==================== design 1
Design 1, power grid:
Scale: 2 px per um. Pins as bars on the die edge.
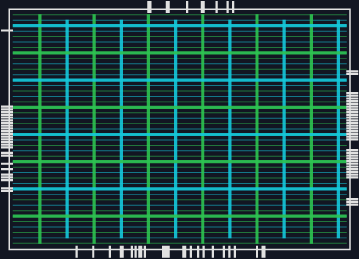
Design 1, cells colored by class:
Scale: 1.5 px per um. Fill, decap, tap and diode cells in gray.
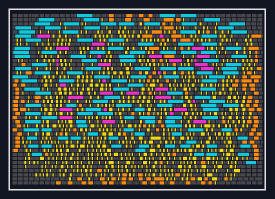
Design 1, clock wires, drivers and flops:
Scale: 3 px per um.
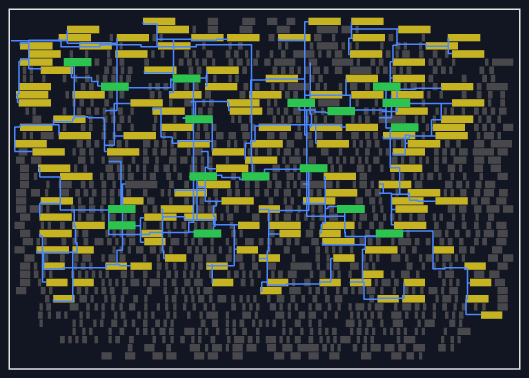
<file path="src/rtl/gpr_pkg.sv">
// Package for the tiny16 general-purpose register file.
// Holds the default geometry, the named register indices and the default stack bounds.
package gpr_pkg;

    localparam int DEF_WIDTH = 16;
    localparam int DEF_NREGS = 8;

    localparam int REG_PC = 0;
    localparam int REG_SP = 1;
    localparam int REG_R2 = 2;
    localparam int REG_R3 = 3;
    localparam int REG_R4 = 4;
    localparam int REG_R5 = 5;
    localparam int REG_R6 = 6;
    localparam int REG_R7 = 7;

    localparam logic [15:0] DEF_SP_RESET = 16'h00FF;
    localparam logic [15:0] DEF_SP_LIMIT = 16'h0080;

endpackage

</file>
<file path="src/rtl/gpr_file_if.sv">
// Bus bundle between the decoder/sequencer (master) and the register file (slave).
interface gpr_file_if
    import gpr_pkg::*;
#(
    parameter int WIDTH = DEF_WIDTH,
    parameter int NREGS = DEF_NREGS
) ();

    localparam int SELW = $clog2(NREGS);

    logic [SELW-1:0]  rd_a_sel;
    logic [SELW-1:0]  rd_b_sel;
    logic [SELW-1:0]  wr_sel;
    logic             wr_en;
    logic [WIDTH-1:0] wr_data;
    logic             pc_inc;
    logic             sp_push;
    logic             sp_pop;
    logic [WIDTH-1:0] rd_a;
    logic [WIDTH-1:0] rd_b;
    logic [WIDTH-1:0] pc;
    logic [WIDTH-1:0] sp;
    logic             sp_err;

    modport master (
        output rd_a_sel, rd_b_sel, wr_sel, wr_en, wr_data, pc_inc, sp_push, sp_pop,
        input  rd_a, rd_b, pc, sp, sp_err
    );

    modport slave (
        input  rd_a_sel, rd_b_sel, wr_sel, wr_en, wr_data, pc_inc, sp_push, sp_pop,
        output rd_a, rd_b, pc, sp, sp_err
    );

endinterface

</file>
<file path="src/rtl/sp_unit.sv">
// Stack-pointer stepping unit: bounded push/pop next-value logic plus the sticky fault flag.
// A push stops at SP_LIMIT (full) and a pop stops at SP_RESET (empty); hitting either sets the flag.
module sp_unit
    import gpr_pkg::*;
#(
    parameter int               WIDTH    = DEF_WIDTH,
    parameter logic [WIDTH-1:0] SP_RESET = WIDTH'(DEF_SP_RESET),
    parameter logic [WIDTH-1:0] SP_LIMIT = WIDTH'(DEF_SP_LIMIT)
) (
    input  logic             clk,
    input  logic             rst,
    input  logic [WIDTH-1:0] i_sp,
    input  logic             i_push,
    input  logic             i_pop,
    input  logic             i_spWrite,
    output logic [WIDTH-1:0] o_spNext,
    output logic             o_spErr
);

    logic w_errSet;
    logic r_spErr;

    // Next SP and fault pulse; push and pop together cancel out with no fault.
    always_comb begin
        o_spNext = i_sp;
        w_errSet = 1'b0;
        if (i_push && !i_pop) begin
            if (i_sp > SP_LIMIT) begin
                o_spNext = i_sp - 1'b1;
            end else begin
                w_errSet = 1'b1;
            end
        end else if (i_pop && !i_push) begin
            if (i_sp < SP_RESET) begin
                o_spNext = i_sp + 1'b1;
            end else begin
                w_errSet = 1'b1;
            end
        end
    end

    // Sticky fault flag; a direct write to SP suppresses the check for that cycle.
    always_ff @(posedge clk) begin
        if (rst) begin
            r_spErr <= 1'b0;
        end else if (w_errSet && !i_spWrite) begin
            r_spErr <= 1'b1;
        end
    end

    assign o_spErr = r_spErr;

endmodule

</file>
<file path="src/rtl/gpr_file.sv">
// Parametrised register file for tiny16: two combinational read ports, one write port,
// auto-incrementing PC and bounded SP.
// Optional feature macro GPR_FILE_BYPASS_EN: forwards same-cycle write data to rd_a/rd_b.
module gpr_file
    import gpr_pkg::*;
#(
    parameter int               WIDTH    = DEF_WIDTH,
    parameter int               NREGS    = DEF_NREGS,
    parameter int               PC_IDX   = REG_PC,
    parameter int               SP_IDX   = REG_SP,
    parameter logic [WIDTH-1:0] SP_RESET = WIDTH'(DEF_SP_RESET),
    parameter logic [WIDTH-1:0] SP_LIMIT = WIDTH'(DEF_SP_LIMIT)
) (
    input  logic      clk,
    input  logic      rst,
    gpr_file_if.slave bus
);

    localparam int              SELW   = $clog2(NREGS);
    localparam logic [SELW-1:0] PC_SEL = SELW'(PC_IDX);
    localparam logic [SELW-1:0] SP_SEL = SELW'(SP_IDX);

    logic [WIDTH-1:0] r_regs     [NREGS];
    logic [WIDTH-1:0] w_regsNext [NREGS];
    logic [WIDTH-1:0] w_spNext;
    logic             w_spWrite;

    assign w_spWrite = bus.wr_en && (bus.wr_sel == SP_SEL);

    sp_unit #(
        .WIDTH    (WIDTH),
        .SP_RESET (SP_RESET),
        .SP_LIMIT (SP_LIMIT)
    ) u_spUnit (
        .clk       (clk),
        .rst       (rst),
        .i_sp      (r_regs[SP_SEL]),
        .i_push    (bus.sp_push),
        .i_pop     (bus.sp_pop),
        .i_spWrite (w_spWrite),
        .o_spNext  (w_spNext),
        .o_spErr   (bus.sp_err)
    );

    // Per-register next state: a write wins over PC increment or stack stepping.
    always_comb begin
        for (int i = 0; i < NREGS; i++) begin
            w_regsNext[i] = r_regs[i];
            if (bus.wr_en && (bus.wr_sel == SELW'(i))) begin
                w_regsNext[i] = bus.wr_data;
            end else if (i == PC_IDX) begin
                if (bus.pc_inc) begin
                    w_regsNext[i] = r_regs[i] + 1'b1;
                end
            end else if (i == SP_IDX) begin
                w_regsNext[i] = w_spNext;
            end
        end
    end

    // Register storage; reset clears everything except SP, which returns to the empty-stack value.
    always_ff @(posedge clk) begin
        for (int i = 0; i < NREGS; i++) begin
            if (rst) begin
                r_regs[i] <= (i == SP_IDX) ? SP_RESET : '0;
            end else begin
                r_regs[i] <= w_regsNext[i];
            end
        end
    end

    // Read ports, optionally forwarding the in-flight write to a matching index.
    always_comb begin
        bus.rd_a = r_regs[bus.rd_a_sel];
        bus.rd_b = r_regs[bus.rd_b_sel];
`ifdef GPR_FILE_BYPASS_EN
        if (bus.wr_en && (bus.rd_a_sel == bus.wr_sel)) begin
            bus.rd_a = bus.wr_data;
        end
        if (bus.wr_en && (bus.rd_b_sel == bus.wr_sel)) begin
            bus.rd_b = bus.wr_data;
        end
`else
`endif
    end

    assign bus.pc = r_regs[PC_SEL];
    assign bus.sp = r_regs[SP_SEL];

endmodule

</file>
<file path="src/flat_wrapper.sv">
// flat-port wrapper written by rule: the top's interface ports become plain ports
module gpr_file_flat import gpr_pkg::*;
#(
    parameter int               WIDTH    = DEF_WIDTH,
    parameter int               NREGS    = DEF_NREGS,
    parameter int               PC_IDX   = REG_PC,
    parameter int               SP_IDX   = REG_SP,
    parameter logic [WIDTH-1:0] SP_RESET = WIDTH'(DEF_SP_RESET),
    parameter logic [WIDTH-1:0] SP_LIMIT = WIDTH'(DEF_SP_LIMIT)
)
  (clk, rst, bus_rd_a_sel, bus_rd_b_sel, bus_wr_sel, bus_wr_en, bus_wr_data, bus_pc_inc, bus_sp_push, bus_sp_pop, bus_rd_a, bus_rd_b, bus_pc, bus_sp, bus_sp_err);
  gpr_file_if #(.WIDTH(WIDTH), .NREGS(NREGS)) bus_i ();
  input  logic clk;
  input  logic rst;
  input wire logic [$bits(bus_i.rd_a_sel)-1:0] bus_rd_a_sel;
  input wire logic [$bits(bus_i.rd_b_sel)-1:0] bus_rd_b_sel;
  input wire logic [$bits(bus_i.wr_sel)-1:0] bus_wr_sel;
  input wire logic [$bits(bus_i.wr_en)-1:0] bus_wr_en;
  input wire logic [$bits(bus_i.wr_data)-1:0] bus_wr_data;
  input wire logic [$bits(bus_i.pc_inc)-1:0] bus_pc_inc;
  input wire logic [$bits(bus_i.sp_push)-1:0] bus_sp_push;
  input wire logic [$bits(bus_i.sp_pop)-1:0] bus_sp_pop;
  output wire logic [$bits(bus_i.rd_a)-1:0] bus_rd_a;
  output wire logic [$bits(bus_i.rd_b)-1:0] bus_rd_b;
  output wire logic [$bits(bus_i.pc)-1:0] bus_pc;
  output wire logic [$bits(bus_i.sp)-1:0] bus_sp;
  output wire logic [$bits(bus_i.sp_err)-1:0] bus_sp_err;
  assign bus_i.rd_a_sel = bus_rd_a_sel;
  assign bus_i.rd_b_sel = bus_rd_b_sel;
  assign bus_i.wr_sel = bus_wr_sel;
  assign bus_i.wr_en = bus_wr_en;
  assign bus_i.wr_data = bus_wr_data;
  assign bus_i.pc_inc = bus_pc_inc;
  assign bus_i.sp_push = bus_sp_push;
  assign bus_i.sp_pop = bus_sp_pop;
  assign bus_rd_a = bus_i.rd_a;
  assign bus_rd_b = bus_i.rd_b;
  assign bus_pc = bus_i.pc;
  assign bus_sp = bus_i.sp;
  assign bus_sp_err = bus_i.sp_err;
  gpr_file #(.WIDTH(WIDTH), .NREGS(NREGS), .PC_IDX(PC_IDX), .SP_IDX(SP_IDX), .SP_RESET(SP_RESET), .SP_LIMIT(SP_LIMIT)) u_core (.clk(clk), .rst(rst), .bus(bus_i));
endmodule
</file>
<file path="config.mk">
export PLATFORM = sky130hd
export DESIGN_NAME = gpr_file_flat
export DESIGN_NICKNAME = d
export VERILOG_FILES = /design/src/rtl/gpr_pkg.sv /design/src/rtl/gpr_file_if.sv /design/src/rtl/sp_unit.sv /design/src/rtl/gpr_file.sv /design/src/flat_wrapper.sv
export SDC_FILE = /design/constraint.sdc
export NUM_CORES = 1
export LEC_CHECK = 0
export ABC_AREA = 1
export CELL_PAD_IN_SITES_DETAIL_PLACEMENT = 1
export CELL_PAD_IN_SITES_GLOBAL_PLACEMENT = 1
export CORE_ASPECT_RATIO = 0.7
export CORE_UTILIZATION = 42
export DETAILED_ROUTE_END_ITERATION = 10
export PLACE_DENSITY = 0.84
export SYNTH_ARGS = -nofsm -noshare
export SYNTH_HDL_FRONTEND = slang
export SYNTH_SLANG_ARGS = --single-unit
</file>
<file path="constraint.sdc">
create_clock -name clk -period 2.6 [get_ports clk]
set_input_delay 0.39 -clock clk [delete_from_list [all_inputs] [get_ports clk]]
set_output_delay 0.39 -clock clk [all_outputs]
set_load 0.02 [all_outputs]
</file>
==> deck_impl_summary.md <==
Run Summary

Outcome
  • Status: finished, final reports clean

Worst hold path
  • Worst hold stages: 2
  • Tightest Hold Check Type: flop to flop
  • Hold Path End: u_core.u_spUnit.o_spErr

Yosys
  • Yosys warning tally: 0
  • Number of cells in Yosys stat: 1139
  • Syn Inst Count: ~1100

Routing
  • Routed WL: around 32 mm
  • Met3 WL: 2.33 mm

GRT
  • Largest net degree at the start of global routing: about 52
  • Met2 usage: about half

Cells and area
  • Cell area after layout: a little over 10000 sq um
  • Comb/total area: between 30% and 40%

Clocking
  • Clock-pin slew on the worst setup and hold paths: about 60 ps
  • Sink Count: between 100 and 150

Power and ir drop
  • P_sw: roughly 2.7 mW
  • Power share of the combinational group: around 31%

Worst setup path
  • CP top delay family: buffers and inverters
  • CP arrival: 2140 ps
  • CP max-delay cell: clkdlybuf4s50_1
## Picture notes: 'power grid' of design 1
color	net
cyan	VDD
green	VSS
met5 straps	8
rows	42
met1 rails	43
signal pins	96
Worst VDD drop: 0.348 mV
CORE AREA: 19100 sq um
Die Ht: 119 um
Die Wd: 170 um

## Picture notes: 'cells colored by class' of design 1
color	class	cells
magenta	clock drivers and dummy loads	32
cyan	flip-flops	129
orange	other buffers and delay cells	144
yellow	all other logic	943
sequential cell area share: 34.2%
final design utilization: 54.3%

## Picture notes: 'clock wires, drivers and flops' of design 1
[yellow] flip-flops | count: 129
[green] cells driving clock nets | count: 17
[blue] clock wires | length: 1910 um
routed clock nets	18
clk ins delay skew pair: 430 ps
clock power share: 33.7%
Max Clock Skew: 11.4 ps
Clk. pwr: 2.47 mW

## worst register-to-register path, cell delays in order, from the launching register on
cell	delay, ps
dfxtp_1	490
ha_1	250
nand3_1	150
nor2_1	280
nand4_1	220
nor2_1	260
nand2_1	140
xor2_1	160
a21oi_1	80
## power by group through the flow
stage                     sequential, mW  clock [mW]  combinational, mW
after floorplan                     2.69           0               1.28
final                               2.61        2.47               2.25
after global routing                2.63        2.56               2.42
after CTS                           2.60        2.48               2.22
after detailed placement            2.64           0               2.22
after global placement              2.63           0               2.15
## kinds of logic after synthesis
logic type / after synthesis
compound gates: 323
xor+xnor: 16
fa+ha+maj: 2
buf+inv: 188
flops: 129
simple gates: 481
## synth_stat cells (12+ instances only)
master	number
o21ai_0	154
nand2_1	208
inv_1	108
nand3_1	45
dfxtp_1	33
nor2_1	193
a21oi_1	81
xor2_1	12
clkbuf_1	52
edfxtp_1	96
o211ai_1	32
a31oi_1	42
## flip-flops by register name (all words and copies together) (netlist names)
| register | cells |
|---|---|
| u_core.r_regs | 128 |
| u_core.u_spUnit.o_spErr | 1 |

==================== design 2
Design 2, power grid:
Scale: 6 px per um. Pins as bars on the die edge.
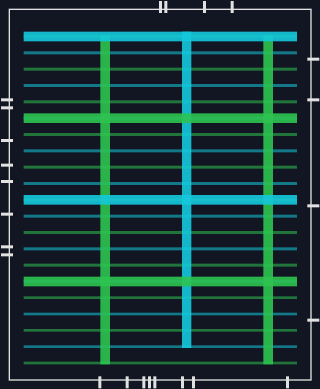
Design 2, cells colored by class:
Scale: 4 px per um. Fill, decap, tap and diode cells in gray.
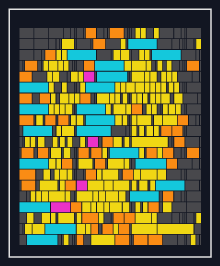
[config.mk]
export PLATFORM = sky130hd
export DESIGN_NAME = btn_msg_sender_flat
export DESIGN_NICKNAME = d
export VERILOG_FILES = /design/src/rtl/btn_msg_sender_if.sv /design/src/rtl/btn_msg_sender.sv /design/src/flat_wrapper.sv
export SDC_FILE = /design/constraint.sdc
export NUM_CORES = 1
export LEC_CHECK = 0
export ABC_AREA = 1
export CORE_ASPECT_RATIO = 1.25
export CORE_MARGIN = 2
export CORE_UTILIZATION = 45
export DETAILED_ROUTE_END_ITERATION = 12
export PLACE_DENSITY = 0.83
export SYNTH_ARGS = -nofsm -noshare
export SYNTH_HDL_FRONTEND = slang
export SYNTH_SLANG_ARGS = --single-unit
[constraint.sdc]
create_clock -name clk -period 1.35 [get_ports clk]
set_clock_uncertainty 0.1 [all_clocks]
set_input_delay 0.2025 -clock clk [delete_from_list [all_inputs] [get_ports clk]]
set_output_delay 0.2025 -clock clk [all_outputs]
set_load 0.02 [all_outputs]
[src/rtl/btn_msg_sender_if.sv]
// Byte valid/ready handshake between the message sender and the UART transmitter.
interface btn_msg_sender_if;
  logic [7:0] tx_data;
  logic       tx_valid;
  logic       tx_ready;

  modport master (output tx_data, output tx_valid, input tx_ready);
  modport slave  (input tx_data, input tx_valid, output tx_ready);
endinterface

[src/rtl/btn_msg_sender.sv]
// Streams a fixed ASCII message to the UART on each button request, buffering one extra request.
// Optional CR/LF terminator enabled by defining BTN_MSG_CRLF_EN.
module btn_msg_sender #(
  parameter int unsigned          MSG_LEN = 5,
  parameter logic [8*MSG_LEN-1:0] MSG     = "HELLO",
  parameter int unsigned          IDX_W   = 6
) (
  input  logic                    clk,
  input  logic                    rst_n,
  input  logic                    trig_pulse,
  btn_msg_sender_if.master        tx,
  output logic                    busy,
  output logic                    done_pulse,
  output logic [7:0]              req_count,
  output logic                    drop_flag
);

`ifdef BTN_MSG_CRLF_EN
  localparam int unsigned NumBytes = MSG_LEN + 2;
`else
  localparam int unsigned NumBytes = MSG_LEN;
`endif
  localparam logic [IDX_W-1:0] Last = IDX_W'(NumBytes - 1);

  typedef enum logic [1:0] {StIdle, StSend, StDone} state_e;

  function automatic logic [7:0] msg_byte(logic [IDX_W-1:0] idx);
    logic [8*MSG_LEN-1:0] sh;
    sh       = MSG << {idx, 3'b000};
    msg_byte = sh[8*MSG_LEN-1 -: 8];
`ifdef BTN_MSG_CRLF_EN
    if (idx == IDX_W'(MSG_LEN)) begin
      msg_byte = 8'h0D;
    end else if (idx == IDX_W'(MSG_LEN + 1)) begin
      msg_byte = 8'h0A;
    end
`endif
  endfunction

  state_e           state_q, state_d;
  logic [IDX_W-1:0] idx_q, idx_d;
  logic             pending_q, pending_d;
  logic [7:0]       data_q, data_d;
  logic             valid_q, valid_d;
  logic [7:0]       count_q, count_d;
  logic             drop_q, drop_d;

  always_comb begin
    state_d   = state_q;
    idx_d     = idx_q;
    pending_d = pending_q;
    data_d    = data_q;
    valid_d   = valid_q;
    count_d   = count_q;
    drop_d    = drop_q;
    unique case (state_q)
      StIdle: begin
        if (trig_pulse) begin
          state_d = StSend;
          idx_d   = '0;
          data_d  = msg_byte('0);
          valid_d = 1'b1;
          count_d = count_q + 8'd1;
        end
      end
      StSend: begin
        if (trig_pulse) begin
          if (pending_q) begin
            drop_d = 1'b1;
          end else begin
            pending_d = 1'b1;
          end
        end
        if (valid_q && tx.tx_ready) begin
          if (idx_q == Last) begin
            valid_d = 1'b0;
            state_d = StDone;
          end else begin
            idx_d  = idx_q + IDX_W'(1);
            data_d = msg_byte(idx_q + IDX_W'(1));
          end
        end
      end
      StDone: begin
        // A trigger landing here is buffered and consumed at once; if a request was already
        // pending, the pending one starts and the new trigger becomes the next pending request.
        if (pending_q || trig_pulse) begin
          state_d   = StSend;
          idx_d     = '0;
          data_d    = msg_byte('0);
          valid_d   = 1'b1;
          count_d   = count_q + 8'd1;
          pending_d = pending_q && trig_pulse;
        end else begin
          state_d = StIdle;
        end
      end
      default: state_d = StIdle;
    endcase
  end

  always_ff @(posedge clk) begin
    if (!rst_n) begin
      state_q   <= StIdle;
      idx_q     <= '0;
      pending_q <= 1'b0;
      data_q    <= 8'h00;
      valid_q   <= 1'b0;
      count_q   <= 8'd0;
      drop_q    <= 1'b0;
    end else begin
      state_q   <= state_d;
      idx_q     <= idx_d;
      pending_q <= pending_d;
      data_q    <= data_d;
      valid_q   <= valid_d;
      count_q   <= count_d;
      drop_q    <= drop_d;
    end
  end

  assign tx.tx_data  = data_q;
  assign tx.tx_valid = valid_q;
  assign busy        = (state_q != StIdle);
  assign done_pulse  = (state_q == StDone);
  assign req_count   = count_q;
  assign drop_flag   = drop_q;

endmodule

[src/flat_wrapper.sv]
// flat-port wrapper written by rule: the top's interface ports become plain ports
module btn_msg_sender_flat 
#(
  parameter int unsigned          MSG_LEN = 5,
  parameter logic [8*MSG_LEN-1:0] MSG     = "     ",
  parameter int unsigned          IDX_W   = 6
)
  (clk, rst_n, trig_pulse, busy, done_pulse, req_count, drop_flag, tx_tx_data, tx_tx_valid, tx_tx_ready);
  btn_msg_sender_if tx_i ();
  input  logic clk;
  input  logic rst_n;
  input  logic trig_pulse;
  output logic busy;
  output logic done_pulse;
  output logic [7:0] req_count;
  output logic drop_flag;
  output wire logic [$bits(tx_i.tx_data)-1:0] tx_tx_data;
  output wire logic [$bits(tx_i.tx_valid)-1:0] tx_tx_valid;
  input wire logic [$bits(tx_i.tx_ready)-1:0] tx_tx_ready;
  assign tx_tx_data = tx_i.tx_data;
  assign tx_tx_valid = tx_i.tx_valid;
  assign tx_i.tx_ready = tx_tx_ready;
  btn_msg_sender #(.MSG_LEN(MSG_LEN), .MSG(MSG), .IDX_W(IDX_W)) u_core (.clk(clk), .rst_n(rst_n), .trig_pulse(trig_pulse), .tx(tx_i), .busy(busy), .done_pulse(done_pulse), .req_count(req_count), .drop_flag(drop_flag));
endmodule
==> deck_impl_summary.md <==
Run Summary

Outcome
  • Status: finished, violations left
  • Failing checks: negative setup slack

Cells and area
  • Area Overhead vs Synth: 47.8%
  • Post-Layout Cell Count: between 200 and 300
  • Antenna diodes: 0
  • MI comb area: roughly 760 sq um
  • #MultiIn Comb: approximately 130
  • Fillers: ~200
  • Clkbuf count: 4

Worst setup path
  • R2r worst-path depth: 9
  • Crit path to: u_core.idx_q[1]
  • CP Launch Type: flop
  • CP Class: flop to flop
  • Required time of the critical path: ~1500 ps

Flow run
  • Log Warnings: 29

Yosys
  • Synth top cell by count: nand2_1
  • Post-Syn Area: around 1200 sq um
  • Async SR Flop Fraction: 0%
  • Share of the yosys chip area belonging to registers: between 30% and 40%
  • Syn Inst Count: about 180

STA
  • Finish-stage setup viols: 9
  • Hold Vio Cnt, Final: 0
  • Max frequency: between 0.6 and 0.7 GHz
  • Setup WS post-layout: -83.8 ps

Clocking
  • Clk buf depth: 2
  • Num CTS Buffers: 3
  • Clock-pin slew on the worst setup and hold paths: between 100 and 150 ps
  • CTS Root Buffer Type: clkbuf_4

Floorplan
  • Pre-Place Util: between 40% and 50%

Routing
  • Avg WL per Cell: between 10 and 15 um
  • Routed WL: ~3.1 mm
  • Post-DRT Antenna Nets: 0

GRT
  • Met2 usage: 38.7%
About 'power grid' of design 2:
color	net
green	VSS
cyan	VDD
signal pins	24
rows	20
met4 straps	3
met5 straps	4
met1 rails	21

About 'cells colored by class' of design 2:
color	class	cells
orange	other buffers and delay cells	48
cyan	flip-flops	20
yellow	all other logic	161
magenta	clock drivers and dummy loads	4

==> routing by layer <==
layer  vias up  part of all wire [%]
met5         -                     0
met4         0                   2.1
met3         9                   2.8
met2        32                    54
met1       606                    41
li1        658                     -
==> kinds of logic after synthesis <==
logic type / Yosys count / synth area share (%)
AOI/OAI and AO/OA: 25 / 10.9
xor gates and xnor gates: 1 / 0.735
adders and majority gates: 3 / 3.15
buffers and inverters: 42 / 15.8
DFF: 20 / 33.6
other: 1 / 0.314
and+or+nand+nor: 92 / 35.5
==> report_power, final <==
group / switching (mW) / total (mW) / internal [mW]
clock: 0.187 / 0.351 / 0.165
combinational: 0.294 / 0.501 / 0.207
sequential: 0.0288 / 0.655 / 0.626
total: 0.509 / 1.51 / 0.998
==> flip-flops by register name (all words and copies together) (netlist names) <==
register	flops
u_core.drop_flag	1
u_core.idx_q	6
u_core.pending_q	1
u_core.req_count	8
u_core.state_q	2
u_core.tx.tx_data	1
u_core.tx.tx_valid	1
==> critical path, delay by kind of cell, from the launching register on <==
family | cells | cell delay, ps
AND-OR/OR-AND | 1 | 140
flip-flops | 1 | 380
AND/OR/NAND/NOR | 5 | 490
adder cells (fa/ha/maj) | 1 | 160
buffers and inverters | 2 | 80

==================== design 3
Design 3, power grid:
Scale: 2 px per um. Pins as bars on the die edge.
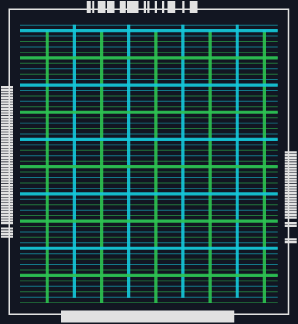
Design 3, cells colored by class:
Scale: 2 px per um. Fill, decap, tap and diode cells in gray.
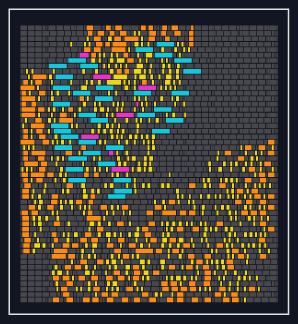
[config.mk]
export PLATFORM = sky130hd
export DESIGN_NAME = cpu64_l2_dir_probe_ctrl
export DESIGN_NICKNAME = d
export VERILOG_FILES = /design/src/rtl/cpu64_l2_dir_probe_ctrl.sv
export SDC_FILE = /design/constraint.sdc
export NUM_CORES = 1
export LEC_CHECK = 0
export ABC_AREA = 1
export CELL_PAD_IN_SITES_DETAIL_PLACEMENT = 1
export CELL_PAD_IN_SITES_GLOBAL_PLACEMENT = 2
export CORE_ASPECT_RATIO = 1.1
export CORE_MARGIN = 5
export CORE_UTILIZATION = 19
export CTS_CLUSTER_SIZE = 30
export DETAILED_ROUTE_END_ITERATION = 7
export PLACE_DENSITY = 0.86
export SLEW_MARGIN = 20
export SYNTH_ARGS = -nofsm -noshare
export SYNTH_HDL_FRONTEND = slang
export SYNTH_SLANG_ARGS = --single-unit
[constraint.sdc]
create_clock -name clk -period 2.59 [get_ports clk]
set_input_delay 0.518 -clock clk [delete_from_list [all_inputs] [get_ports clk]]
set_output_delay 0.518 -clock clk [all_outputs]
set_load 0.05 [all_outputs]
[src/rtl/cpu64_l2_dir_probe_ctrl.sv]
`default_nettype none
// =============================================================================
// cpu64_l2_dir_probe_ctrl : one-at-a-time L1 acquire sequencer for the L2 directory
// Revision 1.0
// =============================================================================

module cpu64_l2_dir_probe_ctrl #(
  parameter int SETS  = 256,
  parameter int WAYS  = 16,
  parameter int CORES = 4,
  localparam int SW = $clog2(SETS),
  localparam int WW = $clog2(WAYS),
  localparam int CW = (CORES > 1) ? $clog2(CORES) : 1
) (
  input  logic                  clk,
  input  logic                  rst_n,
  input  logic                  req_valid_i,
  output logic                  req_ready_o,
  input  logic [SW-1:0]         req_set_i,
  input  logic [WW-1:0]         req_way_i,
  input  logic [CW-1:0]         req_core_i,
  input  logic                  req_unique_i,
  output logic [SW-1:0]         dir_rd_set_o,
  input  logic [WAYS-1:0]       dir_rd_valid_i,
  input  logic [WAYS*CORES-1:0] dir_rd_sharers_i,
  input  logic [WAYS-1:0]       dir_rd_owner_valid_i,
  input  logic [WAYS*CW-1:0]    dir_rd_owner_id_i,
  input  logic [WAYS-1:0]       dir_rd_dirty_i,
  output logic                  dir_we_o,
  output logic [SW-1:0]         dir_wr_set_o,
  output logic [WW-1:0]         dir_wr_way_o,
  output logic                  dir_wr_valid_o,
  output logic [CORES-1:0]      dir_wr_sharers_o,
  output logic                  dir_wr_owner_valid_o,
  output logic [CW-1:0]         dir_wr_owner_id_o,
  output logic                  dir_wr_dirty_o,
  output logic                  probe_valid_o,
  input  logic                  probe_ready_i,
  output logic [CORES-1:0]      probe_mask_o,
  output logic                  probe_inval_o,
  input  logic                  ack_valid_i,
  input  logic [CW-1:0]         ack_core_i,
  input  logic                  ack_dirty_i,
  output logic                  grant_valid_o,
  input  logic                  grant_ready_i,
  output logic [CW-1:0]         grant_core_o,
  output logic                  grant_unique_o,
  output logic                  grant_dirty_o,
  output logic                  busy_o
);

  typedef enum logic [2:0] {
    IDLE     = 3'd0,
    LOOKUP   = 3'd1,
    PROBE    = 3'd2,
    WAIT_ACK = 3'd3,
    UPDATE   = 3'd4,
    GRANT    = 3'd5
  } state_e;

  function automatic logic [CORES-1:0] onehot(input logic [CW-1:0] id);
    logic [CORES-1:0] oh;
    for (int c = 0; c < CORES; c++) oh[c] = (id == CW'(c));
    return oh;
  endfunction

  state_e           state_q, state_d;
  logic             init_q, init_d;
  logic [SW-1:0]    set_q, set_d;
  logic [WW-1:0]    way_q, way_d;
  logic [CW-1:0]    core_q, core_d;
  logic             unique_q, unique_d;
  logic [CORES-1:0] ent_sharers_q, ent_sharers_d;
  logic             ent_ov_q, ent_ov_d;
  logic [CW-1:0]    ent_oid_q, ent_oid_d;
  logic             ent_dirty_q, ent_dirty_d;
  logic [CORES-1:0] mask_q, mask_d;
  logic [CORES-1:0] pending_q, pending_d;
  logic             dirty_seen_q, dirty_seen_d;

  logic [CORES-1:0] rd_sharers_w [WAYS];
  logic [CW-1:0]    rd_oid_w     [WAYS];

  for (genvar w = 0; w < WAYS; w++) begin : g_way
    assign rd_sharers_w[w] = dir_rd_sharers_i[w*CORES +: CORES];
    assign rd_oid_w[w]     = dir_rd_owner_id_i[w*CW +: CW];
  end

  // An invalid entry is treated as all-zero so stale fields never leak into probes or writes.
  logic             lk_valid, lk_ov, lk_dirty;
  logic [CORES-1:0] lk_sharers, lk_own, lk_mask, self_oh, own_oh, ack_oh;
  logic [CW-1:0]    lk_oid;
  logic             self_owner, merged_dirty;

  assign lk_valid     = dir_rd_valid_i[way_q];
  assign lk_sharers   = lk_valid ? rd_sharers_w[way_q] : '0;
  assign lk_ov        = lk_valid & dir_rd_owner_valid_i[way_q];
  assign lk_oid       = lk_valid ? rd_oid_w[way_q] : '0;
  assign lk_dirty     = lk_valid & dir_rd_dirty_i[way_q];
  assign lk_own       = lk_ov ? onehot(lk_oid) : '0;
  assign self_oh      = onehot(core_q);
  assign lk_mask      = unique_q ? ((lk_sharers | lk_own) & ~self_oh) : (lk_own & ~self_oh);
  assign own_oh       = ent_ov_q ? onehot(ent_oid_q) : '0;
  assign ack_oh       = onehot(ack_core_i);
  assign self_owner   = ent_ov_q && (ent_oid_q == core_q);
  assign merged_dirty = ent_dirty_q | dirty_seen_q;
  assign busy_o       = (state_q != IDLE);

  always_comb begin
    state_d       = state_q;
    init_d        = 1'b1;
    set_d         = set_q;
    way_d         = way_q;
    core_d        = core_q;
    unique_d      = unique_q;
    ent_sharers_d = ent_sharers_q;
    ent_ov_d      = ent_ov_q;
    ent_oid_d     = ent_oid_q;
    ent_dirty_d   = ent_dirty_q;
    mask_d        = mask_q;
    pending_d     = pending_q;
    dirty_seen_d  = dirty_seen_q;

    req_ready_o          = 1'b0;
    dir_rd_set_o         = '0;
    dir_we_o             = 1'b0;
    dir_wr_set_o         = '0;
    dir_wr_way_o         = '0;
    dir_wr_valid_o       = 1'b0;
    dir_wr_sharers_o     = '0;
    dir_wr_owner_valid_o = 1'b0;
    dir_wr_owner_id_o    = '0;
    dir_wr_dirty_o       = 1'b0;
    probe_valid_o        = 1'b0;
    probe_mask_o         = '0;
    probe_inval_o        = 1'b0;
    grant_valid_o        = 1'b0;
    grant_core_o         = '0;
    grant_unique_o       = 1'b0;
    grant_dirty_o        = 1'b0;

    case (state_q)
      IDLE: begin
        req_ready_o = init_q;
        if (req_valid_i && init_q) begin
          set_d        = req_set_i;
          way_d        = req_way_i;
          core_d       = req_core_i;
          unique_d     = req_unique_i;
          dirty_seen_d = 1'b0;
          state_d      = LOOKUP;
        end
      end
      LOOKUP: begin
        dir_rd_set_o  = set_q;
        ent_sharers_d = lk_sharers;
        ent_ov_d      = lk_ov;
        ent_oid_d     = lk_oid;
        ent_dirty_d   = lk_dirty;
        mask_d        = lk_mask;
        pending_d     = lk_mask;
        state_d       = (lk_mask == '0) ? UPDATE : PROBE;
      end
      PROBE: begin
        probe_valid_o = 1'b1;
        probe_mask_o  = mask_q;
        probe_inval_o = unique_q;
        if (probe_ready_i) state_d = WAIT_ACK;
      end
      WAIT_ACK: begin
        if (pending_q == '0) begin
          state_d = UPDATE;
        end else if (ack_valid_i && |(pending_q & ack_oh)) begin
          pending_d    = pending_q & ~ack_oh;
          dirty_seen_d = dirty_seen_q | ack_dirty_i;
        end
      end
      UPDATE: begin
        dir_we_o       = 1'b1;
        dir_wr_set_o   = set_q;
        dir_wr_way_o   = way_q;
        dir_wr_valid_o = 1'b1;
        if (unique_q) begin
          dir_wr_owner_valid_o = 1'b1;
          dir_wr_owner_id_o    = core_q;
          dir_wr_dirty_o       = merged_dirty;
        end else if (self_owner) begin
          dir_wr_sharers_o     = ent_sharers_q;
          dir_wr_owner_valid_o = 1'b1;
          dir_wr_owner_id_o    = ent_oid_q;
          dir_wr_dirty_o       = ent_dirty_q;
        end else begin
          // Former owner is demoted to sharer; its dirty data goes out with the grant.
          dir_wr_sharers_o = ent_sharers_q | own_oh | self_oh;
        end
        state_d = GRANT;
      end
      GRANT: begin
        grant_valid_o  = 1'b1;
        grant_core_o   = core_q;
        grant_unique_o = unique_q | self_owner;
        grant_dirty_o  = merged_dirty;
        if (grant_ready_i) state_d = IDLE;
      end
      default: state_d = IDLE;
    endcase
  end

  always_ff @(posedge clk or negedge rst_n) begin
    if (!rst_n) begin
      state_q       <= IDLE;
      init_q        <= 1'b0;
      set_q         <= '0;
      way_q         <= '0;
      core_q        <= '0;
      unique_q      <= 1'b0;
      ent_sharers_q <= '0;
      ent_ov_q      <= 1'b0;
      ent_oid_q     <= '0;
      ent_dirty_q   <= 1'b0;
      mask_q        <= '0;
      pending_q     <= '0;
      dirty_seen_q  <= 1'b0;
    end else begin
      state_q       <= state_d;
      init_q        <= init_d;
      set_q         <= set_d;
      way_q         <= way_d;
      core_q        <= core_d;
      unique_q      <= unique_d;
      ent_sharers_q <= ent_sharers_d;
      ent_ov_q      <= ent_ov_d;
      ent_oid_q     <= ent_oid_d;
      ent_dirty_q   <= ent_dirty_d;
      mask_q        <= mask_d;
      pending_q     <= pending_d;
      dirty_seen_q  <= dirty_seen_d;
    end
  end

endmodule

`default_nettype wire

==> deck_impl_summary.md <==
Run Summary

Outcome
  • Status: finished, final reports clean

Worst setup path
  • Crit path to: busy_o
  • CP max-delay cell: clkdlybuf4s50_1
  • Setup crit start: state_q[1]
  • CP arrival: between 1500 and 2000 ps
  • R2R setup slack: 320 ps

GRT
  • Grt total ovfl: 0
  • First-pass GRT wire length: about 27 mm
  • Largest net degree at the start of global routing: ~61
  • Initial antenna violation count: 0

STA
  • Max Clock Skew: approximately 3.8 ps
  • Hold Vio Cnt, Final: 0
  • Final Critical Period: ~2400 ps
  • Final period util: between 90 and 100%
  • Final Max Tran Viols: 0
  • Finish-stage setup viols: 0
  • Hold WS: roughly 180 ps
  • Max frequency: ~0.41 GHz

Cells and area
  • Nets@finish: approximately 980
  • Top reg by flops: set_q
  • Largest register FFs: 8
  • Register area: 902 sq um
  • Area Overhead vs Synth: 77.0%
  • Fillers: 2317

Yosys
  • Floorplan Nets: around 780
  • Post-synth top cells: nand2_1, nor2_1, inv_1
  • Commonest flop: dfrtp_1
  • Xor/xnor share: 0%
  • Top logic family: simple AND/OR/NAND/NOR gates
  • Yosys warning tally: 0
  • Syn Inst Count: 615
  • Synth top area cells: dfrtp_1, nand2_1, nor2_1
  • Async SR Flop Fraction: 100%

Clocking
  • CTS Root Buffer Type: clkbuf_16

Routing
  • Avg WL per Cell: 16.1 um
  • Top routing layer used: met4
  • Routed WL: 16.9 mm
  • Met2 Wirelength: roughly 8.7 mm
  • DRC Markers: 0

Placement
  • Placed cell area: 5960 sq um

Power and ir drop
  • Cell area power density: a little under 1000 nW/um^2
  • Leakage power: about 2.8 nW

Floorplan
  • Full die area: between 20000 and 25000 sq um

Flow run
  • Log Warnings: 27
  • Max Cap Viol: 0
## Picture notes: 'power grid' of design 3
color	net
green	VSS
cyan	VDD
rows	51
met5 straps	10
met4 straps	9
signal pins	211
CORE AREA: 17900 sq um
Die Ht: 152 um

## Picture notes: 'cells colored by class' of design 3
color	class	cells
magenta	clock drivers and dummy loads	8
orange	other buffers and delay cells	227
cyan	flip-flops	36
yellow	all other logic	542
final design utilization: 34.4%
cell area after layout: 6140 sq um
row cnt: 51

-- layer usage --
| layer | up-vias | GRT usage [%] |
|---|---|---|
| li1 | 2348 | - |
| met1 | 2161 | 18.9 |
| met2 | 111 | 28.8 |
| met3 | 18 | 2.92 |
| met4 | 0 | 3.38 |
| met5 | - | 0 |
-- worst min path at each step --
| stage | from | end | slack, ps | cells past startpoint |
|---|---|---|---|---|
| 2_1_floorplan | rst_n | core_q[0] | 220 | 0 |
| 5_1_grt | rst_n | mask_q[3] | 220 | 1 |
| 3_3_place_gp | ent_sharers_q[1] | ent_sharers_q[1] | 480 | 2 |
| 3_5_place_dp | ent_sharers_q[1] | ent_sharers_q[1] | 480 | 2 |
| 6_report | rst_n | mask_q[3] | 180 | 1 |
| 4_1_cts | rst_n | mask_q[3] | 190 | 1 |
-- layout make-up --
type | count | area share [%]
repair buffers | 227 | 38.6
well taps | 238 | 4.85
flip-flops and latches | 36 | 14.7
clock buffers | 7 | 2.32
inverters | 80 | 4.89
clock inverters | 1 | 0.122
multi-input cells | 462 | 34.5
-- where the power goes --
part	switching [mW]	internal, mW
Clock	0.225	0.383
Sequential	0.203	0.798
Combinational	2.86	1.61
Total	3.29	2.79

==================== design 4
Design 4, power grid:
Scale: 3 px per um. Pins as bars on the die edge.
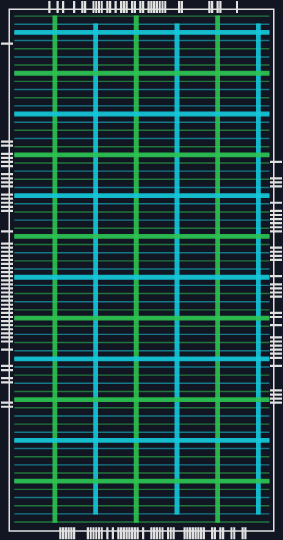
Design 4, cells colored by class:
Scale: 2 px per um. Fill, decap, tap and diode cells in gray.
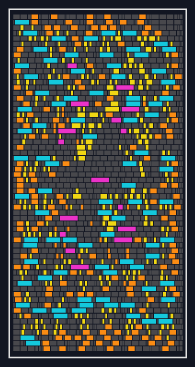
==> config.mk <==
export PLATFORM = sky130hd
export DESIGN_NAME = store_buffer_drain
export DESIGN_NICKNAME = d
export VERILOG_FILES = /design/src/rtl/store_buffer_drain.sv
export SDC_FILE = /design/constraint.sdc
export NUM_CORES = 1
export LEC_CHECK = 0
export CAP_MARGIN = 40
export CELL_PAD_IN_SITES_DETAIL_PLACEMENT = 1
export CELL_PAD_IN_SITES_GLOBAL_PLACEMENT = 2
export CORE_ASPECT_RATIO = 2
export CORE_UTILIZATION = 23
export DETAILED_ROUTE_END_ITERATION = 10
export GPL_TIMING_DRIVEN = 0
export HOLD_SLACK_MARGIN = 0.1
export PLACE_DENSITY_LB_ADDON = 0.1
export SLEW_MARGIN = 10
export SYNTH_ARGS = -nofsm -noshare
export SYNTH_HDL_FRONTEND = slang
export SYNTH_SLANG_ARGS = --single-unit
==> constraint.sdc <==
create_clock -name clock -period 5.4 [get_ports clock]
set_input_delay 0.54 -clock clock [delete_from_list [all_inputs] [get_ports clock]]
set_output_delay 0.54 -clock clock [all_outputs]
set_load 0.02 [all_outputs]
==> src/rtl/store_buffer_drain.sv <==
// Drains the oldest store-buffer entry into the dcache one store at a time.
// Drains start when loads leave the cache idle long enough, or at once when the buffer is full.
package store_buffer_drain_pkg;
    typedef struct packed {
        logic [31:0] addr;
        logic [31:0] data;
        logic [3:0]  byte_en;
    } store_buffer_t;
endpackage

module store_buffer_drain
    import store_buffer_drain_pkg::*;
#(
    parameter int unsigned DRAIN_IDLE_CYCLES = 4
) (
    input  logic          clock,
    input  logic          reset,
    input  logic          sb_empty,
    input  logic          sb_full,
    output logic          sb_get_oldest,
    input  store_buffer_t sb_oldest_info,
    input  logic          ld_req_valid,
    output logic          wr_req_valid,
    output store_buffer_t wr_req_info,
    input  logic          wr_req_ready,
    input  logic          wr_rsp_valid,
    input  logic          wr_rsp_miss,
    input  logic          fill_done,
    output logic          drain_busy,
    output logic [15:0]   drain_count
);

    localparam logic [3:0] IDLE_LIMIT = 4'(DRAIN_IDLE_CYCLES);

    typedef enum logic [1:0] {
        IDLE,
        REQ,
        WAIT_RSP,
        WAIT_FILL
    } state_t;

    state_t        state;
    state_t        state_next;
    logic [3:0]    idle_cnt;
    store_buffer_t hold;
    logic [15:0]   count;
    logic          start;

    // Reset is folded in so a start can never fire in a reset cycle.
    assign start = (state == IDLE) && !reset && !sb_empty &&
                   (sb_full || (!ld_req_valid && (idle_cnt >= IDLE_LIMIT)));

    always_ff @(posedge clock) begin
        if (reset) begin
            state    <= IDLE;
            idle_cnt <= 4'd0;
            hold     <= '0;
            count    <= 16'd0;
        end else begin
            state <= state_next;
            if (ld_req_valid) begin
                idle_cnt <= 4'd0;
            end else if (idle_cnt < IDLE_LIMIT) begin
                idle_cnt <= idle_cnt + 4'd1;
            end
            if (start) begin
                hold <= sb_oldest_info;
            end
            if ((state == WAIT_RSP) && wr_rsp_valid && !wr_rsp_miss) begin
                count <= count + 16'd1;
            end
        end
    end

    always_comb begin
        state_next    = state;
        sb_get_oldest = 1'b0;
        wr_req_valid  = 1'b0;
        case (state)
            IDLE: begin
                if (start) begin
                    sb_get_oldest = 1'b1;
                    state_next    = REQ;
                end
            end
            REQ: begin
                wr_req_valid = 1'b1;
                if (wr_req_ready) begin
                    state_next = WAIT_RSP;
                end
            end
            WAIT_RSP: begin
                if (wr_rsp_valid) begin
                    state_next = wr_rsp_miss ? WAIT_FILL : IDLE;
                end
            end
            WAIT_FILL: begin
                // The held entry is replayed unchanged once the line is present.
                if (fill_done) begin
                    state_next = REQ;
                end
            end
            default: state_next = IDLE;
        endcase
    end

    assign wr_req_info = hold;
    assign drain_busy  = (state != IDLE);
    assign drain_count = count;

endmodule

==> deck_impl_summary.md <==
Run Summary

Floorplan
  • # Taps: about 190
  • Top Ports: around 160
  • CORE AREA: 14400 sq um

Worst setup path
  • CP max-delay cell: clkdlybuf4s50_1
  • Most frequent CP cell: clkdlybuf4s50_1
  • Capture point of the worst reg-to-reg path: drain_count[15]
  • Worst Setup End Kind: output pin
  • R2r worst-path depth: 7
  • CP top delay family: buffers and inverters
  • CP bufs+invs: 4
  • CP peak stage delay: around 600 ps
  • CP arrival: 2830 ps
  • Crit path cell chain: clkdlybuf4s50_1, o21ba_2, o211ai_2, clkinv_1, clkbuf_1, clkdlybuf4s50_1

STA
  • Final Critical Period: roughly 3400 ps
  • Hold WS: 455 ps
  • Max Clock Skew: a little over 10 ps
  • Finish-stage setup viols: 0
  • RSZ-0062 raised after global routing: no
  • Slew HR: approximately 56%
  • Post-Route Setup TNS: 0 ps

Worst hold path
  • Min-delay src: wr_req_info[22]
  • Tightest Hold Check Type: flop to flop
  • Worst hold stages: 2

Routing
  • Routed WL: ~12 mm
  • Vias: 3464

Power and ir drop
  • Logic power comb: 0.325 mW
  • Main power group: sequential cells
  • Clk. pwr: ~0.63 mW
  • Clock power share: between 30% and 40%
  • Cell area power density: ~300 nW/um^2
  • Power, Total: around 1.7 mW
  • Sequential power: a little over 0.7 mW
  • Pint: between 1 and 1.5 mW

Yosys
  • Post-Syn Area: roughly 3400 sq um
  • Top cell area share: between 50% and 60%
  • Yosys Chip Area: approximately 3400 sq um
  • Number of cells in Yosys stat: about 420
  • Syn Inst Count: roughly 420
  • Syn Area/Cell: a little over 8 sq um
  • Synth unique cells: 31
  • Yosys reg bits: roughly 90

Cells and area
  • Fillers: around 1700
  • Flop count: approximately 90
  • Final design utilization: 38.7%
  • Register area: approximately 1800 sq um
  • Sequential cell area share: between 30 and 40%
  • Antenna diodes: 0
  • Cell class with the largest area share: registers
  • Logic inverters: 11
  • Clock Network Area Fraction: 5.41%
  • Most frequent cells in the layout: clkdlybuf4s50_1, nand2_1, dfxtp_1
  • MI comb area: 1440 sq um
  • Final non-clock buffer share: 31.2%
  • Clkbuf count: 12
  • Comb/total area: ~26%

Placement
  • Worst slack at placement: 1910 ps
  • Placed insts: about 770
  • GPL Wtd Cong: between 0.7 and 0.8

GRT
  • Vias in the first global route: ~3700
  • Largest net degree at the start of global routing: 16
  • First-pass GRT wire length: approximately 19 mm
  • Global Route Usage Sum: around 16%

Clocking
  • Clk buf depth: 2
  • Post-CTS resize count: 0

Outcome
  • Status: finished, final reports clean

Flow run
  • Log Warnings: 29
Notes on 'power grid' of design 4 above:
color	net
cyan	VDD
green	VSS
rows	62
signal pins	164
met5 straps	12
met1 rails	63
Worst VDD drop: 0.150 mV
Die Wd: 87.7 um

Notes on 'cells colored by class' of design 4 above:
color	class	cells
cyan	flip-flops	90
orange	other buffers and delay cells	188
yellow	all other logic	302
magenta	clock drivers and dummy loads	16

[cells by family after synthesis]
family / Yosys count / share of synthesized area (%)
adder cells (fa/ha/maj): 6 / 2.22
flip-flops: 90 / 53.3
AND-OR/OR-AND: 92 / 14.3
buffers and inverters: 36 / 4.15
AND/OR/NAND/NOR: 181 / 22.7
XOR/XNOR: 8 / 2.07
multiplexers: 4 / 1.22
[tightest hold or removal path, cell delays in order (launching register included)]
cell and delay, ps:
dfxtp_1 310, nand2_1 50, a21oi_1 50
[metal layers]
metal | GRT usage, % | wire length, um | vias up
met2 | 32.2 | 6800 | 93
li1 | - | - | 1718
met3 | 4.29 | 633 | 13
met5 | 0 | 0 | -
met1 | 14.8 | 4070 | 1640
met4 | 5.53 | 203 | 0
[worst max-delay path by stage]
stage                 startpoint       endpoint  slack (ps)
floorplan           ld_req_valid  sb_get_oldest        3480
global placement    ld_req_valid  sb_get_oldest        1930
detailed placement  ld_req_valid  sb_get_oldest        1910
CTS                 ld_req_valid  sb_get_oldest        1900
global route        ld_req_valid  sb_get_oldest        1800
finish              ld_req_valid  sb_get_oldest        2030
[state kept, by name (all words and copies together), names as in the netlist]
register	cells
idle_cnt	4
wr_req_info	68
state	2
drain_count	16

==================== design 5
Design 5, power grid:
Scale: 6 px per um. Pins as bars on the die edge.
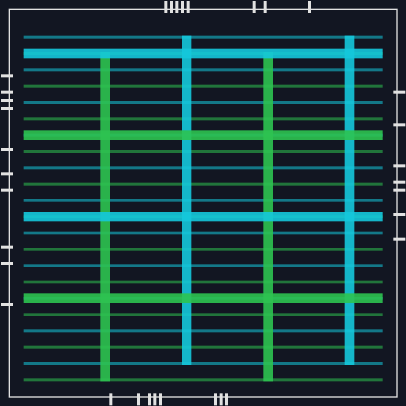
File: config.mk
export PLATFORM = sky130hd
export DESIGN_NAME = serial_adder_ctrl
export DESIGN_NICKNAME = d
export VERILOG_FILES = /design/src/rtl/arith_pkg.sv /design/src/rtl/full_adder.sv /design/src/rtl/serial_adder_ctrl.sv
export SDC_FILE = /design/constraint.sdc
export NUM_CORES = 1
export LEC_CHECK = 0
export CELL_PAD_IN_SITES_DETAIL_PLACEMENT = 1
export CELL_PAD_IN_SITES_GLOBAL_PLACEMENT = 1
export CORE_MARGIN = 2
export CORE_UTILIZATION = 39
export DETAILED_ROUTE_END_ITERATION = 7
export GPL_ROUTABILITY_DRIVEN = 0
export PLACE_DENSITY_LB_ADDON = 0.1
export SLEW_MARGIN = 5
export SYNTH_ARGS = -nofsm -noshare
export SYNTH_HDL_FRONTEND = slang
export SYNTH_SLANG_ARGS = --single-unit
File: constraint.sdc
create_clock -name clk_in -period 1.65 [get_ports clk_in]
set_input_delay 0.165 -clock clk_in [delete_from_list [all_inputs] [get_ports clk_in]]
set_output_delay 0.165 -clock clk_in [all_outputs]
set_load 0.1 [all_outputs]
File: src/rtl/arith_pkg.sv
// Shared arithmetic definitions: FSM state encoding and a counter-width helper.
package arith_pkg;

  typedef enum logic [1:0] {
    ST_IDLE = 2'd0,
    ST_RUN  = 2'd1,
    ST_DONE = 2'd2
  } state_e;

  // Smallest r with 2**r >= v; used to size counters that must hold the value v-1.
  function automatic int unsigned clog2_fn(input int unsigned v);
    int unsigned r;
    r = 0;
    for (int unsigned i = 0; i < 32; i++) begin
      if ((32'd1 << i) < v) r = i + 1;
    end
    return r;
  endfunction

endpackage

File: src/rtl/full_adder.sv
// Single-bit full adder cell: sum and carry of three input bits.
module full_adder (
  input  logic a_in,
  input  logic b_in,
  input  logic c_in,
  output logic sum_out,
  output logic car_out
);

  assign sum_out = a_in ^ b_in ^ c_in;
  assign car_out = (a_in & b_in) | (c_in & (a_in ^ b_in));

endmodule

File: src/rtl/serial_adder_ctrl.sv
// Bit-serial adder: one full_adder cell fed LSB first, with valid/ready on both sides.
module serial_adder_ctrl
  import arith_pkg::*;
#(
  parameter int unsigned WIDTH = 8,
  parameter int unsigned CNT_W = clog2_fn(WIDTH + 1)
) (
  input  logic             clk_in,
  input  logic             rst_in,
  input  logic             in_valid_in,
  output logic             in_ready_out,
  input  logic [WIDTH-1:0] a_data_in,
  input  logic [WIDTH-1:0] b_data_in,
  input  logic             c_in,
  output logic             out_valid_out,
  input  logic             out_ready_in,
  output logic [WIDTH-1:0] sum_data_out,
  output logic             car_out,
  output logic             busy_out
);

  state_e           state_q, state_d;
  logic [WIDTH-1:0] a_sh, b_sh, sum_sh, sum_next;
  logic             carry_q;
  logic [CNT_W-1:0] count_q;
  logic             fa_sum, fa_car;
  logic             last_bit;

  full_adder u_full_adder (
    .a_in    (a_sh[0]),
    .b_in    (b_sh[0]),
    .c_in    (carry_q),
    .sum_out (fa_sum),
    .car_out (fa_car)
  );

  assign last_bit = (count_q == CNT_W'(WIDTH - 1));

  // New sum bit enters at the MSB so the LSB-first stream lands in place after WIDTH shifts.
  if (WIDTH == 1) begin : g_sum_w1
    assign sum_next = fa_sum;
  end else begin : g_sum_wn
    assign sum_next = {fa_sum, sum_sh[WIDTH-1:1]};
  end

  always_comb begin
    state_d = state_q;
    case (state_q)
      ST_IDLE: if (in_valid_in)  state_d = ST_RUN;
      ST_RUN:  if (last_bit)     state_d = ST_DONE;
      ST_DONE: if (out_ready_in) state_d = ST_IDLE;
      default:                   state_d = ST_IDLE;
    endcase
  end

  always_ff @(posedge clk_in) begin
    if (rst_in) begin
      state_q <= ST_IDLE;
      a_sh    <= '0;
      b_sh    <= '0;
      sum_sh  <= '0;
      carry_q <= 1'b0;
      count_q <= '0;
    end else begin
      state_q <= state_d;
      if (state_q == ST_IDLE && in_valid_in) begin
        a_sh    <= a_data_in;
        b_sh    <= b_data_in;
        carry_q <= c_in;
        count_q <= '0;
      end else if (state_q == ST_RUN) begin
        a_sh    <= a_sh >> 1;
        b_sh    <= b_sh >> 1;
        sum_sh  <= sum_next;
        carry_q <= fa_car;
        count_q <= count_q + CNT_W'(1);
      end
    end
  end

  assign in_ready_out  = (state_q == ST_IDLE);
  assign out_valid_out = (state_q == ST_DONE);
  assign busy_out      = (state_q == ST_RUN);
  assign sum_data_out  = sum_sh;
  assign car_out       = carry_q;

endmodule

==> deck_impl_summary.md <==
Run Summary

GRT
  • First-pass GRT wire length: ~6.5 mm
  • Grt total ovfl: 0

Yosys
  • Post-Syn Area: between 1000 and 1500 sq um
  • Top cell area share: roughly 44%
  • Synth unique cells: 36
  • Synth Area in Simple Gates: approximately a fifth

Power and ir drop
  • Pint: 1.20 mW
  • P_sw: between 0.4 and 0.5 mW
  • Clock power share: 30.4%
  • Worst VDD drop: 0.415 mV

Cells and area
  • Final design utilization: a little under 60%
  • MI comb area: around 710 sq um
  • Most numerous logic cell after layout: dfxtp_1

Worst setup path
  • Worst Setup End Kind: output pin
  • CP max-delay cell: dfxtp_1
  • Peak fanout along the critical path: 15
  • Crit path to: busy_out

Clocking
  • Clock-pin slew on the worst setup and hold paths: 90 ps
  • CTS tree: done
  • H-tree depth: 2

Routing
  • Met3 WL: ~130 um
  • DRT Pass-1 Iters: 4

Outcome
  • Status: finished, final reports clean

Placement
  • I/O Buffers: 32

Floorplan
  • Die Wd: between 60 and 70 um

Worst hold path
  • Hold Path End: state_q[1]

STA
  • Final period util: just over 90%
  • Finish-stage setup viols: 0
About 'power grid' of design 5:
color	net
green	VSS
cyan	VDD
rows	21
signal pins	33
met5 straps	4
met1 rails	22
met4 straps	4

-- timing repair --
item	4_1_cts	5_1_grt
setup endpoints to repair	1	2
setup buffers	1	0
resized	1	1
-- cell type report --
type	count	area share [%]
sequential	31	31.5
tap	46	2.91
timing repair buffer	41	25.0
inverter	7	1.52
multi-input combinational	109	35.6
clock buffer	8	3.47
-- synthesized netlist by cell type (all sizes together), types with 2 or more instances --
cell type and number:
o22ai 7, buf 8, nor2b 2, clkbuf 4, nor2 8, nand3b 2, inv 7, a21oi 21
nand2b 2, a31oi 2, nand3 2, or3b 7, o221ai 10, dfxtp 31, o21ai 8, or2b 2
nand2 19, a221oi 3
-- metrics by stage --
step                area, sq um  setup slack, ps  hold slack, ps  power [mW]  TNS [ps]
floorplan                  1430            -14.9             337        1.05     -14.9
global placement           1900             53.0             443        1.17         0
detailed placement         1900            -37.4             467        1.18     -74.5
CTS                        1980             33.7             467        1.69         0
global route               1980             10.2             455        1.77         0
finish                     1980              113             462        1.68         0
-- sequential cells by signal (all words and copies together), names as in the netlist --
| signal | count |
|---|---|
| a_sh | 8 |
| b_sh | 8 |
| sum_data_out | 8 |
| count_q | 4 |
| state_q | 2 |
| car_out | 1 |

==================== design 6
`src/rtl/matrix_bram_arb_pkg.sv`:
```
// Shared types and constants for the matrix-storage BRAM port arbiter.
// Requester indices name the fixed wiring of the matrix_op_selector submodules.
package matrix_bram_arb_pkg;

  typedef enum logic {
    ARB_FREE   = 1'b0,
    ARB_LOCKED = 1'b1
  } arb_state_t;

  localparam int MAX_READ_LATENCY = 3;

  localparam int REQ_SCANNER = 0;
  localparam int REQ_READER  = 1;
  localparam int REQ_CALC    = 2;
  localparam int REQ_WRITER  = 3;

endpackage

```
`src/rtl/rr_priority_picker.sv`:
```
// Combinational round-robin picker: first set bit of req at or above ptr, with wrap.
// Winner is 0 and any_valid is low when no request is set.
module rr_priority_picker
  import matrix_bram_arb_pkg::*;
#(
  parameter int NUM_REQ = 4,
  localparam int PTR_W  = (NUM_REQ > 1) ? $clog2(NUM_REQ) : 1
) (
  input  logic [NUM_REQ-1:0] req,
  input  logic [PTR_W-1:0]   ptr,
  output logic [PTR_W-1:0]   winner,
  output logic               any_valid
);

  // Scan from the farthest offset down so the closest match to ptr is the last write.
  always_comb begin
    // NOTE: every output gets a default before the loop so no path leaves it unassigned (no latch).
    winner    = '0;
    any_valid = 1'b0;
    for (int i = NUM_REQ - 1; i >= 0; i--) begin
      automatic int idx = (int'(ptr) + i) % NUM_REQ;
      if (req[idx]) begin
        winner    = PTR_W'(idx);
        any_valid = 1'b1;
      end
    end
  end

endmodule

```
`src/rtl/matrix_bram_arbiter.sv`:
```
// Round-robin arbiter for the single matrix-storage BRAM port, with burst lock
// and a tagged read-return pipeline matching the BRAM read latency.
module matrix_bram_arbiter
  import matrix_bram_arb_pkg::*;
#(
  parameter int NUM_REQ      = 4,
  parameter int ADDR_WIDTH   = 14,
  parameter int DATA_WIDTH   = 32,
  parameter int READ_LATENCY = 1
) (
  input  logic                          clk,
  input  logic                          rst,
  input  logic [NUM_REQ-1:0]            req,
  input  logic [NUM_REQ*ADDR_WIDTH-1:0] req_addr,
  input  logic [NUM_REQ-1:0]            req_we,
  input  logic [NUM_REQ*DATA_WIDTH-1:0] req_wdata,
  input  logic [NUM_REQ-1:0]            req_lock,
  output logic [NUM_REQ-1:0]            gnt,
  output logic [NUM_REQ-1:0]            rvalid,
  output logic [DATA_WIDTH-1:0]         rdata,
  output logic                          bram_en,
  output logic                          bram_we,
  output logic [ADDR_WIDTH-1:0]         bram_addr,
  output logic [DATA_WIDTH-1:0]         bram_wdata,
  input  logic [DATA_WIDTH-1:0]         bram_rdata,
  output logic                          busy
);

  localparam int PTR_W = (NUM_REQ > 1) ? $clog2(NUM_REQ) : 1;

  arb_state_t              state;
  logic [PTR_W-1:0]        rr_ptr;
  logic [PTR_W-1:0]        owner;
  logic [PTR_W-1:0]        winner;
  logic                    any_valid;

  logic [PTR_W-1:0]        sel;
  logic                    sel_req;
  logic                    sel_we;
  logic                    sel_lock;
  logic [ADDR_WIDTH-1:0]   sel_addr;
  logic [DATA_WIDTH-1:0]   sel_wdata;
  logic                    issue;

  logic [ADDR_WIDTH-1:0]   addr_q;
  logic [DATA_WIDTH-1:0]   wdata_q;
  logic [READ_LATENCY-1:0] pipe_valid;
  logic [PTR_W-1:0]        pipe_id [READ_LATENCY];

  rr_priority_picker #(.NUM_REQ(NUM_REQ)) u_picker (
    .req       (req),
    .ptr       (rr_ptr),
    .winner    (winner),
    .any_valid (any_valid)
  );

  // While locked only the owner is eligible; otherwise the round-robin winner.
  always_comb begin
    sel       = (state == ARB_LOCKED) ? owner : winner;
    sel_req   = 1'b0;
    sel_we    = 1'b0;
    sel_lock  = 1'b0;
    sel_addr  = '0;
    sel_wdata = '0;
    for (int i = 0; i < NUM_REQ; i++) begin
      if (sel == PTR_W'(i)) begin
        sel_req   = req[i];
        sel_we    = req_we[i];
        sel_lock  = req_lock[i];
        sel_addr  = req_addr[i*ADDR_WIDTH +: ADDR_WIDTH];
        sel_wdata = req_wdata[i*DATA_WIDTH +: DATA_WIDTH];
      end
    end
    issue = !rst && sel_req && ((state == ARB_LOCKED) || any_valid);
  end

  always_comb begin
    gnt = '0;
    for (int i = 0; i < NUM_REQ; i++) begin
      gnt[i] = issue && (sel == PTR_W'(i));
    end
  end

  // Address and write data hold their last issued value on idle cycles.
  assign bram_en    = issue;
  assign bram_we    = issue && sel_we;
  assign bram_addr  = issue ? sel_addr : addr_q;
  assign bram_wdata = issue ? sel_wdata : wdata_q;

  always_ff @(posedge clk) begin
    // NOTE: sequential state uses non-blocking assignments so every register samples pre-edge values.
    if (rst) begin
      state      <= ARB_FREE;
      rr_ptr     <= '0;
      owner      <= '0;
      addr_q     <= '0;
      wdata_q    <= '0;
      pipe_valid <= '0;
    end else begin
      if (issue) begin
        addr_q  <= sel_addr;
        wdata_q <= sel_wdata;
      end

      case (state)
        ARB_FREE: begin
          if (issue) begin
            rr_ptr <= (winner == PTR_W'(NUM_REQ - 1)) ? '0 : winner + PTR_W'(1);
            if (sel_lock) begin
              owner <= winner;
              state <= ARB_LOCKED;
            end
          end
        end
        ARB_LOCKED: begin
          if (!sel_lock) state <= ARB_FREE;
        end
        default: state <= ARB_FREE;
      endcase

      for (int i = READ_LATENCY - 1; i > 0; i--) begin
        pipe_valid[i] <= pipe_valid[i-1];
      end
      pipe_valid[0] <= issue && !sel_we;
    end
  end

  // NOTE: the tag payload is not reset; it is only observed when its valid bit is set.
  always_ff @(posedge clk) begin
    for (int i = READ_LATENCY - 1; i > 0; i--) begin
      pipe_id[i] <= pipe_id[i-1];
    end
    pipe_id[0] <= sel;
  end

  always_comb begin
    rvalid = '0;
    for (int i = 0; i < NUM_REQ; i++) begin
      rvalid[i] = pipe_valid[READ_LATENCY-1] && (pipe_id[READ_LATENCY-1] == PTR_W'(i));
    end
  end

  assign rdata = bram_rdata;
  assign busy  = (state == ARB_LOCKED) || (|pipe_valid);

endmodule

```
`config.mk`:
```
export PLATFORM = sky130hd
export DESIGN_NAME = matrix_bram_arbiter
export DESIGN_NICKNAME = d
export VERILOG_FILES = /design/src/rtl/matrix_bram_arb_pkg.sv /design/src/rtl/rr_priority_picker.sv /design/src/rtl/matrix_bram_arbiter.sv
export SDC_FILE = /design/constraint.sdc
export NUM_CORES = 1
export LEC_CHECK = 0
export CELL_PAD_IN_SITES_DETAIL_PLACEMENT = 1
export CELL_PAD_IN_SITES_GLOBAL_PLACEMENT = 2
export CORE_MARGIN = 4
export CORE_UTILIZATION = 17
export DETAILED_ROUTE_END_ITERATION = 12
export GPL_TIMING_DRIVEN = 0
export PLACE_DENSITY_LB_ADDON = 0.1
export SETUP_SLACK_MARGIN = 0.3
export SLEW_MARGIN = 20
export SYNTH_ARGS = -nofsm -noshare
export SYNTH_HDL_FRONTEND = slang
export SYNTH_SLANG_ARGS = --single-unit
```
`constraint.sdc`:
```
create_clock -name clk -period 2.2 [get_ports clk]
set_input_delay 0.22 -clock clk [delete_from_list [all_inputs] [get_ports clk]]
set_output_delay 0.22 -clock clk [all_outputs]
set_load 0.005 [all_outputs]
```
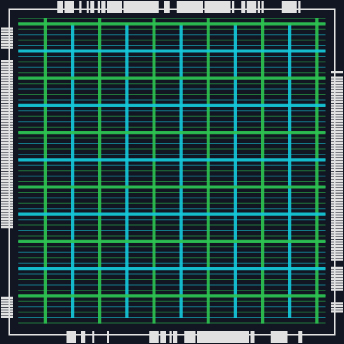
Design 6: power grid
Scale: 2 px per um. Pins as bars on the die edge.
color	net
green	VSS
cyan	VDD
met5 straps	11
met4 straps	11
CORE AREA: 23400 sq um
Die Ht: 162 um
Die Wd: 162 um
Worst VDD drop: 0.238 mV

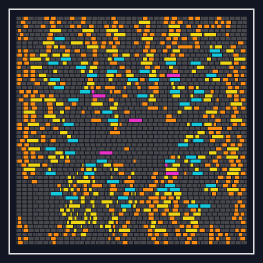
Design 6: cells colored by class
Scale: 1.5 px per um. Fill, decap, tap and diode cells in gray.
color	class	cells
orange	other buffers and delay cells	406
magenta	clock drivers and dummy loads	7
yellow	all other logic	207
cyan	flip-flops	54
final design utilization: 36.0%
row cnt: 56
sequential cell area share: 12.9%

==> deck_impl_summary.md <==
Run Summary

Yosys
  • Top logic family: multiplexers
  • Post-Syn Area: roughly 4000 sq um
  • Yosys reg bits: approximately 54
  • Top cell area share: 26.8%
  • Number of cells in Yosys stat: ~320
  • Synth Area in Simple Gates: ~13%
  • Xor/xnor share: less than 1%
  • Syn Area/Cell: ~13 sq um
  • Yosys top cell by area: dfxtp_1
  • Synth unique cells: approximately 46
  • Number of enable flip-flop cells: 0
  • Yosys warning tally: 0
  • Commonest flop: dfxtp_1
  • Post-synth top cells: dfxtp_1, and2_1, mux4_2
  • Share of the yosys chip area belonging to registers: between 20% and 30%
  • Floorplan Nets: between 500 and 600
  • Compound-Gate Fraction of Synth Area: between 3 and 4%
  • Syn Inst Count: around 320
  • Synth top area cells: dfxtp_1, mux4_2, mux2_4

STA
  • Least-Margin Pin Slew: roughly 500 ps
  • Max frequency: 0.334 GHz
  • Final Critical Period: around 3000 ps
  • Slew HR: between 60% and 70%
  • Post-Route Setup TNS: -51350 ps
  • Max Clock Skew: 4.92 ps
  • Final Max Tran Viols: 0
  • Final period util: 136%
  • Setup WS post-layout: -790 ps
  • Finish-stage setup viols: between 100 and 150

Floorplan
  • Pre-Place Util: between 10% and 20%
  • Top Ports: 319

Worst setup path
  • CP peak stage delay: about 500 ps
  • CP bufs+invs: 5
  • CP arrival: approximately 2800 ps
  • Crit path cell chain: and2b_2, nor4_4, a211o_1, buf_12, buf_12, buf_16, buf_6, mux4_2, mux2_4, buf_6
  • CP Class: flop to output pin
  • CP top delay family: multiplexers
  • CP max-delay cell: mux4_2
  • Required time of the critical path: ~2000 ps
  • Peak fanout along the critical path: 8

GRT
  • GR met1 Demand/Resource: 14.0%
  • Largest net degree at the start of global routing: 15
  • Vias in the first global route: 4637
  • Met3 usage: around 3.8%
  • First-pass GRT wire length: roughly 26 mm

Clocking
  • Post-CTS resize count: around 320
  • Postcts setup bufs: approximately 47
  • Sink Count: 54

Outcome
  • Status: finished, violations left
  • Failing checks: negative setup slack

Placement
  • Placed cell area: around 7300 sq um
  • Worst slack at placement: -1370 ps
  • I/O Buffers: 285

Power and ir drop
  • Leakage power: roughly 3.5 nW
  • Cell area power density: 642 nW/um^2

Routing
  • Vias: roughly 4000
  • DRT met1 WL: roughly 6.5 mm
  • Avg WL per Cell: 17.3 um
  • Met2 Wirelength: 9.17 mm
  • Post-DRT Antenna Nets: 0

Cells and area
  • Share of cells above drive strength 1: approximately half
  • Most numerous logic cell after layout: clkdlybuf4s50_1
  • Antenna diodes: 0
  • Nets@finish: 904

Worst hold path
  • Min-delay src: req[1]
  • Tightest Hold Check Type: input port to flop
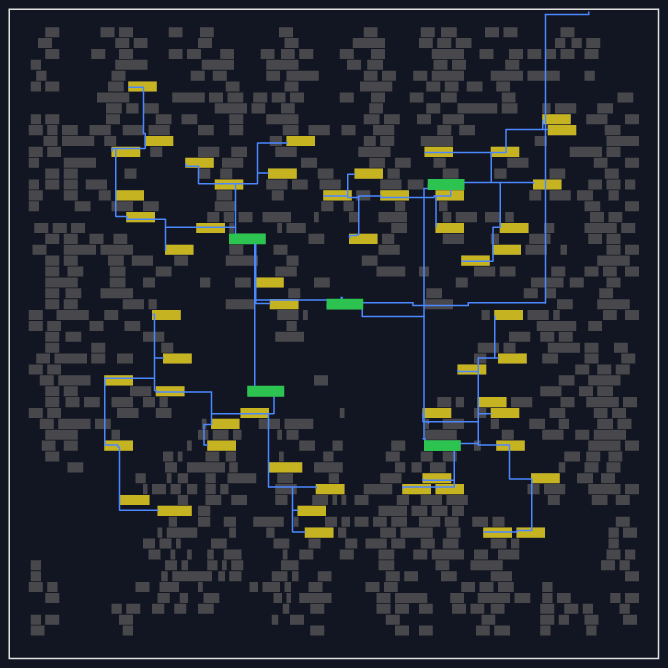
Design 6: clock wires, drivers and flops
Scale: 4 px per um.
[green] cells driving clock nets | count: 5
[blue] clock wires | length: 943 um
[yellow] flip-flops | count: 54
routed clock nets	6
clock power share: 14.3%
Clk. pwr: 0.773 mW

worst reg2reg max path: stages (launching register included):
cell,delay [ps]
dfxtp_2,340
and2b_2,250
nor4_4,290
a211o_1,190
buf_12,170
buf_12,110
buf_12,110
buf_6,90
mux4_2,470
mux2_4,290
buf_6,120
buf_6,100
and2_4,140
cell type report:
| class | count | area, sq um |
|---|---|---|
| clock buffers | 7 | 133 |
| multi-input cells | 203 | 2670 |
| repair buffers | 351 | 3590 |
| well taps | 319 | 399 |
| flip-flops and latches | 54 | 1090 |
| fillers | 2582 | 15000 |
| plain buffers | 55 | 534 |
| inverters | 4 | 15.0 |
sequential cells by signal (all words and copies together) (netlist names):
register,count
pipe_valid,1
state,1
wdata_q,32
rr_ptr,2
owner,2
addr_q,14
pipe_id,2
worst paths after layout:
check | slack, ps | depth (start not counted) | to
worst max-delay path | -790 | 10 | bram_wdata[21]
worst min-delay path | 500 | 5 | owner[1]
worst min register to register | 530 | 2 | owner[1]
worst max register to register | -550 | 12 | addr_q[11]
report_power, final:
group | internal [mW] | switching (mW)
sequential | 1.13 | 0.0563
clock | 0.418 | 0.355
combinational | 2.33 | 1.12
total | 3.87 | 1.54

==================== design 7
Design 7, power grid:
Scale: 4 px per um. Pins as bars on the die edge.
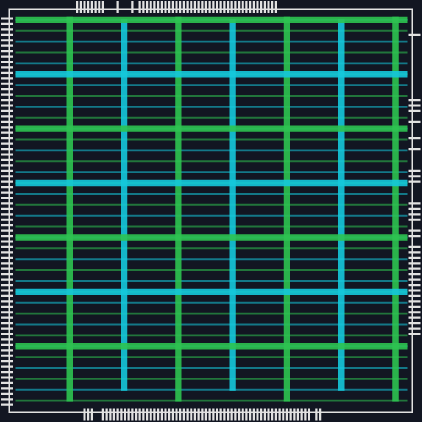
### src/rtl/npi_ict_rd_arb.sv
// Round-robin read arbiter feeding an NPI address port and a read-status FIFO.
// One request is in flight at a time: IDLE grants, REQ holds the address request, DONE reports.
module npi_ict_rd_arb #(
  parameter int unsigned C_NUM_PORTS      = 4,
  parameter int unsigned C_PIM_ADDR_WIDTH = 32
) (
  input  logic                                   Clk,
  input  logic                                   Rst,
  input  logic [C_NUM_PORTS-1:0]                 req_valid,
  input  logic [C_NUM_PORTS*C_PIM_ADDR_WIDTH-1:0] req_addr,
  input  logic [C_NUM_PORTS*6-1:0]               req_len,
  output logic [C_NUM_PORTS-1:0]                 req_ack,
  output logic                                   req_err,
  output logic                                   PIM_AddrReq,
  input  logic                                   PIM_AddrAck,
  output logic [C_PIM_ADDR_WIDTH-1:0]            PIM_Addr,
  output logic                                   PIM_RNW,
  output logic [3:0]                             PIM_Size,
  output logic                                   PIM_RdModWr,
  output logic                                   rdsts_wren,
  output logic [5:0]                             rdsts_len,
  output logic [2:0]                             rdsts_nr,
  input  logic                                   rdsts_afull,
  output logic                                   busy
);

  localparam int unsigned IDX_W = (C_NUM_PORTS > 1) ? $clog2(C_NUM_PORTS) : 1;
  localparam int unsigned AW    = C_PIM_ADDR_WIDTH;
  localparam int unsigned LEN_W = 6;

  localparam logic [1:0] S_IDLE = 2'd0;
  localparam logic [1:0] S_REQ  = 2'd1;
  localparam logic [1:0] S_DONE = 2'd2;

  logic [1:0]             state_q,    state_d;
  logic [IDX_W-1:0]       last_q,     last_d;
  logic [IDX_W-1:0]       gnt_q,      gnt_d;
  logic [AW-1:0]          addr_q,     addr_d;
  logic [3:0]             size_q,     size_d;
  logic [LEN_W-1:0]       len_q,      len_d;
  logic                   addr_req_q, addr_req_d;
  logic [C_NUM_PORTS-1:0] ack_q,      ack_d;
  logic                   err_q,      err_d;
  logic                   wren_q,     wren_d;
  logic [LEN_W-1:0]       rlen_q,     rlen_d;
  logic [2:0]             rnr_q,      rnr_d;
  logic                   busy_q,     busy_d;

  logic [IDX_W-1:0] cand_c;
  logic [IDX_W-1:0] sel_c;
  logic             sel_found_c;
  logic [AW-1:0]    sel_addr_c;
  logic [LEN_W-1:0] sel_len_c;
  logic [4:0]       sz_c;

  // {legal, size code}; anything outside the supported burst set is illegal
  function automatic logic [4:0] size_code(input logic [LEN_W-1:0] len);
    case (len)
      6'd1:    return 5'b1_0000;
      6'd4:    return 5'b1_0001;
      6'd8:    return 5'b1_0010;
      6'd16:   return 5'b1_0011;
      6'd32:   return 5'b1_0100;
      default: return 5'b0_0000;
    endcase
  endfunction

  // Round-robin pick: first requester after the last grant, wrapping
  always_comb begin
    cand_c      = '0;
    sel_c       = '0;
    sel_found_c = 1'b0;
    for (int unsigned i = 1; i <= C_NUM_PORTS; i++) begin
      cand_c = IDX_W'((32'(last_q) + i) % C_NUM_PORTS);
      if (!sel_found_c && req_valid[cand_c]) begin
        sel_found_c = 1'b1;
        sel_c       = cand_c;
      end
    end
  end

  always_comb begin
    sel_addr_c = '0;
    sel_len_c  = '0;
    for (int unsigned p = 0; p < C_NUM_PORTS; p++) begin
      if (IDX_W'(p) == sel_c) begin
        sel_addr_c = req_addr[p*AW +: AW];
        sel_len_c  = req_len[p*LEN_W +: LEN_W];
      end
    end
  end

  always_comb begin
    state_d    = state_q;
    last_d     = last_q;
    gnt_d      = gnt_q;
    addr_d     = addr_q;
    size_d     = size_q;
    len_d      = len_q;
    addr_req_d = addr_req_q;
    ack_d      = '0;
    err_d      = 1'b0;
    wren_d     = 1'b0;
    rlen_d     = rlen_q;
    rnr_d      = rnr_q;
    sz_c       = size_code(sel_len_c);
    case (state_q)
      S_IDLE: begin
        if (sel_found_c && !rdsts_afull) begin
          last_d = sel_c;
          gnt_d  = sel_c;
          len_d  = sel_len_c;
          if (sz_c[4]) begin
            addr_d     = sel_addr_c;
            size_d     = sz_c[3:0];
            addr_req_d = 1'b1;
            state_d    = S_REQ;
          end else begin
            // Rejected burst: acknowledge with error, never touch NPI or the status FIFO
            ack_d   = C_NUM_PORTS'(1) << sel_c;
            err_d   = 1'b1;
            state_d = S_DONE;
          end
        end
      end
      S_REQ: begin
        if (PIM_AddrAck) begin
          addr_req_d = 1'b0;
          wren_d     = 1'b1;
          rlen_d     = len_q;
          rnr_d      = 3'(gnt_q);
          ack_d      = C_NUM_PORTS'(1) << gnt_q;
          state_d    = S_DONE;
        end
      end
      S_DONE:  state_d = S_IDLE;
      default: state_d = S_IDLE;
    endcase
    busy_d = (state_d != S_IDLE);
  end

  always_ff @(posedge Clk or posedge Rst) begin
    if (Rst) begin
      state_q    <= S_IDLE;
      last_q     <= IDX_W'(C_NUM_PORTS - 1);
      gnt_q      <= '0;
      addr_q     <= '0;
      size_q     <= '0;
      len_q      <= '0;
      addr_req_q <= 1'b0;
      ack_q      <= '0;
      err_q      <= 1'b0;
      wren_q     <= 1'b0;
      rlen_q     <= '0;
      rnr_q      <= '0;
      busy_q     <= 1'b0;
    end else begin
      state_q    <= state_d;
      last_q     <= last_d;
      gnt_q      <= gnt_d;
      addr_q     <= addr_d;
      size_q     <= size_d;
      len_q      <= len_d;
      addr_req_q <= addr_req_d;
      ack_q      <= ack_d;
      err_q      <= err_d;
      wren_q     <= wren_d;
      rlen_q     <= rlen_d;
      rnr_q      <= rnr_d;
      busy_q     <= busy_d;
    end
  end

  assign req_ack     = ack_q;
  assign req_err     = err_q;
  assign PIM_AddrReq = addr_req_q;
  assign PIM_Addr    = addr_q;
  assign PIM_Size    = size_q;
  assign PIM_RNW     = 1'b1;
  assign PIM_RdModWr = 1'b0;
  assign rdsts_wren  = wren_q;
  assign rdsts_len   = rlen_q;
  assign rdsts_nr    = rnr_q;
  assign busy        = busy_q;

endmodule

### config.mk
export PLATFORM = sky130hd
export DESIGN_NAME = npi_ict_rd_arb
export DESIGN_NICKNAME = d
export VERILOG_FILES = /design/src/rtl/npi_ict_rd_arb.sv
export SDC_FILE = /design/constraint.sdc
export NUM_CORES = 1
export LEC_CHECK = 0
export CAP_MARGIN = 20
export CORE_UTILIZATION = 39
export CTS_CLUSTER_DIAMETER = 50
export DETAILED_ROUTE_END_ITERATION = 10
export GPL_ROUTABILITY_DRIVEN = 1
export MAX_ROUTING_LAYER = met4
export PLACE_DENSITY_LB_ADDON = 0.25
export SYNTH_ARGS = -nofsm -noshare
export SYNTH_HDL_FRONTEND = slang
export SYNTH_SLANG_ARGS = --single-unit
### constraint.sdc
create_clock -name Clk -period 3.8 [get_ports Clk]
set_clock_uncertainty 0.05 [all_clocks]
set_input_delay 0.76 -clock Clk [delete_from_list [all_inputs] [get_ports Clk]]
set_output_delay 0.76 -clock Clk [all_outputs]
set_load 0.005 [all_outputs]
==> deck_impl_summary.md <==
Run Summary

Yosys
  • Yosys warning tally: 0
  • Number of cells in Yosys stat: between 400 and 500
  • Synth top area cells: dfrtp_1, nand2_1, mux2_1
  • Syn Inst Count: about 440
  • Synth top cell by count: nand2_1
  • Top cell area share: 40.4%
  • Yosys top cell by area: dfrtp_1

Cells and area
  • Flop count: between 60 and 70
  • Logic inverters: 5
  • Clkbuf count: 13
  • Antenna diodes: 0
  • Post-Layout Cell Count: about 790
  • Share of cells above drive strength 1: between 10% and 20%
  • Most numerous logic cell after layout: clkdlybuf4s50_1
  • Buffers, non-clock: between 200 and 250

Clocking
  • Sink Count: 63
  • CTS tree: done

Placement
  • GPL Wtd Cong: 0.825

Flow run
  • Log Warnings: 26

Routing
  • Vias: ~4000

GRT
  • Global Route Usage Sum: 24.3%
  • First-pass GRT wire length: roughly 18 mm
  • Initial antenna violation count: 0

Power and ir drop
  • Pint: between 2 and 2.5 mW
  • Leakage power: around 2.8 nW
  • Power, Total: 3.85 mW
  • Sw Ratio: between 30% and 40%
  • Cell area power density: 609 nW/um^2
  • Clock power share: approximately 16%

STA
  • Final Max Tran Viols: 0
  • Slew HR: between 40% and 50%

Worst setup path
  • CP arrival: about 3700 ps
  • Crit path cell chain: clkdlybuf4s50_1, buf_4, mux2i_1, o22ai_1, or2_2, mux4_2, nor3_2, o21ai_1, a21oi_4, buf_12, mux2_2
  • Setup crit start: req_valid[3]

Worst hold path
  • Min-delay src: len_q[3]
  • Worst hold stages: 2

Outcome
  • Status: finished, final reports clean

Floorplan
  • Full die area: around 10000 sq um
  • # Taps: around 130
## Picture notes: 'power grid' of design 7
color	net
green	VSS
cyan	VDD
met1 rails	36
rows	35
Die Wd: 100 um
Die Ht: 100 um
Worst VDD drop: 0.254 mV
CORE AREA: 9330 sq um

-- per-layer routing --
metal,GRT usage (%),vias up,part of all wire [%]
met3,4.94,15,6.1
li1,-,1934,-
met4,7.58,0,1.8
met5,-,-,0
met2,42.3,160,50
met1,28.0,1841,42
-- logic make-up after synthesis --
group / Yosys count / synth area share [%]
mux: 44 / 14.0
other cells: 2 / 0.199
xor+xnor: 2 / 0.464
flops: 63 / 41.8
compound gates: 68 / 12.5
simple gates: 224 / 26.1
buf+inv: 39 / 4.97
-- flip-flops by register name, summed over array words and instances, names as in the netlist, 2 cells and up --
register   flops
rdsts_nr       2
req_ack        4
PIM_Size       3
len_q          6
rdsts_len      6
state_q        2
gnt_q          2
PIM_Addr      32
last_q         2
-- critical path, delay by kind of cell --
family / cells / cell delay [ps]
AND-OR/OR-AND: 3 / 500
buffers and inverters: 3 / 850
multiplexers: 3 / 1000
AND/OR/NAND/NOR: 2 / 580
-- timing repair --
action,in CTS,in global routing
resized,0,2
endpoints found under the setup margin,0,13
hold buffers,0,0

==================== design 8
Design 8, cell placement:
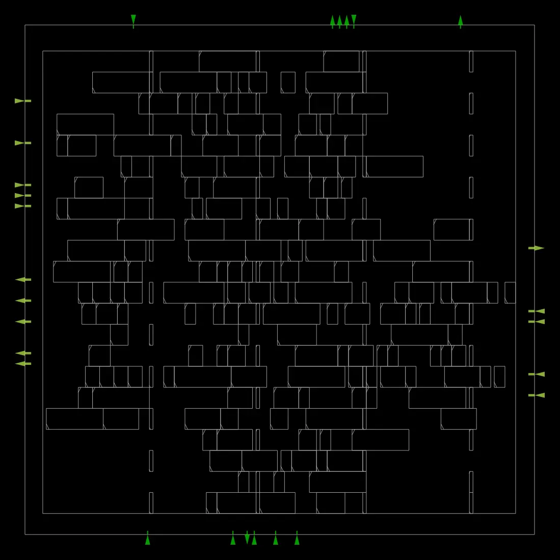
## config.mk

```make
export PLATFORM = sky130hd
export DESIGN_NAME = pwm_ramp_ctrl
export DESIGN_NICKNAME = d
export VERILOG_FILES = /design/src/rtl/pwm_ramp_ctrl.sv
export SDC_FILE = /design/constraint.sdc
export NUM_CORES = 1
export LEC_CHECK = 0
export CORE_MARGIN = 2
export CORE_UTILIZATION = 40
export CTS_CLUSTER_DIAMETER = 30
export CTS_CLUSTER_SIZE = 12
export DETAILED_ROUTE_END_ITERATION = 16
export DONT_BUFFER_PORTS = 1
export PLACE_DENSITY = 0.58
export SLEW_MARGIN = 20
export SYNTH_ARGS = -nofsm -noshare
export SYNTH_HDL_FRONTEND = slang
export SYNTH_SLANG_ARGS = --single-unit
```

## constraint.sdc

```tcl
create_clock -name clk -period 3.2 [get_ports clk]
set_input_delay 0.48 -clock clk [delete_from_list [all_inputs] [get_ports clk]]
set_output_delay 0.48 -clock clk [all_outputs]
set_load 0.005 [all_outputs]
```

## src/rtl/pwm_ramp_ctrl.sv

```systemverilog
// pwm_ramp_ctrl: sawtooth counter plus a reference that slews toward a
// host-loaded target by one LSB per STEP_PERIODS PWM periods. The reference
// only moves on a period boundary, so the comparator never sees a glitch.
module pwm_ramp_ctrl #(
  parameter int WIDTH        = 4,
  parameter int PRESC_W      = 8,
  parameter int STEP_PERIODS = 4
) (
  input  logic               clk,
  input  logic               reset,
  input  logic               en_i,
  input  logic [PRESC_W-1:0] presc_i,
  input  logic [WIDTH-1:0]   target_i,
  input  logic               load_i,
  output logic [WIDTH-1:0]   cont_o,
  output logic [WIDTH-1:0]   ref_o,
  output logic               wrap_o,
  output logic               busy_o,
  output logic               done_o
);

  localparam int PCNT_W = (STEP_PERIODS > 1) ? $clog2(STEP_PERIODS) : 1;
  localparam logic [PCNT_W-1:0] PCNT_LAST = PCNT_W'(STEP_PERIODS - 1);

  typedef enum logic {IDLE = 1'b0, RAMP = 1'b1} state_t;

  state_t             r_state, w_next;
  logic [PRESC_W-1:0] r_presc;
  logic [WIDTH-1:0]   r_cont, r_ref, r_tgt;
  logic [PCNT_W-1:0]  r_pcnt;
  logic               r_wrap, r_done;
  logic               w_tick, w_wrap_ev, w_step, w_done_ev;

  // >= (not ==) so that lowering presc_i below the running count ticks at once
  assign w_tick    = en_i && (r_presc >= presc_i);
  assign w_wrap_ev = w_tick && (r_cont == {WIDTH{1'b1}});
  assign w_step    = w_wrap_ev && (r_state == RAMP) && (r_pcnt == PCNT_LAST);

  // Prescaler: free-runs while enabled, clears on each tick
  always_ff @(posedge clk) begin
    if (reset)     r_presc <= '0;
    else if (en_i) r_presc <= w_tick ? '0 : r_presc + PRESC_W'(1);
  end

  // Sawtooth counter; wrap pulse is registered so it lines up with cont_o==0
  always_ff @(posedge clk) begin
    if (reset) begin
      r_cont <= '0;
      r_wrap <= 1'b0;
    end else begin
      r_wrap <= w_wrap_ev;
      if (w_tick) r_cont <= r_cont + WIDTH'(1);
    end
  end

  // Target capture; accepted regardless of en_i
  always_ff @(posedge clk) begin
    if (reset)       r_tgt <= '0;
    else if (load_i) r_tgt <= target_i;
  end

  // Reference slews one LSB toward the target on a step event only
  always_ff @(posedge clk) begin
    if (reset) r_ref <= '0;
    else if (w_step) begin
      if (r_ref < r_tgt)      r_ref <= r_ref + WIDTH'(1);
      else if (r_ref > r_tgt) r_ref <= r_ref - WIDTH'(1);
    end
  end

  // Period counter: counts wraps in RAMP, cleared when falling back to IDLE
  always_ff @(posedge clk) begin
    if (reset) r_pcnt <= '0;
    else if (r_state == RAMP && w_next == IDLE) r_pcnt <= '0;
    else if (r_state == RAMP && w_wrap_ev)
      r_pcnt <= (r_pcnt == PCNT_LAST) ? '0 : r_pcnt + PCNT_W'(1);
  end

  // FSM state register and registered done pulse
  always_ff @(posedge clk) begin
    if (reset) begin
      r_state <= IDLE;
      r_done  <= 1'b0;
    end else begin
      r_state <= w_next;
      r_done  <= w_done_ev;
    end
  end

  // Next-state: ramp while target and reference differ; frozen when disabled
  always_comb begin
    w_next    = r_state;
    w_done_ev = 1'b0;
    if (en_i) begin
      case (r_state)
        IDLE: if (r_tgt != r_ref) w_next = RAMP;
        RAMP: if (r_tgt == r_ref) begin
          w_next    = IDLE;
          w_done_ev = 1'b1;
        end
        default: w_next = IDLE;
      endcase
    end
  end

  assign cont_o = r_cont;
  assign ref_o  = r_ref;
  assign wrap_o = r_wrap;
  assign busy_o = (r_state == RAMP);
  assign done_o = r_done;

endmodule

```

==> deck_impl_summary.md <==
Run Summary

Clocking
  • Post-CTS resize count: 0
  • Postcts setup bufs: 0
  • Num CTS Buffers: 3
  • CTS Root Buffer Type: clkbuf_8
  • CTS Hold Buffers Added: 0
  • H-tree depth: 1

STA
  • Final Critical Period: between 2000 and 3000 ps
  • Final period util: 90.3%
  • Finish-stage setup viols: 0
  • Slew HR: between 50% and 60%
  • Max Clock Skew: about 3.3 ps
  • RSZ-0062 raised after global routing: no
  • Max frequency: 0.346 GHz

Cells and area
  • Nets@finish: around 210
  • Clock Network Area Fraction: between 2 and 3%
  • Most numerous logic cell after layout: dfxtp_1
  • Register area: around 500 sq um
  • Antenna diodes: 0
  • Post-Layout Cell Count: about 220
  • Cell area after layout: ~1600 sq um
  • #MultiIn Comb: 132
  • Share of cells above drive strength 1: under 10%
  • Sequential cell area share: between 30% and 40%
  • Buffers, non-clock: 0
  • Final design utilization: a little over two fifths

Power and ir drop
  • Worst VDD drop: slightly below 0.3 mV
  • Power, Total: 0.575 mW

Worst setup path
  • CP Launch Type: flop
  • Worst Setup End Kind: flop
  • CP arrival: a little over 3000 ps
  • Required time of the critical path: 3410 ps
  • R2r worst-path depth: 10
  • CP top delay family: AND-OR/OR-AND gates
  • Crit path to: ref_o[3]
  • R2R Path Start: ref_o[1]
  • CP Class: flop to flop

Yosys
  • Mux share: under 10%
  • Commonest flop: dfxtp_1
  • Xor/xnor share: around 4.6%
  • Number of cells in Yosys stat: ~180
  • Floorplan Nets: 209
  • Top logic family: simple AND/OR/NAND/NOR gates
  • Compound-Gate Fraction of Synth Area: around 15%

Routing
  • Vias: ~1200
  • Avg WL per Cell: 14.2 um
  • Post-DRT Antenna Nets: 0
  • DRT Pass-1 Iters: 5
  • Routed WL: 3.15 mm

Placement
  • Placed cell area: 1560 sq um

Worst hold path
  • Tightest Hold Check Type: input port to flop
  • Min-delay src: reset

GRT
  • Initial antenna violation count: 0

Outcome
  • Status: finished, final reports clean

Flow run
  • Log Warnings: 26

Floorplan
  • Row cnt: 22
  • Full die area: 4350 sq um
  • Pre-Place Util: between 40% and 50%
About 'cell placement' of design 8:
# Taps: 48
fillers: 368

## where the power goes
part | switching (mW) | total (mW) | internal (mW)
logic | 0.0331 | 0.0618 | 0.0287
clock network | 0.101 | 0.188 | 0.0871
registers | 0.00724 | 0.325 | 0.318
## registers in the layout (all words and copies together) (netlist names)
signal	flops
done_o	1
cont_o	4
r_presc	8
r_tgt	4
wrap_o	1
r_pcnt	2
busy_o	1
ref_o	4
## synthesized netlist by cell type (2+ instances only)
| cell | n |
|---|---|
| a2111o_1 | 2 |
| a21oi_1 | 12 |
| a31oi_1 | 2 |
| and3_1 | 2 |
| buf_6 | 2 |
| dfxtp_1 | 25 |
| ha_1 | 17 |
| inv_1 | 13 |
| mux2i_1 | 6 |
| nand2_1 | 12 |
| nand2b_1 | 2 |
| nand3_1 | 9 |
| nand4_1 | 6 |
| nor2_1 | 18 |
| nor2b_1 | 2 |
| nor3_1 | 3 |
| o21ai_0 | 10 |
| or2_2 | 2 |
| or3_2 | 3 |
| xnor2_1 | 4 |
| xor2_1 | 4 |
## per-layer routing
layer	vias up	GRT usage [%]	wire length (um)
met4	0	4.17	25
met2	35	26.6	1440
met5	-	0	0
met1	565	20.1	1520
li1	622	-	-
met3	8	3.75	162

==================== design 9
Design 9, power grid:
Scale: 4 px per um. Pins as bars on the die edge.
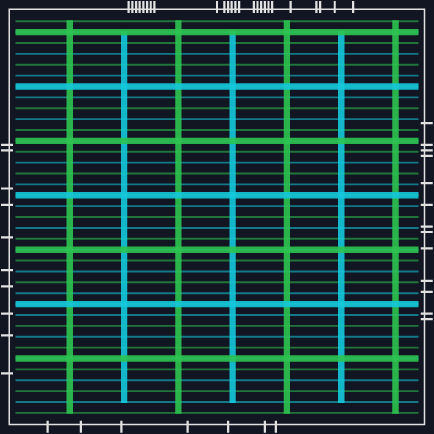
Design 9, cells colored by class:
Scale: 3 px per um. Fill, decap, tap and diode cells in gray.
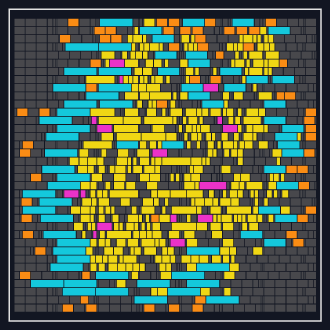
## config.mk

```make
export PLATFORM = sky130hd
export DESIGN_NAME = mx_block_quantizer
export DESIGN_NICKNAME = d
export VERILOG_FILES = /design/src/rtl/mx_block_quantizer.sv
export SDC_FILE = /design/constraint.sdc
export NUM_CORES = 1
export LEC_CHECK = 0
export CORE_UTILIZATION = 45
export CTS_CLUSTER_DIAMETER = 80
export CTS_CLUSTER_SIZE = 16
export DETAILED_ROUTE_END_ITERATION = 8
export PLACE_DENSITY = 0.76
export SYNTH_ARGS = -nofsm -noshare
export SYNTH_HDL_FRONTEND = slang
export SYNTH_SLANG_ARGS = --single-unit
```

## constraint.sdc

```tcl
create_clock -name i_clk -period 7.59 [get_ports i_clk]
set_clock_uncertainty 0.15 [all_clocks]
set_input_delay 1.1385 -clock i_clk [delete_from_list [all_inputs] [get_ports i_clk]]
set_output_delay 1.1385 -clock i_clk [all_outputs]
set_load 0.005 [all_outputs]
```

## src/rtl/mx_block_quantizer.sv

```systemverilog
// MX block quantizer: gathers k signed elements, finds the shared exponent shift
// that fits the widest element into MAN_WIDTH+1 bits, and emits the block with its scale.
module mx_block_quantizer #(
  parameter int k           = 2,
  parameter int IN_WIDTH    = 16,
  parameter int MAN_WIDTH   = 7,
  parameter int scale_width = 8
) (
  input  logic                        i_clk,
  input  logic                        i_rst,
  input  logic signed [IN_WIDTH-1:0]  in_data,
  input  logic [scale_width-1:0]      in_scale,
  input  logic                        in_valid,
  output logic                        in_ready,
  output logic signed [MAN_WIDTH:0]   out_mant [k],
  output logic [scale_width-1:0]      out_scale,
  output logic                        out_ovf,
  output logic                        out_valid,
  input  logic                        out_ready
);

  localparam int CNT_W = (k > 1) ? $clog2(k) : 1;
  localparam int LEN_W = $clog2(IN_WIDTH + 1);
  localparam int SUM_W = scale_width + 1;

  typedef enum logic [1:0] {COLLECT, CALC, SEND} state_t;

  state_t                      state_reg;
  logic [CNT_W-1:0]            cnt_reg;
  logic signed [IN_WIDTH-1:0]  data_reg [k];
  logic [scale_width-1:0]      scale_reg;
  logic                        in_ready_reg;
  logic                        out_valid_reg;
  logic                        out_ovf_reg;
  logic [scale_width-1:0]      out_scale_reg;
  logic signed [MAN_WIDTH:0]   out_mant_reg [k];

  logic [IN_WIDTH-1:0]         mag [k];
  logic [IN_WIDTH-1:0]         mag_or;
  logic [LEN_W-1:0]            lmax_next;
  logic [LEN_W-1:0]            shift_next;
  logic signed [MAN_WIDTH:0]   mant_next [k];
  logic [SUM_W-1:0]            sum_next;
  logic                        accept;
  logic                        last_elem;

  assign accept    = in_valid & in_ready_reg & ~i_rst;
  assign last_elem = (cnt_reg == CNT_W'(k - 1));

  // Negative values are measured through their one's complement, so -2^n needs n bits.
  generate
    for (genvar gi = 0; gi < k; gi++) begin : g_elem
      logic signed [IN_WIDTH-1:0] shifted;
      assign mag[gi]       = data_reg[gi][IN_WIDTH-1] ? ~data_reg[gi] : data_reg[gi];
      assign shifted       = data_reg[gi] >>> shift_next;
      assign mant_next[gi] = shifted[MAN_WIDTH:0];
    end
  endgenerate

  // The bit length of the OR of all magnitudes equals the largest per-element bit length.
  always_comb begin
    mag_or = '0;
    for (int i = 0; i < k; i++) begin
      mag_or = mag_or | mag[i];
    end
    lmax_next = '0;
    for (int b = 0; b < IN_WIDTH; b++) begin
      if (mag_or[b]) lmax_next = LEN_W'(b + 1);
    end
    shift_next = (lmax_next > LEN_W'(MAN_WIDTH)) ? (lmax_next - LEN_W'(MAN_WIDTH)) : '0;
    sum_next   = SUM_W'(scale_reg) + SUM_W'(shift_next);
  end

  always_ff @(posedge i_clk) begin
    if (accept) begin
      data_reg[cnt_reg] <= in_data;
      if (cnt_reg == '0) scale_reg <= in_scale;
    end
  end

  always_ff @(posedge i_clk) begin
    if (i_rst) begin
      state_reg     <= COLLECT;
      cnt_reg       <= '0;
      in_ready_reg  <= 1'b1;
      out_valid_reg <= 1'b0;
      out_scale_reg <= '0;
      out_ovf_reg   <= 1'b0;
      for (int i = 0; i < k; i++) out_mant_reg[i] <= '0;
    end else begin
      case (state_reg)
        COLLECT: begin
          if (accept) begin
            if (last_elem) begin
              cnt_reg      <= '0;
              in_ready_reg <= 1'b0;
              state_reg    <= CALC;
            end else begin
              cnt_reg <= cnt_reg + 1'b1;
            end
          end
        end
        CALC: begin
          for (int i = 0; i < k; i++) out_mant_reg[i] <= mant_next[i];
          // Carry out of the scale sum means the exponent cannot be represented.
          if (sum_next[scale_width]) begin
            out_scale_reg <= '1;
            out_ovf_reg   <= 1'b1;
          end else begin
            out_scale_reg <= sum_next[scale_width-1:0];
            out_ovf_reg   <= 1'b0;
          end
          out_valid_reg <= 1'b1;
          state_reg     <= SEND;
        end
        SEND: begin
          if (out_ready) begin
            out_valid_reg <= 1'b0;
            in_ready_reg  <= 1'b1;
            state_reg     <= COLLECT;
          end
        end
        default: begin
          state_reg     <= COLLECT;
          cnt_reg       <= '0;
          in_ready_reg  <= 1'b1;
          out_valid_reg <= 1'b0;
        end
      endcase
    end
  end

  assign in_ready  = in_ready_reg;
  assign out_valid = out_valid_reg;
  assign out_scale = out_scale_reg;
  assign out_ovf   = out_ovf_reg;
  assign out_mant  = out_mant_reg;

endmodule

```

==> deck_impl_summary.md <==
Run Summary

STA
  • Post-Route Setup TNS: 0 ps
  • Final Critical Period: 5430 ps
  • RSZ-0062 raised after global routing: no
  • Least-Margin Pin Slew: between 800 and 900 ps
  • Hold Vio Cnt, Final: 0
  • Hold WS: roughly 330 ps
  • Final Max Tran Viols: 0
  • Final period util: a little over 70%

Worst setup path
  • Capture point of the worst reg-to-reg path: out_scale[7]
  • CP max-delay cell: o21a_1
  • CP Class: flop to flop
  • CP bufs+invs: 3
  • Peak fanout along the critical path: 34
  • CP Launch Type: flop
  • Worst Setup End Kind: flop
  • R2R setup slack: around 2200 ps

Floorplan
  • Pre-Place Util: between 40% and 50%
  • # Taps: between 100 and 150
  • Full die area: approximately 11000 sq um
  • Die Ht: slightly above 100 um

Yosys
  • Synth Area in Simple Gates: between 10% and 20%
  • Async SR Flop Fraction: 0%
  • Yosys warning tally: 0
  • Top logic family: AND-OR/OR-AND gates
  • Floorplan Nets: about 500
  • Yosys Chip Area: roughly 4600 sq um
  • Compound-Gate Fraction of Synth Area: 16.7%
  • Xor/xnor share: slightly below 5%

Routing
  • DRT Pass-1 Iters: 5
  • Met3 WL: 713 um
  • Vias: 3813
  • Post-DRT Antenna Nets: 0
  • DRT met1 WL: a little over 5 mm

Cells and area
  • Antenna diodes: 0
  • Buffers, non-clock: 60
  • Flop count: ~70
  • Register area: between 1500 and 2000 sq um
  • Post-Layout Cell Count: 636
  • Final non-clock buffer share: approximately 11%
  • #MultiIn Comb: around 340
  • Comb/total area: between 40% and 50%

GRT
  • Vias in the first global route: 3516
  • GR met1 Demand/Resource: a little under a third
  • Largest net degree at the start of global routing: 38
  • Met3 usage: 4.70%
  • First-pass GRT wire length: 18.4 mm
  • Grt total ovfl: 0

Power and ir drop
  • Cell area power density: approximately 250 nW/um^2
  • Leakage power: between 1.5 and 2 nW
  • P_sw: 0.476 mW
  • Clock power share: between 20% and 30%

Placement
  • DPL Wire Length: 8.13 mm
  • I/O Buffers: around 54
  • GPL Wtd Cong: 0.958

Clocking
  • CTS tree: done
  • Post-CTS resize count: 0
  • CTS Hold Buffers Added: 0

Outcome
  • Status: finished, final reports clean

Worst hold path
  • Min-delay src: out_valid
About 'power grid' of design 9:
color	net
cyan	VDD
green	VSS
signal pins	55
met5 straps	7
CORE AREA: 9860 sq um
Worst VDD drop: 0.107 mV

About 'cells colored by class' of design 9:
color	class	cells
yellow	all other logic	357
magenta	clock drivers and dummy loads	16
cyan	flip-flops	70
orange	other buffers and delay cells	60
row cnt: 36
cell area after layout: 5350 sq um
final design utilization: 54.2%
sequential cell area share: 33.7%

## per-stage QoR
step	setup WS [ps]	instance area [sq um]
2_1_floorplan	3410	4630
3_3_place_gp	2530	5170
5_1_grt	1800	5350
3_5_place_dp	2350	5170
4_1_cts	2310	5350
6_report	2160	5350
## power by group through the flow
stage / combinational [mW] / sequential (mW) / clock (mW)
floorplan: 0.365 / 0.517 / 0
global placement: 0.516 / 0.525 / 0
detailed placement: 0.526 / 0.530 / 0
CTS: 0.528 / 0.521 / 0.286
global route: 0.585 / 0.530 / 0.303
finish: 0.531 / 0.522 / 0.283
## cell usage after synthesis, types with 4 or more instances
master and number:
edfxtp_1 40, mux4_2 9, xor2_1 10, a311oi_1 4, inv_1 20, a211oi_1 12
nand3_1 13, ha_1 11, mux4_1 5, o221ai_1 5, nand2_1 40, o21ai_0 16
a31oi_1 6, xnor2_1 16, mux2i_1 25, and3_1 14, a21oi_1 13, clkbuf_1 11
nand2b_1 6, nor3_2 4, nor3_1 16, nor2_1 42, dfxtp_1 30, buf_2 5
mux2_2 5, o22ai_1 8, buf_6 8

==================== design 10
Design 10, power grid:
Scale: 4 px per um. Pins as bars on the die edge.
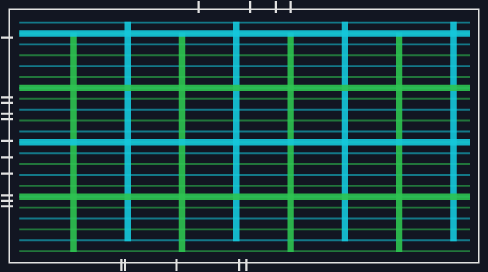
Design 10, cells colored by class:
Scale: 3 px per um. Fill, decap, tap and diode cells in gray.
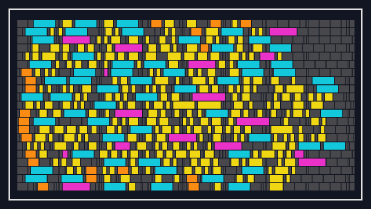
Design 10, clock wires, drivers and flops:
Scale: 6 px per um.
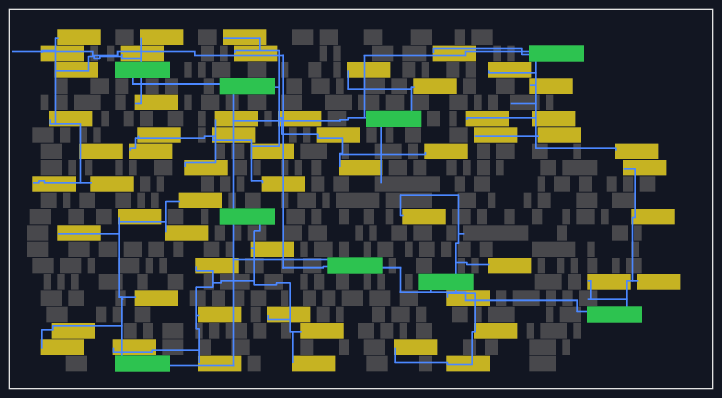
<file path="src/rtl/keypad_pkg.sv">
// Shared types and defaults for the matrix keypad scanner.
package keypad_pkg;

  typedef enum logic [1:0] {IDLE, PRESSED, RELEASE_WAIT} state_t;

  typedef enum logic [1:0] {NONE, KEY, MULTI} result_t;

  localparam int DEFAULT_SCAN_DIV       = 100000;
  localparam int DEFAULT_DEBOUNCE_SCANS = 3;

  function automatic int key_width(input int rows, input int cols);
    return (rows * cols > 1) ? $clog2(rows * cols) : 1;
  endfunction

endpackage

</file>
<file path="src/rtl/keypad_sync.sv">
// Two-flop synchroniser for the asynchronous column sense lines.
// Resets to all ones, i.e. the pulled-up "no key" level.
module keypad_sync #(
  parameter int WIDTH = 4
) (
  input  logic             clk,
  input  logic             rst_n,
  input  logic [WIDTH-1:0] d,
  output logic [WIDTH-1:0] q
);

  logic [WIDTH-1:0] meta;

  always_ff @(posedge clk) begin
    if (!rst_n) begin
      meta <= '1;
      q    <= '1;
    end else begin
      meta <= d;
      q    <= meta;
    end
  end

endmodule

</file>
<file path="src/rtl/keypad_scanner.sv">
// Matrix keypad scanner: walks active-low rows, debounces whole-frame results and
// delivers presses over valid/ack. Define KEYPAD_AUTOREPEAT_EN for auto-repeat.
module keypad_scanner
  import keypad_pkg::*;
#(
  parameter int ROWS           = 4,
  parameter int COLS           = 4,
  parameter int SCAN_DIV       = DEFAULT_SCAN_DIV,
  parameter int DEBOUNCE_SCANS = DEFAULT_DEBOUNCE_SCANS,
`ifdef KEYPAD_AUTOREPEAT_EN
  parameter int REPEAT_SCANS   = 250,
`endif
  localparam int KW            = key_width(ROWS, COLS)
) (
  input  logic            clk,
  input  logic            rst_n,
  output logic [ROWS-1:0] row_out,
  input  logic [COLS-1:0] col_in,
  output logic            key_valid,
  output logic [KW-1:0]   key_code,
  input  logic            key_ack,
  output logic            key_pressed,
  output logic            key_overrun,
  output state_t          fsm_state
);

  localparam int RW = (ROWS > 1) ? $clog2(ROWS) : 1;
  localparam int CW = $clog2(SCAN_DIV);
  localparam int DW = $clog2(DEBOUNCE_SCANS + 1);

  logic [COLS-1:0] col_s;
  logic [CW-1:0]   dwell;
  logic [RW-1:0]   row_idx;
  logic [1:0]      acc_cnt;
  logic [KW-1:0]   acc_code;
  result_t         prev_res;
  logic [KW-1:0]   prev_code;
  logic [DW-1:0]   deb_cnt;
  state_t          state;
  logic [KW-1:0]   held_code;

  logic            sample;
  logic            frame_done;
  logic [1:0]      row_pop;
  int              row_col;
  logic [2:0]      sum;
  logic [1:0]      tot;
  logic [KW-1:0]   cur_code;
  result_t         res;
  logic            same;
  logic [DW-1:0]   deb_next;
  logic            stable;
  logic            hold_same;
  logic            press_evt;
  logic            ack_fire;

  keypad_sync #(.WIDTH(COLS)) u_sync (
    .clk   (clk),
    .rst_n (rst_n),
    .d     (col_in),
    .q     (col_s)
  );

  assign sample     = (dwell == CW'(SCAN_DIV - 1));
  assign frame_done = sample && (row_idx == RW'(ROWS - 1));
  assign fsm_state  = state;

  // Count low columns in the current row (saturating at 2) and keep the lowest one.
  always_comb begin
    row_pop = 2'd0;
    row_col = 0;
    for (int c = COLS - 1; c >= 0; c--) begin
      if (!col_s[c]) begin
        row_col = c;
        if (row_pop != 2'd2) row_pop = row_pop + 2'd1;
      end
    end
  end

  always_comb begin
    sum       = {1'b0, acc_cnt} + {1'b0, row_pop};
    tot       = (sum >= 3'd2) ? 2'd2 : sum[1:0];
    cur_code  = (acc_cnt == 2'd0) ? KW'(int'(row_idx) * COLS + row_col) : acc_code;
    res       = (tot == 2'd0) ? NONE : ((tot == 2'd1) ? KEY : MULTI);
    same      = (res == prev_res) && ((res != KEY) || (cur_code == prev_code));
    deb_next  = DW'(1);
    if (same) deb_next = (deb_cnt >= DW'(DEBOUNCE_SCANS)) ? deb_cnt : deb_cnt + 1'b1;
    stable    = (deb_next >= DW'(DEBOUNCE_SCANS));
    hold_same = (res == KEY) && (cur_code == held_code);
  end

  always_ff @(posedge clk) begin
    if (!rst_n) begin
      dwell     <= '0;
      row_idx   <= '0;
      row_out   <= ~ROWS'(1);
      acc_cnt   <= 2'd0;
      acc_code  <= '0;
      prev_res  <= NONE;
      prev_code <= '0;
      deb_cnt   <= '0;
    end else begin
      dwell <= sample ? '0 : dwell + 1'b1;
      if (sample) begin
        row_out <= {row_out[ROWS-2:0], row_out[ROWS-1]};
        if (frame_done) begin
          row_idx   <= '0;
          acc_cnt   <= 2'd0;
          acc_code  <= '0;
          prev_res  <= res;
          prev_code <= cur_code;
          deb_cnt   <= deb_next;
        end else begin
          row_idx  <= row_idx + 1'b1;
          acc_cnt  <= tot;
          acc_code <= cur_code;
        end
      end
    end
  end

`ifdef KEYPAD_AUTOREPEAT_EN
  localparam int PW = (REPEAT_SCANS > 1) ? $clog2(REPEAT_SCANS) : 1;
  logic [PW-1:0] rep_cnt;
  logic          rep_hit;
  assign rep_hit = (rep_cnt == PW'(REPEAT_SCANS - 1));
`endif

  always_comb begin
    press_evt = frame_done && (state == IDLE) && (res == KEY) && stable;
`ifdef KEYPAD_AUTOREPEAT_EN
    if (frame_done && (state == PRESSED) && hold_same && rep_hit) press_evt = 1'b1;
`endif
  end

  // Handshake: key_valid holds with key_code frozen until a cycle samples
  // key_valid && key_ack; that ack cycle retires the key and clears key_overrun.
  assign ack_fire = key_valid && key_ack;

  always_ff @(posedge clk) begin
    if (!rst_n) begin
      state       <= IDLE;
      held_code   <= '0;
      key_valid   <= 1'b0;
      key_code    <= '0;
      key_pressed <= 1'b0;
      key_overrun <= 1'b0;
`ifdef KEYPAD_AUTOREPEAT_EN
      rep_cnt     <= '0;
`endif
    end else begin
      if (frame_done) begin
        case (state)
          IDLE: begin
            if (res == KEY && stable) begin
              state       <= PRESSED;
              held_code   <= cur_code;
              key_pressed <= 1'b1;
`ifdef KEYPAD_AUTOREPEAT_EN
              rep_cnt     <= '0;
`endif
            end
          end
          PRESSED: begin
            if (!hold_same) begin
              state <= RELEASE_WAIT;
            end
`ifdef KEYPAD_AUTOREPEAT_EN
            else begin
              rep_cnt <= rep_hit ? '0 : rep_cnt + 1'b1;
            end
`endif
          end
          RELEASE_WAIT: begin
            if (hold_same) begin
              state   <= PRESSED;
`ifdef KEYPAD_AUTOREPEAT_EN
              rep_cnt <= '0;
`endif
            end else if (res == NONE && stable) begin
              state       <= IDLE;
              key_pressed <= 1'b0;
            end
          end
          default: state <= IDLE;
        endcase
      end

      if (press_evt) begin
        if (key_valid && !key_ack) begin
          key_overrun <= 1'b1;
        end else begin
          key_valid   <= 1'b1;
          key_code    <= cur_code;
          key_overrun <= 1'b0;
        end
      end else if (ack_fire) begin
        key_valid   <= 1'b0;
        key_overrun <= 1'b0;
      end
    end
  end

endmodule
</file>
<file path="config.mk">
export PLATFORM = sky130hd
export DESIGN_NAME = keypad_scanner
export DESIGN_NICKNAME = d
export VERILOG_FILES = /design/src/rtl/keypad_pkg.sv /design/src/rtl/keypad_sync.sv /design/src/rtl/keypad_scanner.sv
export SDC_FILE = /design/constraint.sdc
export NUM_CORES = 1
export LEC_CHECK = 0
export CELL_PAD_IN_SITES_DETAIL_PLACEMENT = 1
export CELL_PAD_IN_SITES_GLOBAL_PLACEMENT = 1
export CORE_AREA = 2 2 115 61
export DETAILED_ROUTE_END_ITERATION = 10
export DIE_AREA = 0 0 117 63
export PLACE_DENSITY = 0.84
export SLEW_MARGIN = 0
export SYNTH_ARGS = -nofsm -noshare
export SYNTH_HDL_FRONTEND = slang
export SYNTH_SLANG_ARGS = --single-unit
</file>
<file path="constraint.sdc">
create_clock -name clk -period 6.8 [get_ports clk]
set_input_delay 1.36 -clock clk [delete_from_list [all_inputs] [get_ports clk]]
set_output_delay 1.36 -clock clk [all_outputs]
set_load 0.05 [all_outputs]
</file>
==> deck_impl_summary.md <==
Run Summary

Outcome
  • Status: finished, final reports clean

Clocking
  • Post-CTS resize count: 0
  • Clock-pin slew on the worst setup and hold paths: 50 ps
  • Postcts setup bufs: 0
  • CTS Hold Buffers Added: 0
  • CTS Root Buffer Type: clkbuf_16

Routing
  • Avg WL per Cell: 18.6 um
  • DRT met1 WL: between 4 and 5 mm
  • Routed WL: between 8 and 9 mm
  • Vias: between 2000 and 3000
  • Top routing layer used: met4

Worst hold path
  • Min-delay src: u_sync.meta[0]
  • Hold Path End: u_sync.q[0]
  • Worst hold stages: 1
  • Tightest Hold Check Type: flop to flop

Cells and area
  • Area Overhead vs Synth: 18.5%
  • Antenna diodes: 0
  • Cell class with the largest area share: combinational gates
  • Buffers, non-clock: 20
  • Comb/total area: a little under half
  • Fillers: ~750
  • Largest register FFs: 17
  • Final non-clock buffer share: 5.62%
  • Cell area after layout: approximately 3500 sq um
  • Share of cells above drive strength 1: under 10%
  • Flop count: 58
  • Post-Layout Cell Count: between 400 and 500

Yosys
  • Synth unique cells: roughly 64
  • Adders+Majority by Area: 4.05%
  • Syn Inst Count: around 350
  • Share of the yosys chip area belonging to registers: slightly below 40%
  • Synth top area cells: dfxtp_1, nand2_1, xor2_1
  • Syn Area/Cell: between 8 and 9 sq um
  • Top cell area share: 39.1%

GRT
  • Met2 usage: around two fifths
  • Largest net degree at the start of global routing: just over 50
  • Vias in the first global route: roughly 2700
  • Gr busiest metal: met2
  • First-pass GRT wire length: about 14 mm
  • GR met1 Demand/Resource: 35.4%
  • Global Route Usage Sum: 26.1%

STA
  • Final Critical Period: 3660 ps
  • Setup WS post-layout: between 3000 and 4000 ps
  • Slew HR: a little over a third
  • Final Max Tran Viols: 0
  • RSZ-0062 raised after global routing: no

Placement
  • DPL Wire Length: between 5 and 6 mm
  • Placed insts: 440

Worst setup path
  • R2R Path Start: u_sync.q[2]
  • Peak fanout along the critical path: 9
  • Most frequent CP cell: ha_1
  • CP bufs+invs: 2
  • CP arrival: roughly 3900 ps
  • CP peak stage delay: ~560 ps
  • Levels on crit path: 15
  • R2r worst-path depth: 15
  • CP Launch Type: flop
  • CP max-delay cell: nor4_4

Floorplan
  • Die Wd: roughly 120 um
  • Top Ports: 20
  • Full die area: between 7000 and 8000 sq um
  • Pre-Place Util: 46.1%

Power and ir drop
  • Leakage power: around 1.3 nW
  • P_sw: ~0.19 mW
  • Cell area power density: approximately 250 nW/um^2
  • Power, Total: slightly below 0.9 mW
  • Sequential power: around 0.35 mW
  • Sw Ratio: between 20% and 30%

Flow run
  • Log Warnings: 29
About 'power grid' of design 10:
color	net
cyan	VDD
green	VSS
signal pins	20
met4 straps	8

About 'cells colored by class' of design 10:
color	class	cells
yellow	all other logic	270
magenta	clock drivers and dummy loads	16
orange	other buffers and delay cells	20
cyan	flip-flops	58

About 'clock wires, drivers and flops' of design 10:
[green] cells driving clock nets | count: 9
[yellow] flip-flops | count: 58
[blue] clock wires | length: 899 um
routed clock nets	10
clock power share: 56.8%
clk ins delay skew pair: 340 ps
Clk. pwr: 0.503 mW
Max Clock Skew: 9.67 ps

[cell usage in the layout, fill, tap and decap left out, types with 2 or more instances in the layout]
cell             synthesis  routed
inv_1                   10      10
a21boi_0                13      13
and3_1                   5       5
xnor2_1                  6       6
nor3_1                   9       9
and4b_1                  2       2
bufinv_16                0       2
ha_1                     8       8
clkdlybuf4s50_1          0      19
mux2i_1                  5       5
clkbuf_16                0       9
or3_1                    4       4
and4bb_2                 2       2
nand4_1                  3       3
nand3_1                 14      14
nand2_1                 51      51
o21a_1                   2       2
o21ai_1                  2       2
nor2_1                  27      27
a21oi_1                  7       7
and2_1                   6       6
nand2b_1                10      10
clkbuf_8                 0       2
a21oi_2                  2       2
a21boi_1                 4       4
o21ai_0                 13      13
nor4_1                   2       2
nand3b_1                 6       6
or2_2                    3       3
nor4b_1                  3       3
dfxtp_1                 58      58
nor2b_1                  4       4
xor2_1                  15      15
nand4b_1                 3       3
[logic make-up after synthesis]
kind of cell / Yosys count
AND-OR/OR-AND: 58
multiplexers: 5
XOR/XNOR: 21
AND/OR/NAND/NOR: 167
adder cells (fa/ha/maj): 9
buffers and inverters: 27
flip-flops: 58

==================== design 11
$ cat src/rtl/booth_div_pkg.sv
// Shared definitions for the signed sequential divider.
//   - default operand / partial-remainder widths
//   - iteration counter width
//   - controller state encoding
package booth_div_pkg;

  localparam int DEF_WIDTH_IN  = 16;
  localparam int DEF_WIDTH_REM = DEF_WIDTH_IN + 1;
  localparam int DEF_CNT_W     = $clog2(DEF_WIDTH_IN + 1);

  typedef enum logic [1:0] {
    IDLE,
    CALC,
    FIX,
    DONE
  } div_state_e;

endpackage

$ cat src/rtl/div_controller.sv
// Sequencing FSM for the signed divider.
// Ports:
//   clk_i        rising-edge clock
//   rst_i        synchronous active-high reset
//   valid_in_i   operand strobe, only honoured in IDLE
//   load_o       capture operands this cycle (IDLE and valid_in_i)
//   shift_o      perform one restoring-division step this cycle
//   fix_o        apply sign correction and publish results this cycle
//   busy_o       high in every state except IDLE
//   valid_out_o  one-cycle pulse, registered out of DONE
module div_controller
  import booth_div_pkg::*;
#(
  parameter int WIDTH_IN = DEF_WIDTH_IN,
  parameter int CNT_W    = DEF_CNT_W
) (
  input  logic clk_i,
  input  logic rst_i,
  input  logic valid_in_i,
  output logic load_o,
  output logic shift_o,
  output logic fix_o,
  output logic busy_o,
  output logic valid_out_o
);

  localparam logic [CNT_W-1:0] LAST_STEP = CNT_W'(WIDTH_IN - 1);

  div_state_e       state_q;
  logic [CNT_W-1:0] cnt_q;
  logic             shift_q;
  logic             fix_q;
  logic             busy_q;
  logic             valid_q;

  // Operand capture must happen on the accepting edge, so load is decoded
  // directly from the current state rather than registered.
  assign load_o      = (state_q == IDLE) && valid_in_i;
  assign shift_o     = shift_q;
  assign fix_o       = fix_q;
  assign busy_o      = busy_q;
  assign valid_out_o = valid_q;

  always_ff @(posedge clk_i) begin
    if (rst_i) begin
      state_q <= IDLE;
      cnt_q   <= '0;
      shift_q <= 1'b0;
      fix_q   <= 1'b0;
      busy_q  <= 1'b0;
      valid_q <= 1'b0;
    end else begin
      valid_q <= 1'b0;
      case (state_q)
        IDLE: begin
          if (valid_in_i) begin
            state_q <= CALC;
            cnt_q   <= '0;
            shift_q <= 1'b1;
            busy_q  <= 1'b1;
          end
        end
        CALC: begin
          if (cnt_q == LAST_STEP) begin
            state_q <= FIX;
            shift_q <= 1'b0;
            fix_q   <= 1'b1;
          end else begin
            cnt_q <= cnt_q + CNT_W'(1);
          end
        end
        FIX: begin
          state_q <= DONE;
          fix_q   <= 1'b0;
        end
        DONE: begin
          // busy drops and the result strobe rises together on leaving DONE
          state_q <= IDLE;
          busy_q  <= 1'b0;
          valid_q <= 1'b1;
        end
        default: begin
          state_q <= IDLE;
        end
      endcase
    end
  end

endmodule

$ cat src/rtl/booth_divider.sv
// Signed sequential divider: magnitude restoring division, one quotient bit
// per clock MSB first, followed by a sign-correction step. Quotient
// truncates toward zero; remainder carries the dividend's sign.
// Ports:
//   clk, reset         clock and synchronous active-high reset
//   in_a, in_b         signed dividend / divisor, sampled when accepted
//   valid_in           operand strobe (ignored while busy)
//   busy               operation in progress
//   valid_out          one-cycle result strobe
//   quotient, remainder, div_by_zero   held results of the last operation
module booth_divider
  import booth_div_pkg::*;
#(
  parameter int WIDTH_IN  = DEF_WIDTH_IN,
  parameter int WIDTH_REM = DEF_WIDTH_REM
) (
  input  logic                       clk,
  input  logic                       reset,
  input  logic signed [WIDTH_IN-1:0] in_a,
  input  logic signed [WIDTH_IN-1:0] in_b,
  input  logic                       valid_in,
  output logic                       busy,
  output logic                       valid_out,
  output logic signed [WIDTH_IN-1:0] quotient,
  output logic signed [WIDTH_IN-1:0] remainder,
  output logic                       div_by_zero
);

  localparam int CNT_W = $clog2(WIDTH_IN + 1);

  logic load, shift, fix;

  div_controller #(
    .WIDTH_IN (WIDTH_IN),
    .CNT_W    (CNT_W)
  ) u_ctrl (
    .clk_i       (clk),
    .rst_i       (reset),
    .valid_in_i  (valid_in),
    .load_o      (load),
    .shift_o     (shift),
    .fix_o       (fix),
    .busy_o      (busy),
    .valid_out_o (valid_out)
  );

  // Two's-complement magnitude; the most-negative value maps to 2^(W-1).
  function automatic logic [WIDTH_IN-1:0] magnitude(input logic [WIDTH_IN-1:0] v);
    return v[WIDTH_IN-1] ? -v : v;
  endfunction

  logic [WIDTH_REM-1:0] prem_q, prem_d;    // partial remainder
  logic [WIDTH_IN-1:0]  dvd_q, dvd_d;      // dividend bits in, quotient bits out
  logic [WIDTH_IN-1:0]  dvs_q;             // divisor magnitude
  logic                 neg_quot_q;        // operand signs differ
  logic                 neg_rem_q;         // dividend negative
  logic                 dz_q;              // divisor was zero
  logic [WIDTH_IN-1:0]  quot_q, rem_q;
  logic                 dz_out_q;

  logic [WIDTH_REM-1:0] shifted_rem, trial_rem;
  logic                 q_bit;
  logic [WIDTH_IN-1:0]  quot_fix, rem_fix;
  logic                 prem_msb_unused;

  // The partial remainder never exceeds twice the divisor magnitude, so its
  // top bit only matters as the sign of the trial subtraction.
  assign prem_msb_unused = prem_q[WIDTH_REM-1];

  always_comb begin
    shifted_rem = {prem_q[WIDTH_REM-2:0], dvd_q[WIDTH_IN-1]};
    trial_rem   = shifted_rem - {{(WIDTH_REM-WIDTH_IN){1'b0}}, dvs_q};
    q_bit       = ~trial_rem[WIDTH_REM-1];
    prem_d      = q_bit ? trial_rem : shifted_rem;
    dvd_d       = {dvd_q[WIDTH_IN-2:0], q_bit};
    // With a zero divisor every trial succeeds, so the remainder register
    // ends up holding |in_a| and the sign fix restores in_a exactly.
    quot_fix    = dz_q ? '1 : (neg_quot_q ? -dvd_q : dvd_q);
    rem_fix     = neg_rem_q ? -prem_q[WIDTH_IN-1:0] : prem_q[WIDTH_IN-1:0];
  end

  always_ff @(posedge clk) begin
    if (reset) begin
      prem_q     <= '0;
      dvd_q      <= '0;
      dvs_q      <= '0;
      neg_quot_q <= 1'b0;
      neg_rem_q  <= 1'b0;
      dz_q       <= 1'b0;
      quot_q     <= '0;
      rem_q      <= '0;
      dz_out_q   <= 1'b0;
    end else begin
      if (load) begin
        prem_q     <= '0;
        dvd_q      <= magnitude(in_a);
        dvs_q      <= magnitude(in_b);
        neg_quot_q <= in_a[WIDTH_IN-1] ^ in_b[WIDTH_IN-1];
        neg_rem_q  <= in_a[WIDTH_IN-1];
        dz_q       <= (in_b == '0);
      end else if (shift) begin
        prem_q <= prem_d;
        dvd_q  <= dvd_d;
      end
      if (fix) begin
        quot_q   <= quot_fix;
        rem_q    <= rem_fix;
        dz_out_q <= dz_q;
      end
    end
  end

  assign quotient    = quot_q;
  assign remainder   = rem_q;
  assign div_by_zero = dz_out_q;

endmodule

$ cat config.mk
export PLATFORM = sky130hd
export DESIGN_NAME = booth_divider
export DESIGN_NICKNAME = d
export VERILOG_FILES = /design/src/rtl/booth_div_pkg.sv /design/src/rtl/div_controller.sv /design/src/rtl/booth_divider.sv
export SDC_FILE = /design/constraint.sdc
export NUM_CORES = 1
export LEC_CHECK = 0
export CAP_MARGIN = 20
export CORE_ASPECT_RATIO = 0.7
export CORE_MARGIN = 2
export CORE_UTILIZATION = 55
export DETAILED_ROUTE_END_ITERATION = 12
export PLACE_DENSITY = 0.82
export REMOVE_ABC_BUFFERS = 1
export SLEW_MARGIN = 10
export SYNTH_ARGS = -nofsm -noshare
export SYNTH_HDL_FRONTEND = slang
export SYNTH_SLANG_ARGS = --single-unit
$ cat constraint.sdc
create_clock -name clk -period 4.87 [get_ports clk]
set_clock_uncertainty 0.2 [all_clocks]
set_input_delay 0.974 -clock clk [delete_from_list [all_inputs] [get_ports clk]]
set_output_delay 0.974 -clock clk [all_outputs]
set_load 0.005 [all_outputs]
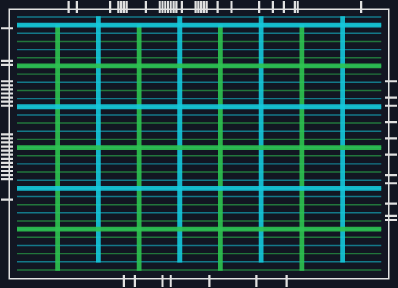
Design 11: power grid
Scale: 3 px per um. Pins as bars on the die edge.
color	net
cyan	VDD
green	VSS
met4 straps	8
signal pins	70
CORE AREA: 10200 sq um
Die Wd: 126 um
Die Ht: 89.4 um
Worst VDD drop: 0.388 mV

==> deck_impl_summary.md <==
Run Summary

Outcome
  • Status: finished, final reports clean

Cells and area
  • Most numerous logic cell after layout: nor2_1
  • Nets@finish: 813
  • Fillers: 869
  • Share of cells above drive strength 1: around 3.7%
  • Antenna diodes: 0

Clocking
  • Post-CTS resize count: 0
  • Clock-pin slew on the worst setup and hold paths: around 70 ps
  • H-tree depth: 3
  • Clk ins delay skew pair: ~350 ps
  • Postcts setup bufs: 0
  • Num CTS Buffers: 9
  • Sink Count: approximately 95

Worst setup path
  • CP Class: input port to flop
  • CP Launch Type: input port
  • CP top delay family: simple AND/OR/NAND/NOR gates
  • Setup crit start: in_a[4]
  • CP arrival: 3350 ps
  • CP bufs+invs: 1
  • Required time of the critical path: 4920 ps

Power and ir drop
  • Cell area power density: 560 nW/um^2
  • Leakage power: approximately 2.5 nW
  • Power, Total: 3.79 mW

Routing
  • Top routing layer used: met4
  • Post-DRT Antenna Nets: 0
  • Routed WL: about 14 mm
  • Avg WL per Cell: about 16 um
  • Vias: 5164
  • Met2 Wirelength: about 6.5 mm
  • DRT met1 WL: approximately 6.6 mm

STA
  • Final Max Tran Viols: 0
  • Finish-stage setup viols: 0
  • Post-Route Setup TNS: 0 ps
  • Hold WS: approximately 280 ps
  • Slew HR: around 30%

Floorplan
  • Pre-Place Util: 55.9%
  • Top Ports: approximately 70

GRT
  • Global Route Usage Sum: around 25%
  • Met3 usage: 5.92%
  • Vias in the first global route: approximately 4600
  • Initial antenna violation count: 0
  • Met2 usage: between 40% and 50%
  • Grt total ovfl: 0
  • Gr busiest metal: met2

Flow run
  • Log Warnings: 29

Placement
  • Worst slack at placement: approximately 1200 ps
  • DPL Wire Length: between 10 and 15 mm

Yosys
  • Post-synth top cells: nor2_1, dfxtp_1, a211oi_1
  • Synth unique cells: between 40 and 50
  • Share of the yosys chip area belonging to registers: between 30 and 40%
  • Yosys warning tally: 0
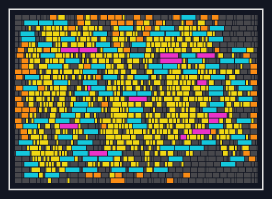
Design 11: cells colored by class
Scale: 2 px per um. Fill, decap, tap and diode cells in gray.
color	class	cells
orange	other buffers and delay cells	74
yellow	all other logic	570
cyan	flip-flops	95
magenta	clock drivers and dummy loads	14
cell area after layout: 6760 sq um
final design utilization: 66.0%
row cnt: 31
sequential cell area share: 28.2%

==> power breakdown <==
group          switching (mW)  internal [mW]
sequential              0.223          0.919
combinational            1.09          0.844
clock                   0.293          0.420
==> area by class of cell <==
cell class | count | area (sq um) | area share, %
inverters | 30 | 113 | 1.67
repair buffers | 74 | 736 | 10.9
clock buffers | 11 | 253 | 3.74
flip-flops and latches | 95 | 1900 | 28.2
clock inverters | 3 | 43.8 | 0.648
well taps | 132 | 165 | 2.44
multi-input cells | 540 | 3540 | 52.4
==> cell families (layout without fill, tap and decap cells) <==
logic type,Yosys count,in the layout,synth area share (%)
compound gates,192,192,21.9
xor+xnor,69,69,10.6
fa+ha+maj,28,28,6.25
buf+inv,73,118,4.92
flops,95,95,33.2
mux,31,31,5.42
simple gates,220,220,17.8
==> sequential cells by signal (all words and copies together), names as in the netlist <==
register / flops
dvd_q: 16
prem_q: 16
u_ctrl.valid_out_o: 1
u_ctrl.fix_o: 1
dz_q: 1
div_by_zero: 1
quotient: 16
dvs_q: 16
u_ctrl.busy_o: 1
u_ctrl.shift_o: 1
remainder: 16
u_ctrl.state_q: 2
neg_quot_q: 1
neg_rem_q: 1
u_ctrl.cnt_q: 5


==> screenshots <==
Clock wires, drivers and flops.
shot_01.png
Scale: 6 px per um.
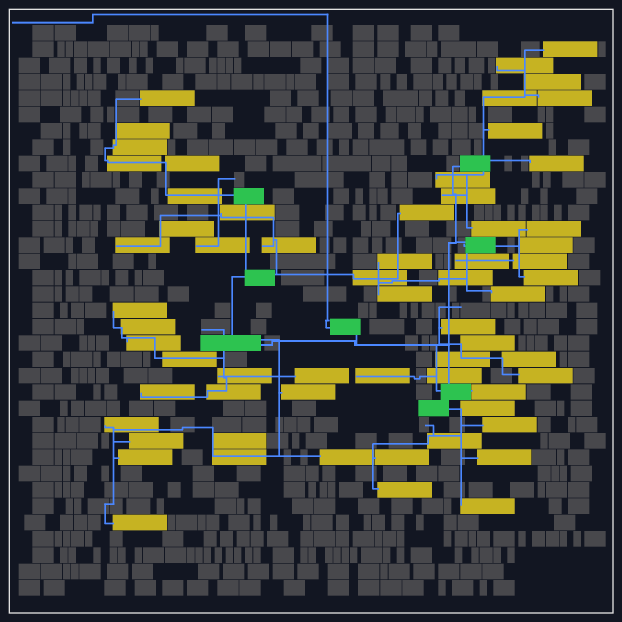
shot_02.png
Scale: 10 px per um.
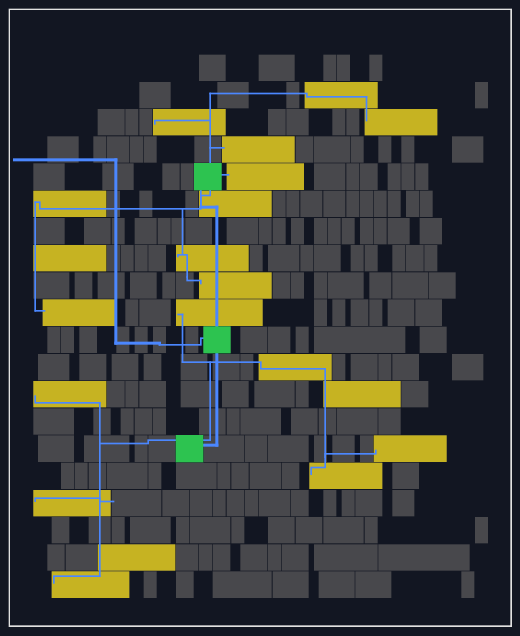
shot_03.png
Scale: 4 px per um.
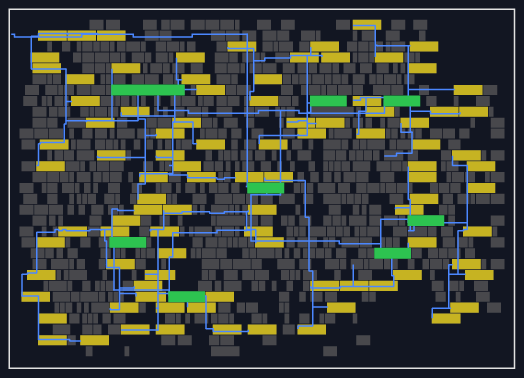
shot_04.png
Scale: 10 px per um.
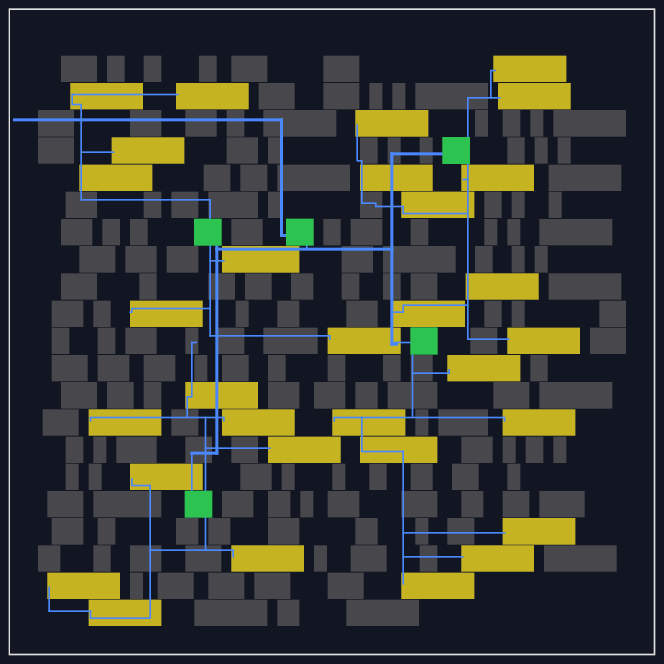
shot_05.png
Scale: 4 px per um.
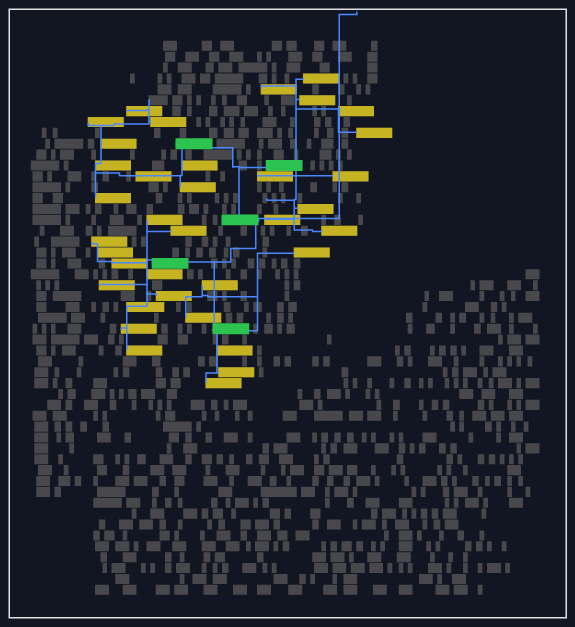
shot_06.png
Scale: 4 px per um.
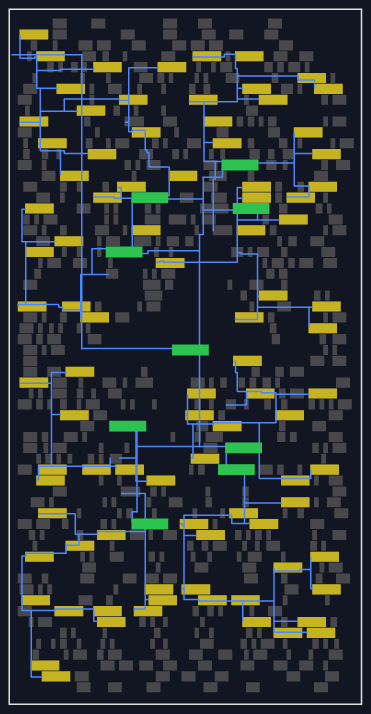
For design 4, see shot_06.png.
For design 11, see shot_03.png.
For design 2, see shot_02.png.
For design 3, see shot_05.png.
For design 5, see shot_04.png.
For design 7, see shot_01.png.


==> notes/layouts.md <==
Pictures saved along the way, in no particular order.

Routed metal, one color a layer.
image #1
Scale: 4 px per um. Only two layers are drawn.
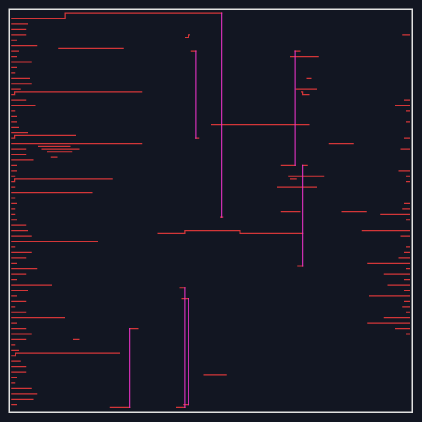
image #2
Scale: 6 px per um. Only two layers are drawn.
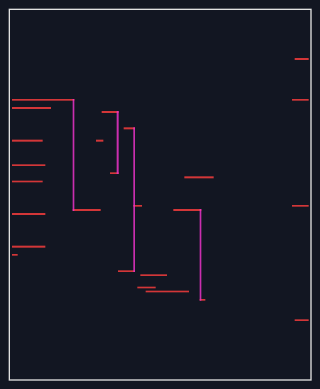
image #3
Scale: 3 px per um. Only two layers are drawn.
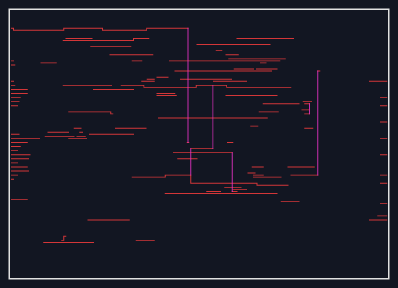
image #4
Scale: 2 px per um. Only two layers are drawn.
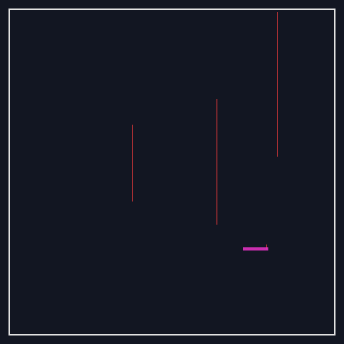
image #5
Scale: 6 px per um. Only two layers are drawn.
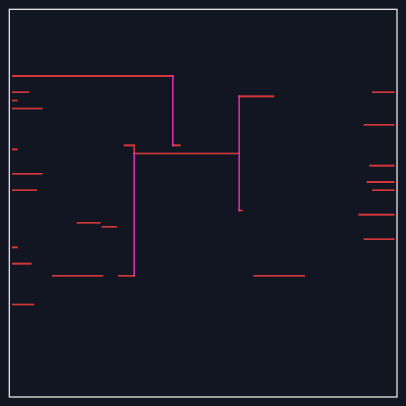
image #6
Scale: 4 px per um. Only two layers are drawn.
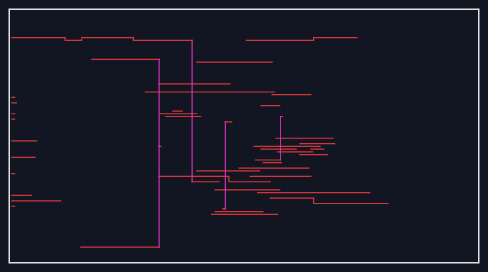
| picture | from |
|---|---|
| image #6 | design 10 |
| image #1 | design 7 |
| image #2 | design 2 |
| image #5 | design 5 |
| image #3 | design 11 |
| image #4 | design 6 |
- least wire: image #2
- most wire: image #4

Power is estimated from default activity; no workload was simulated.
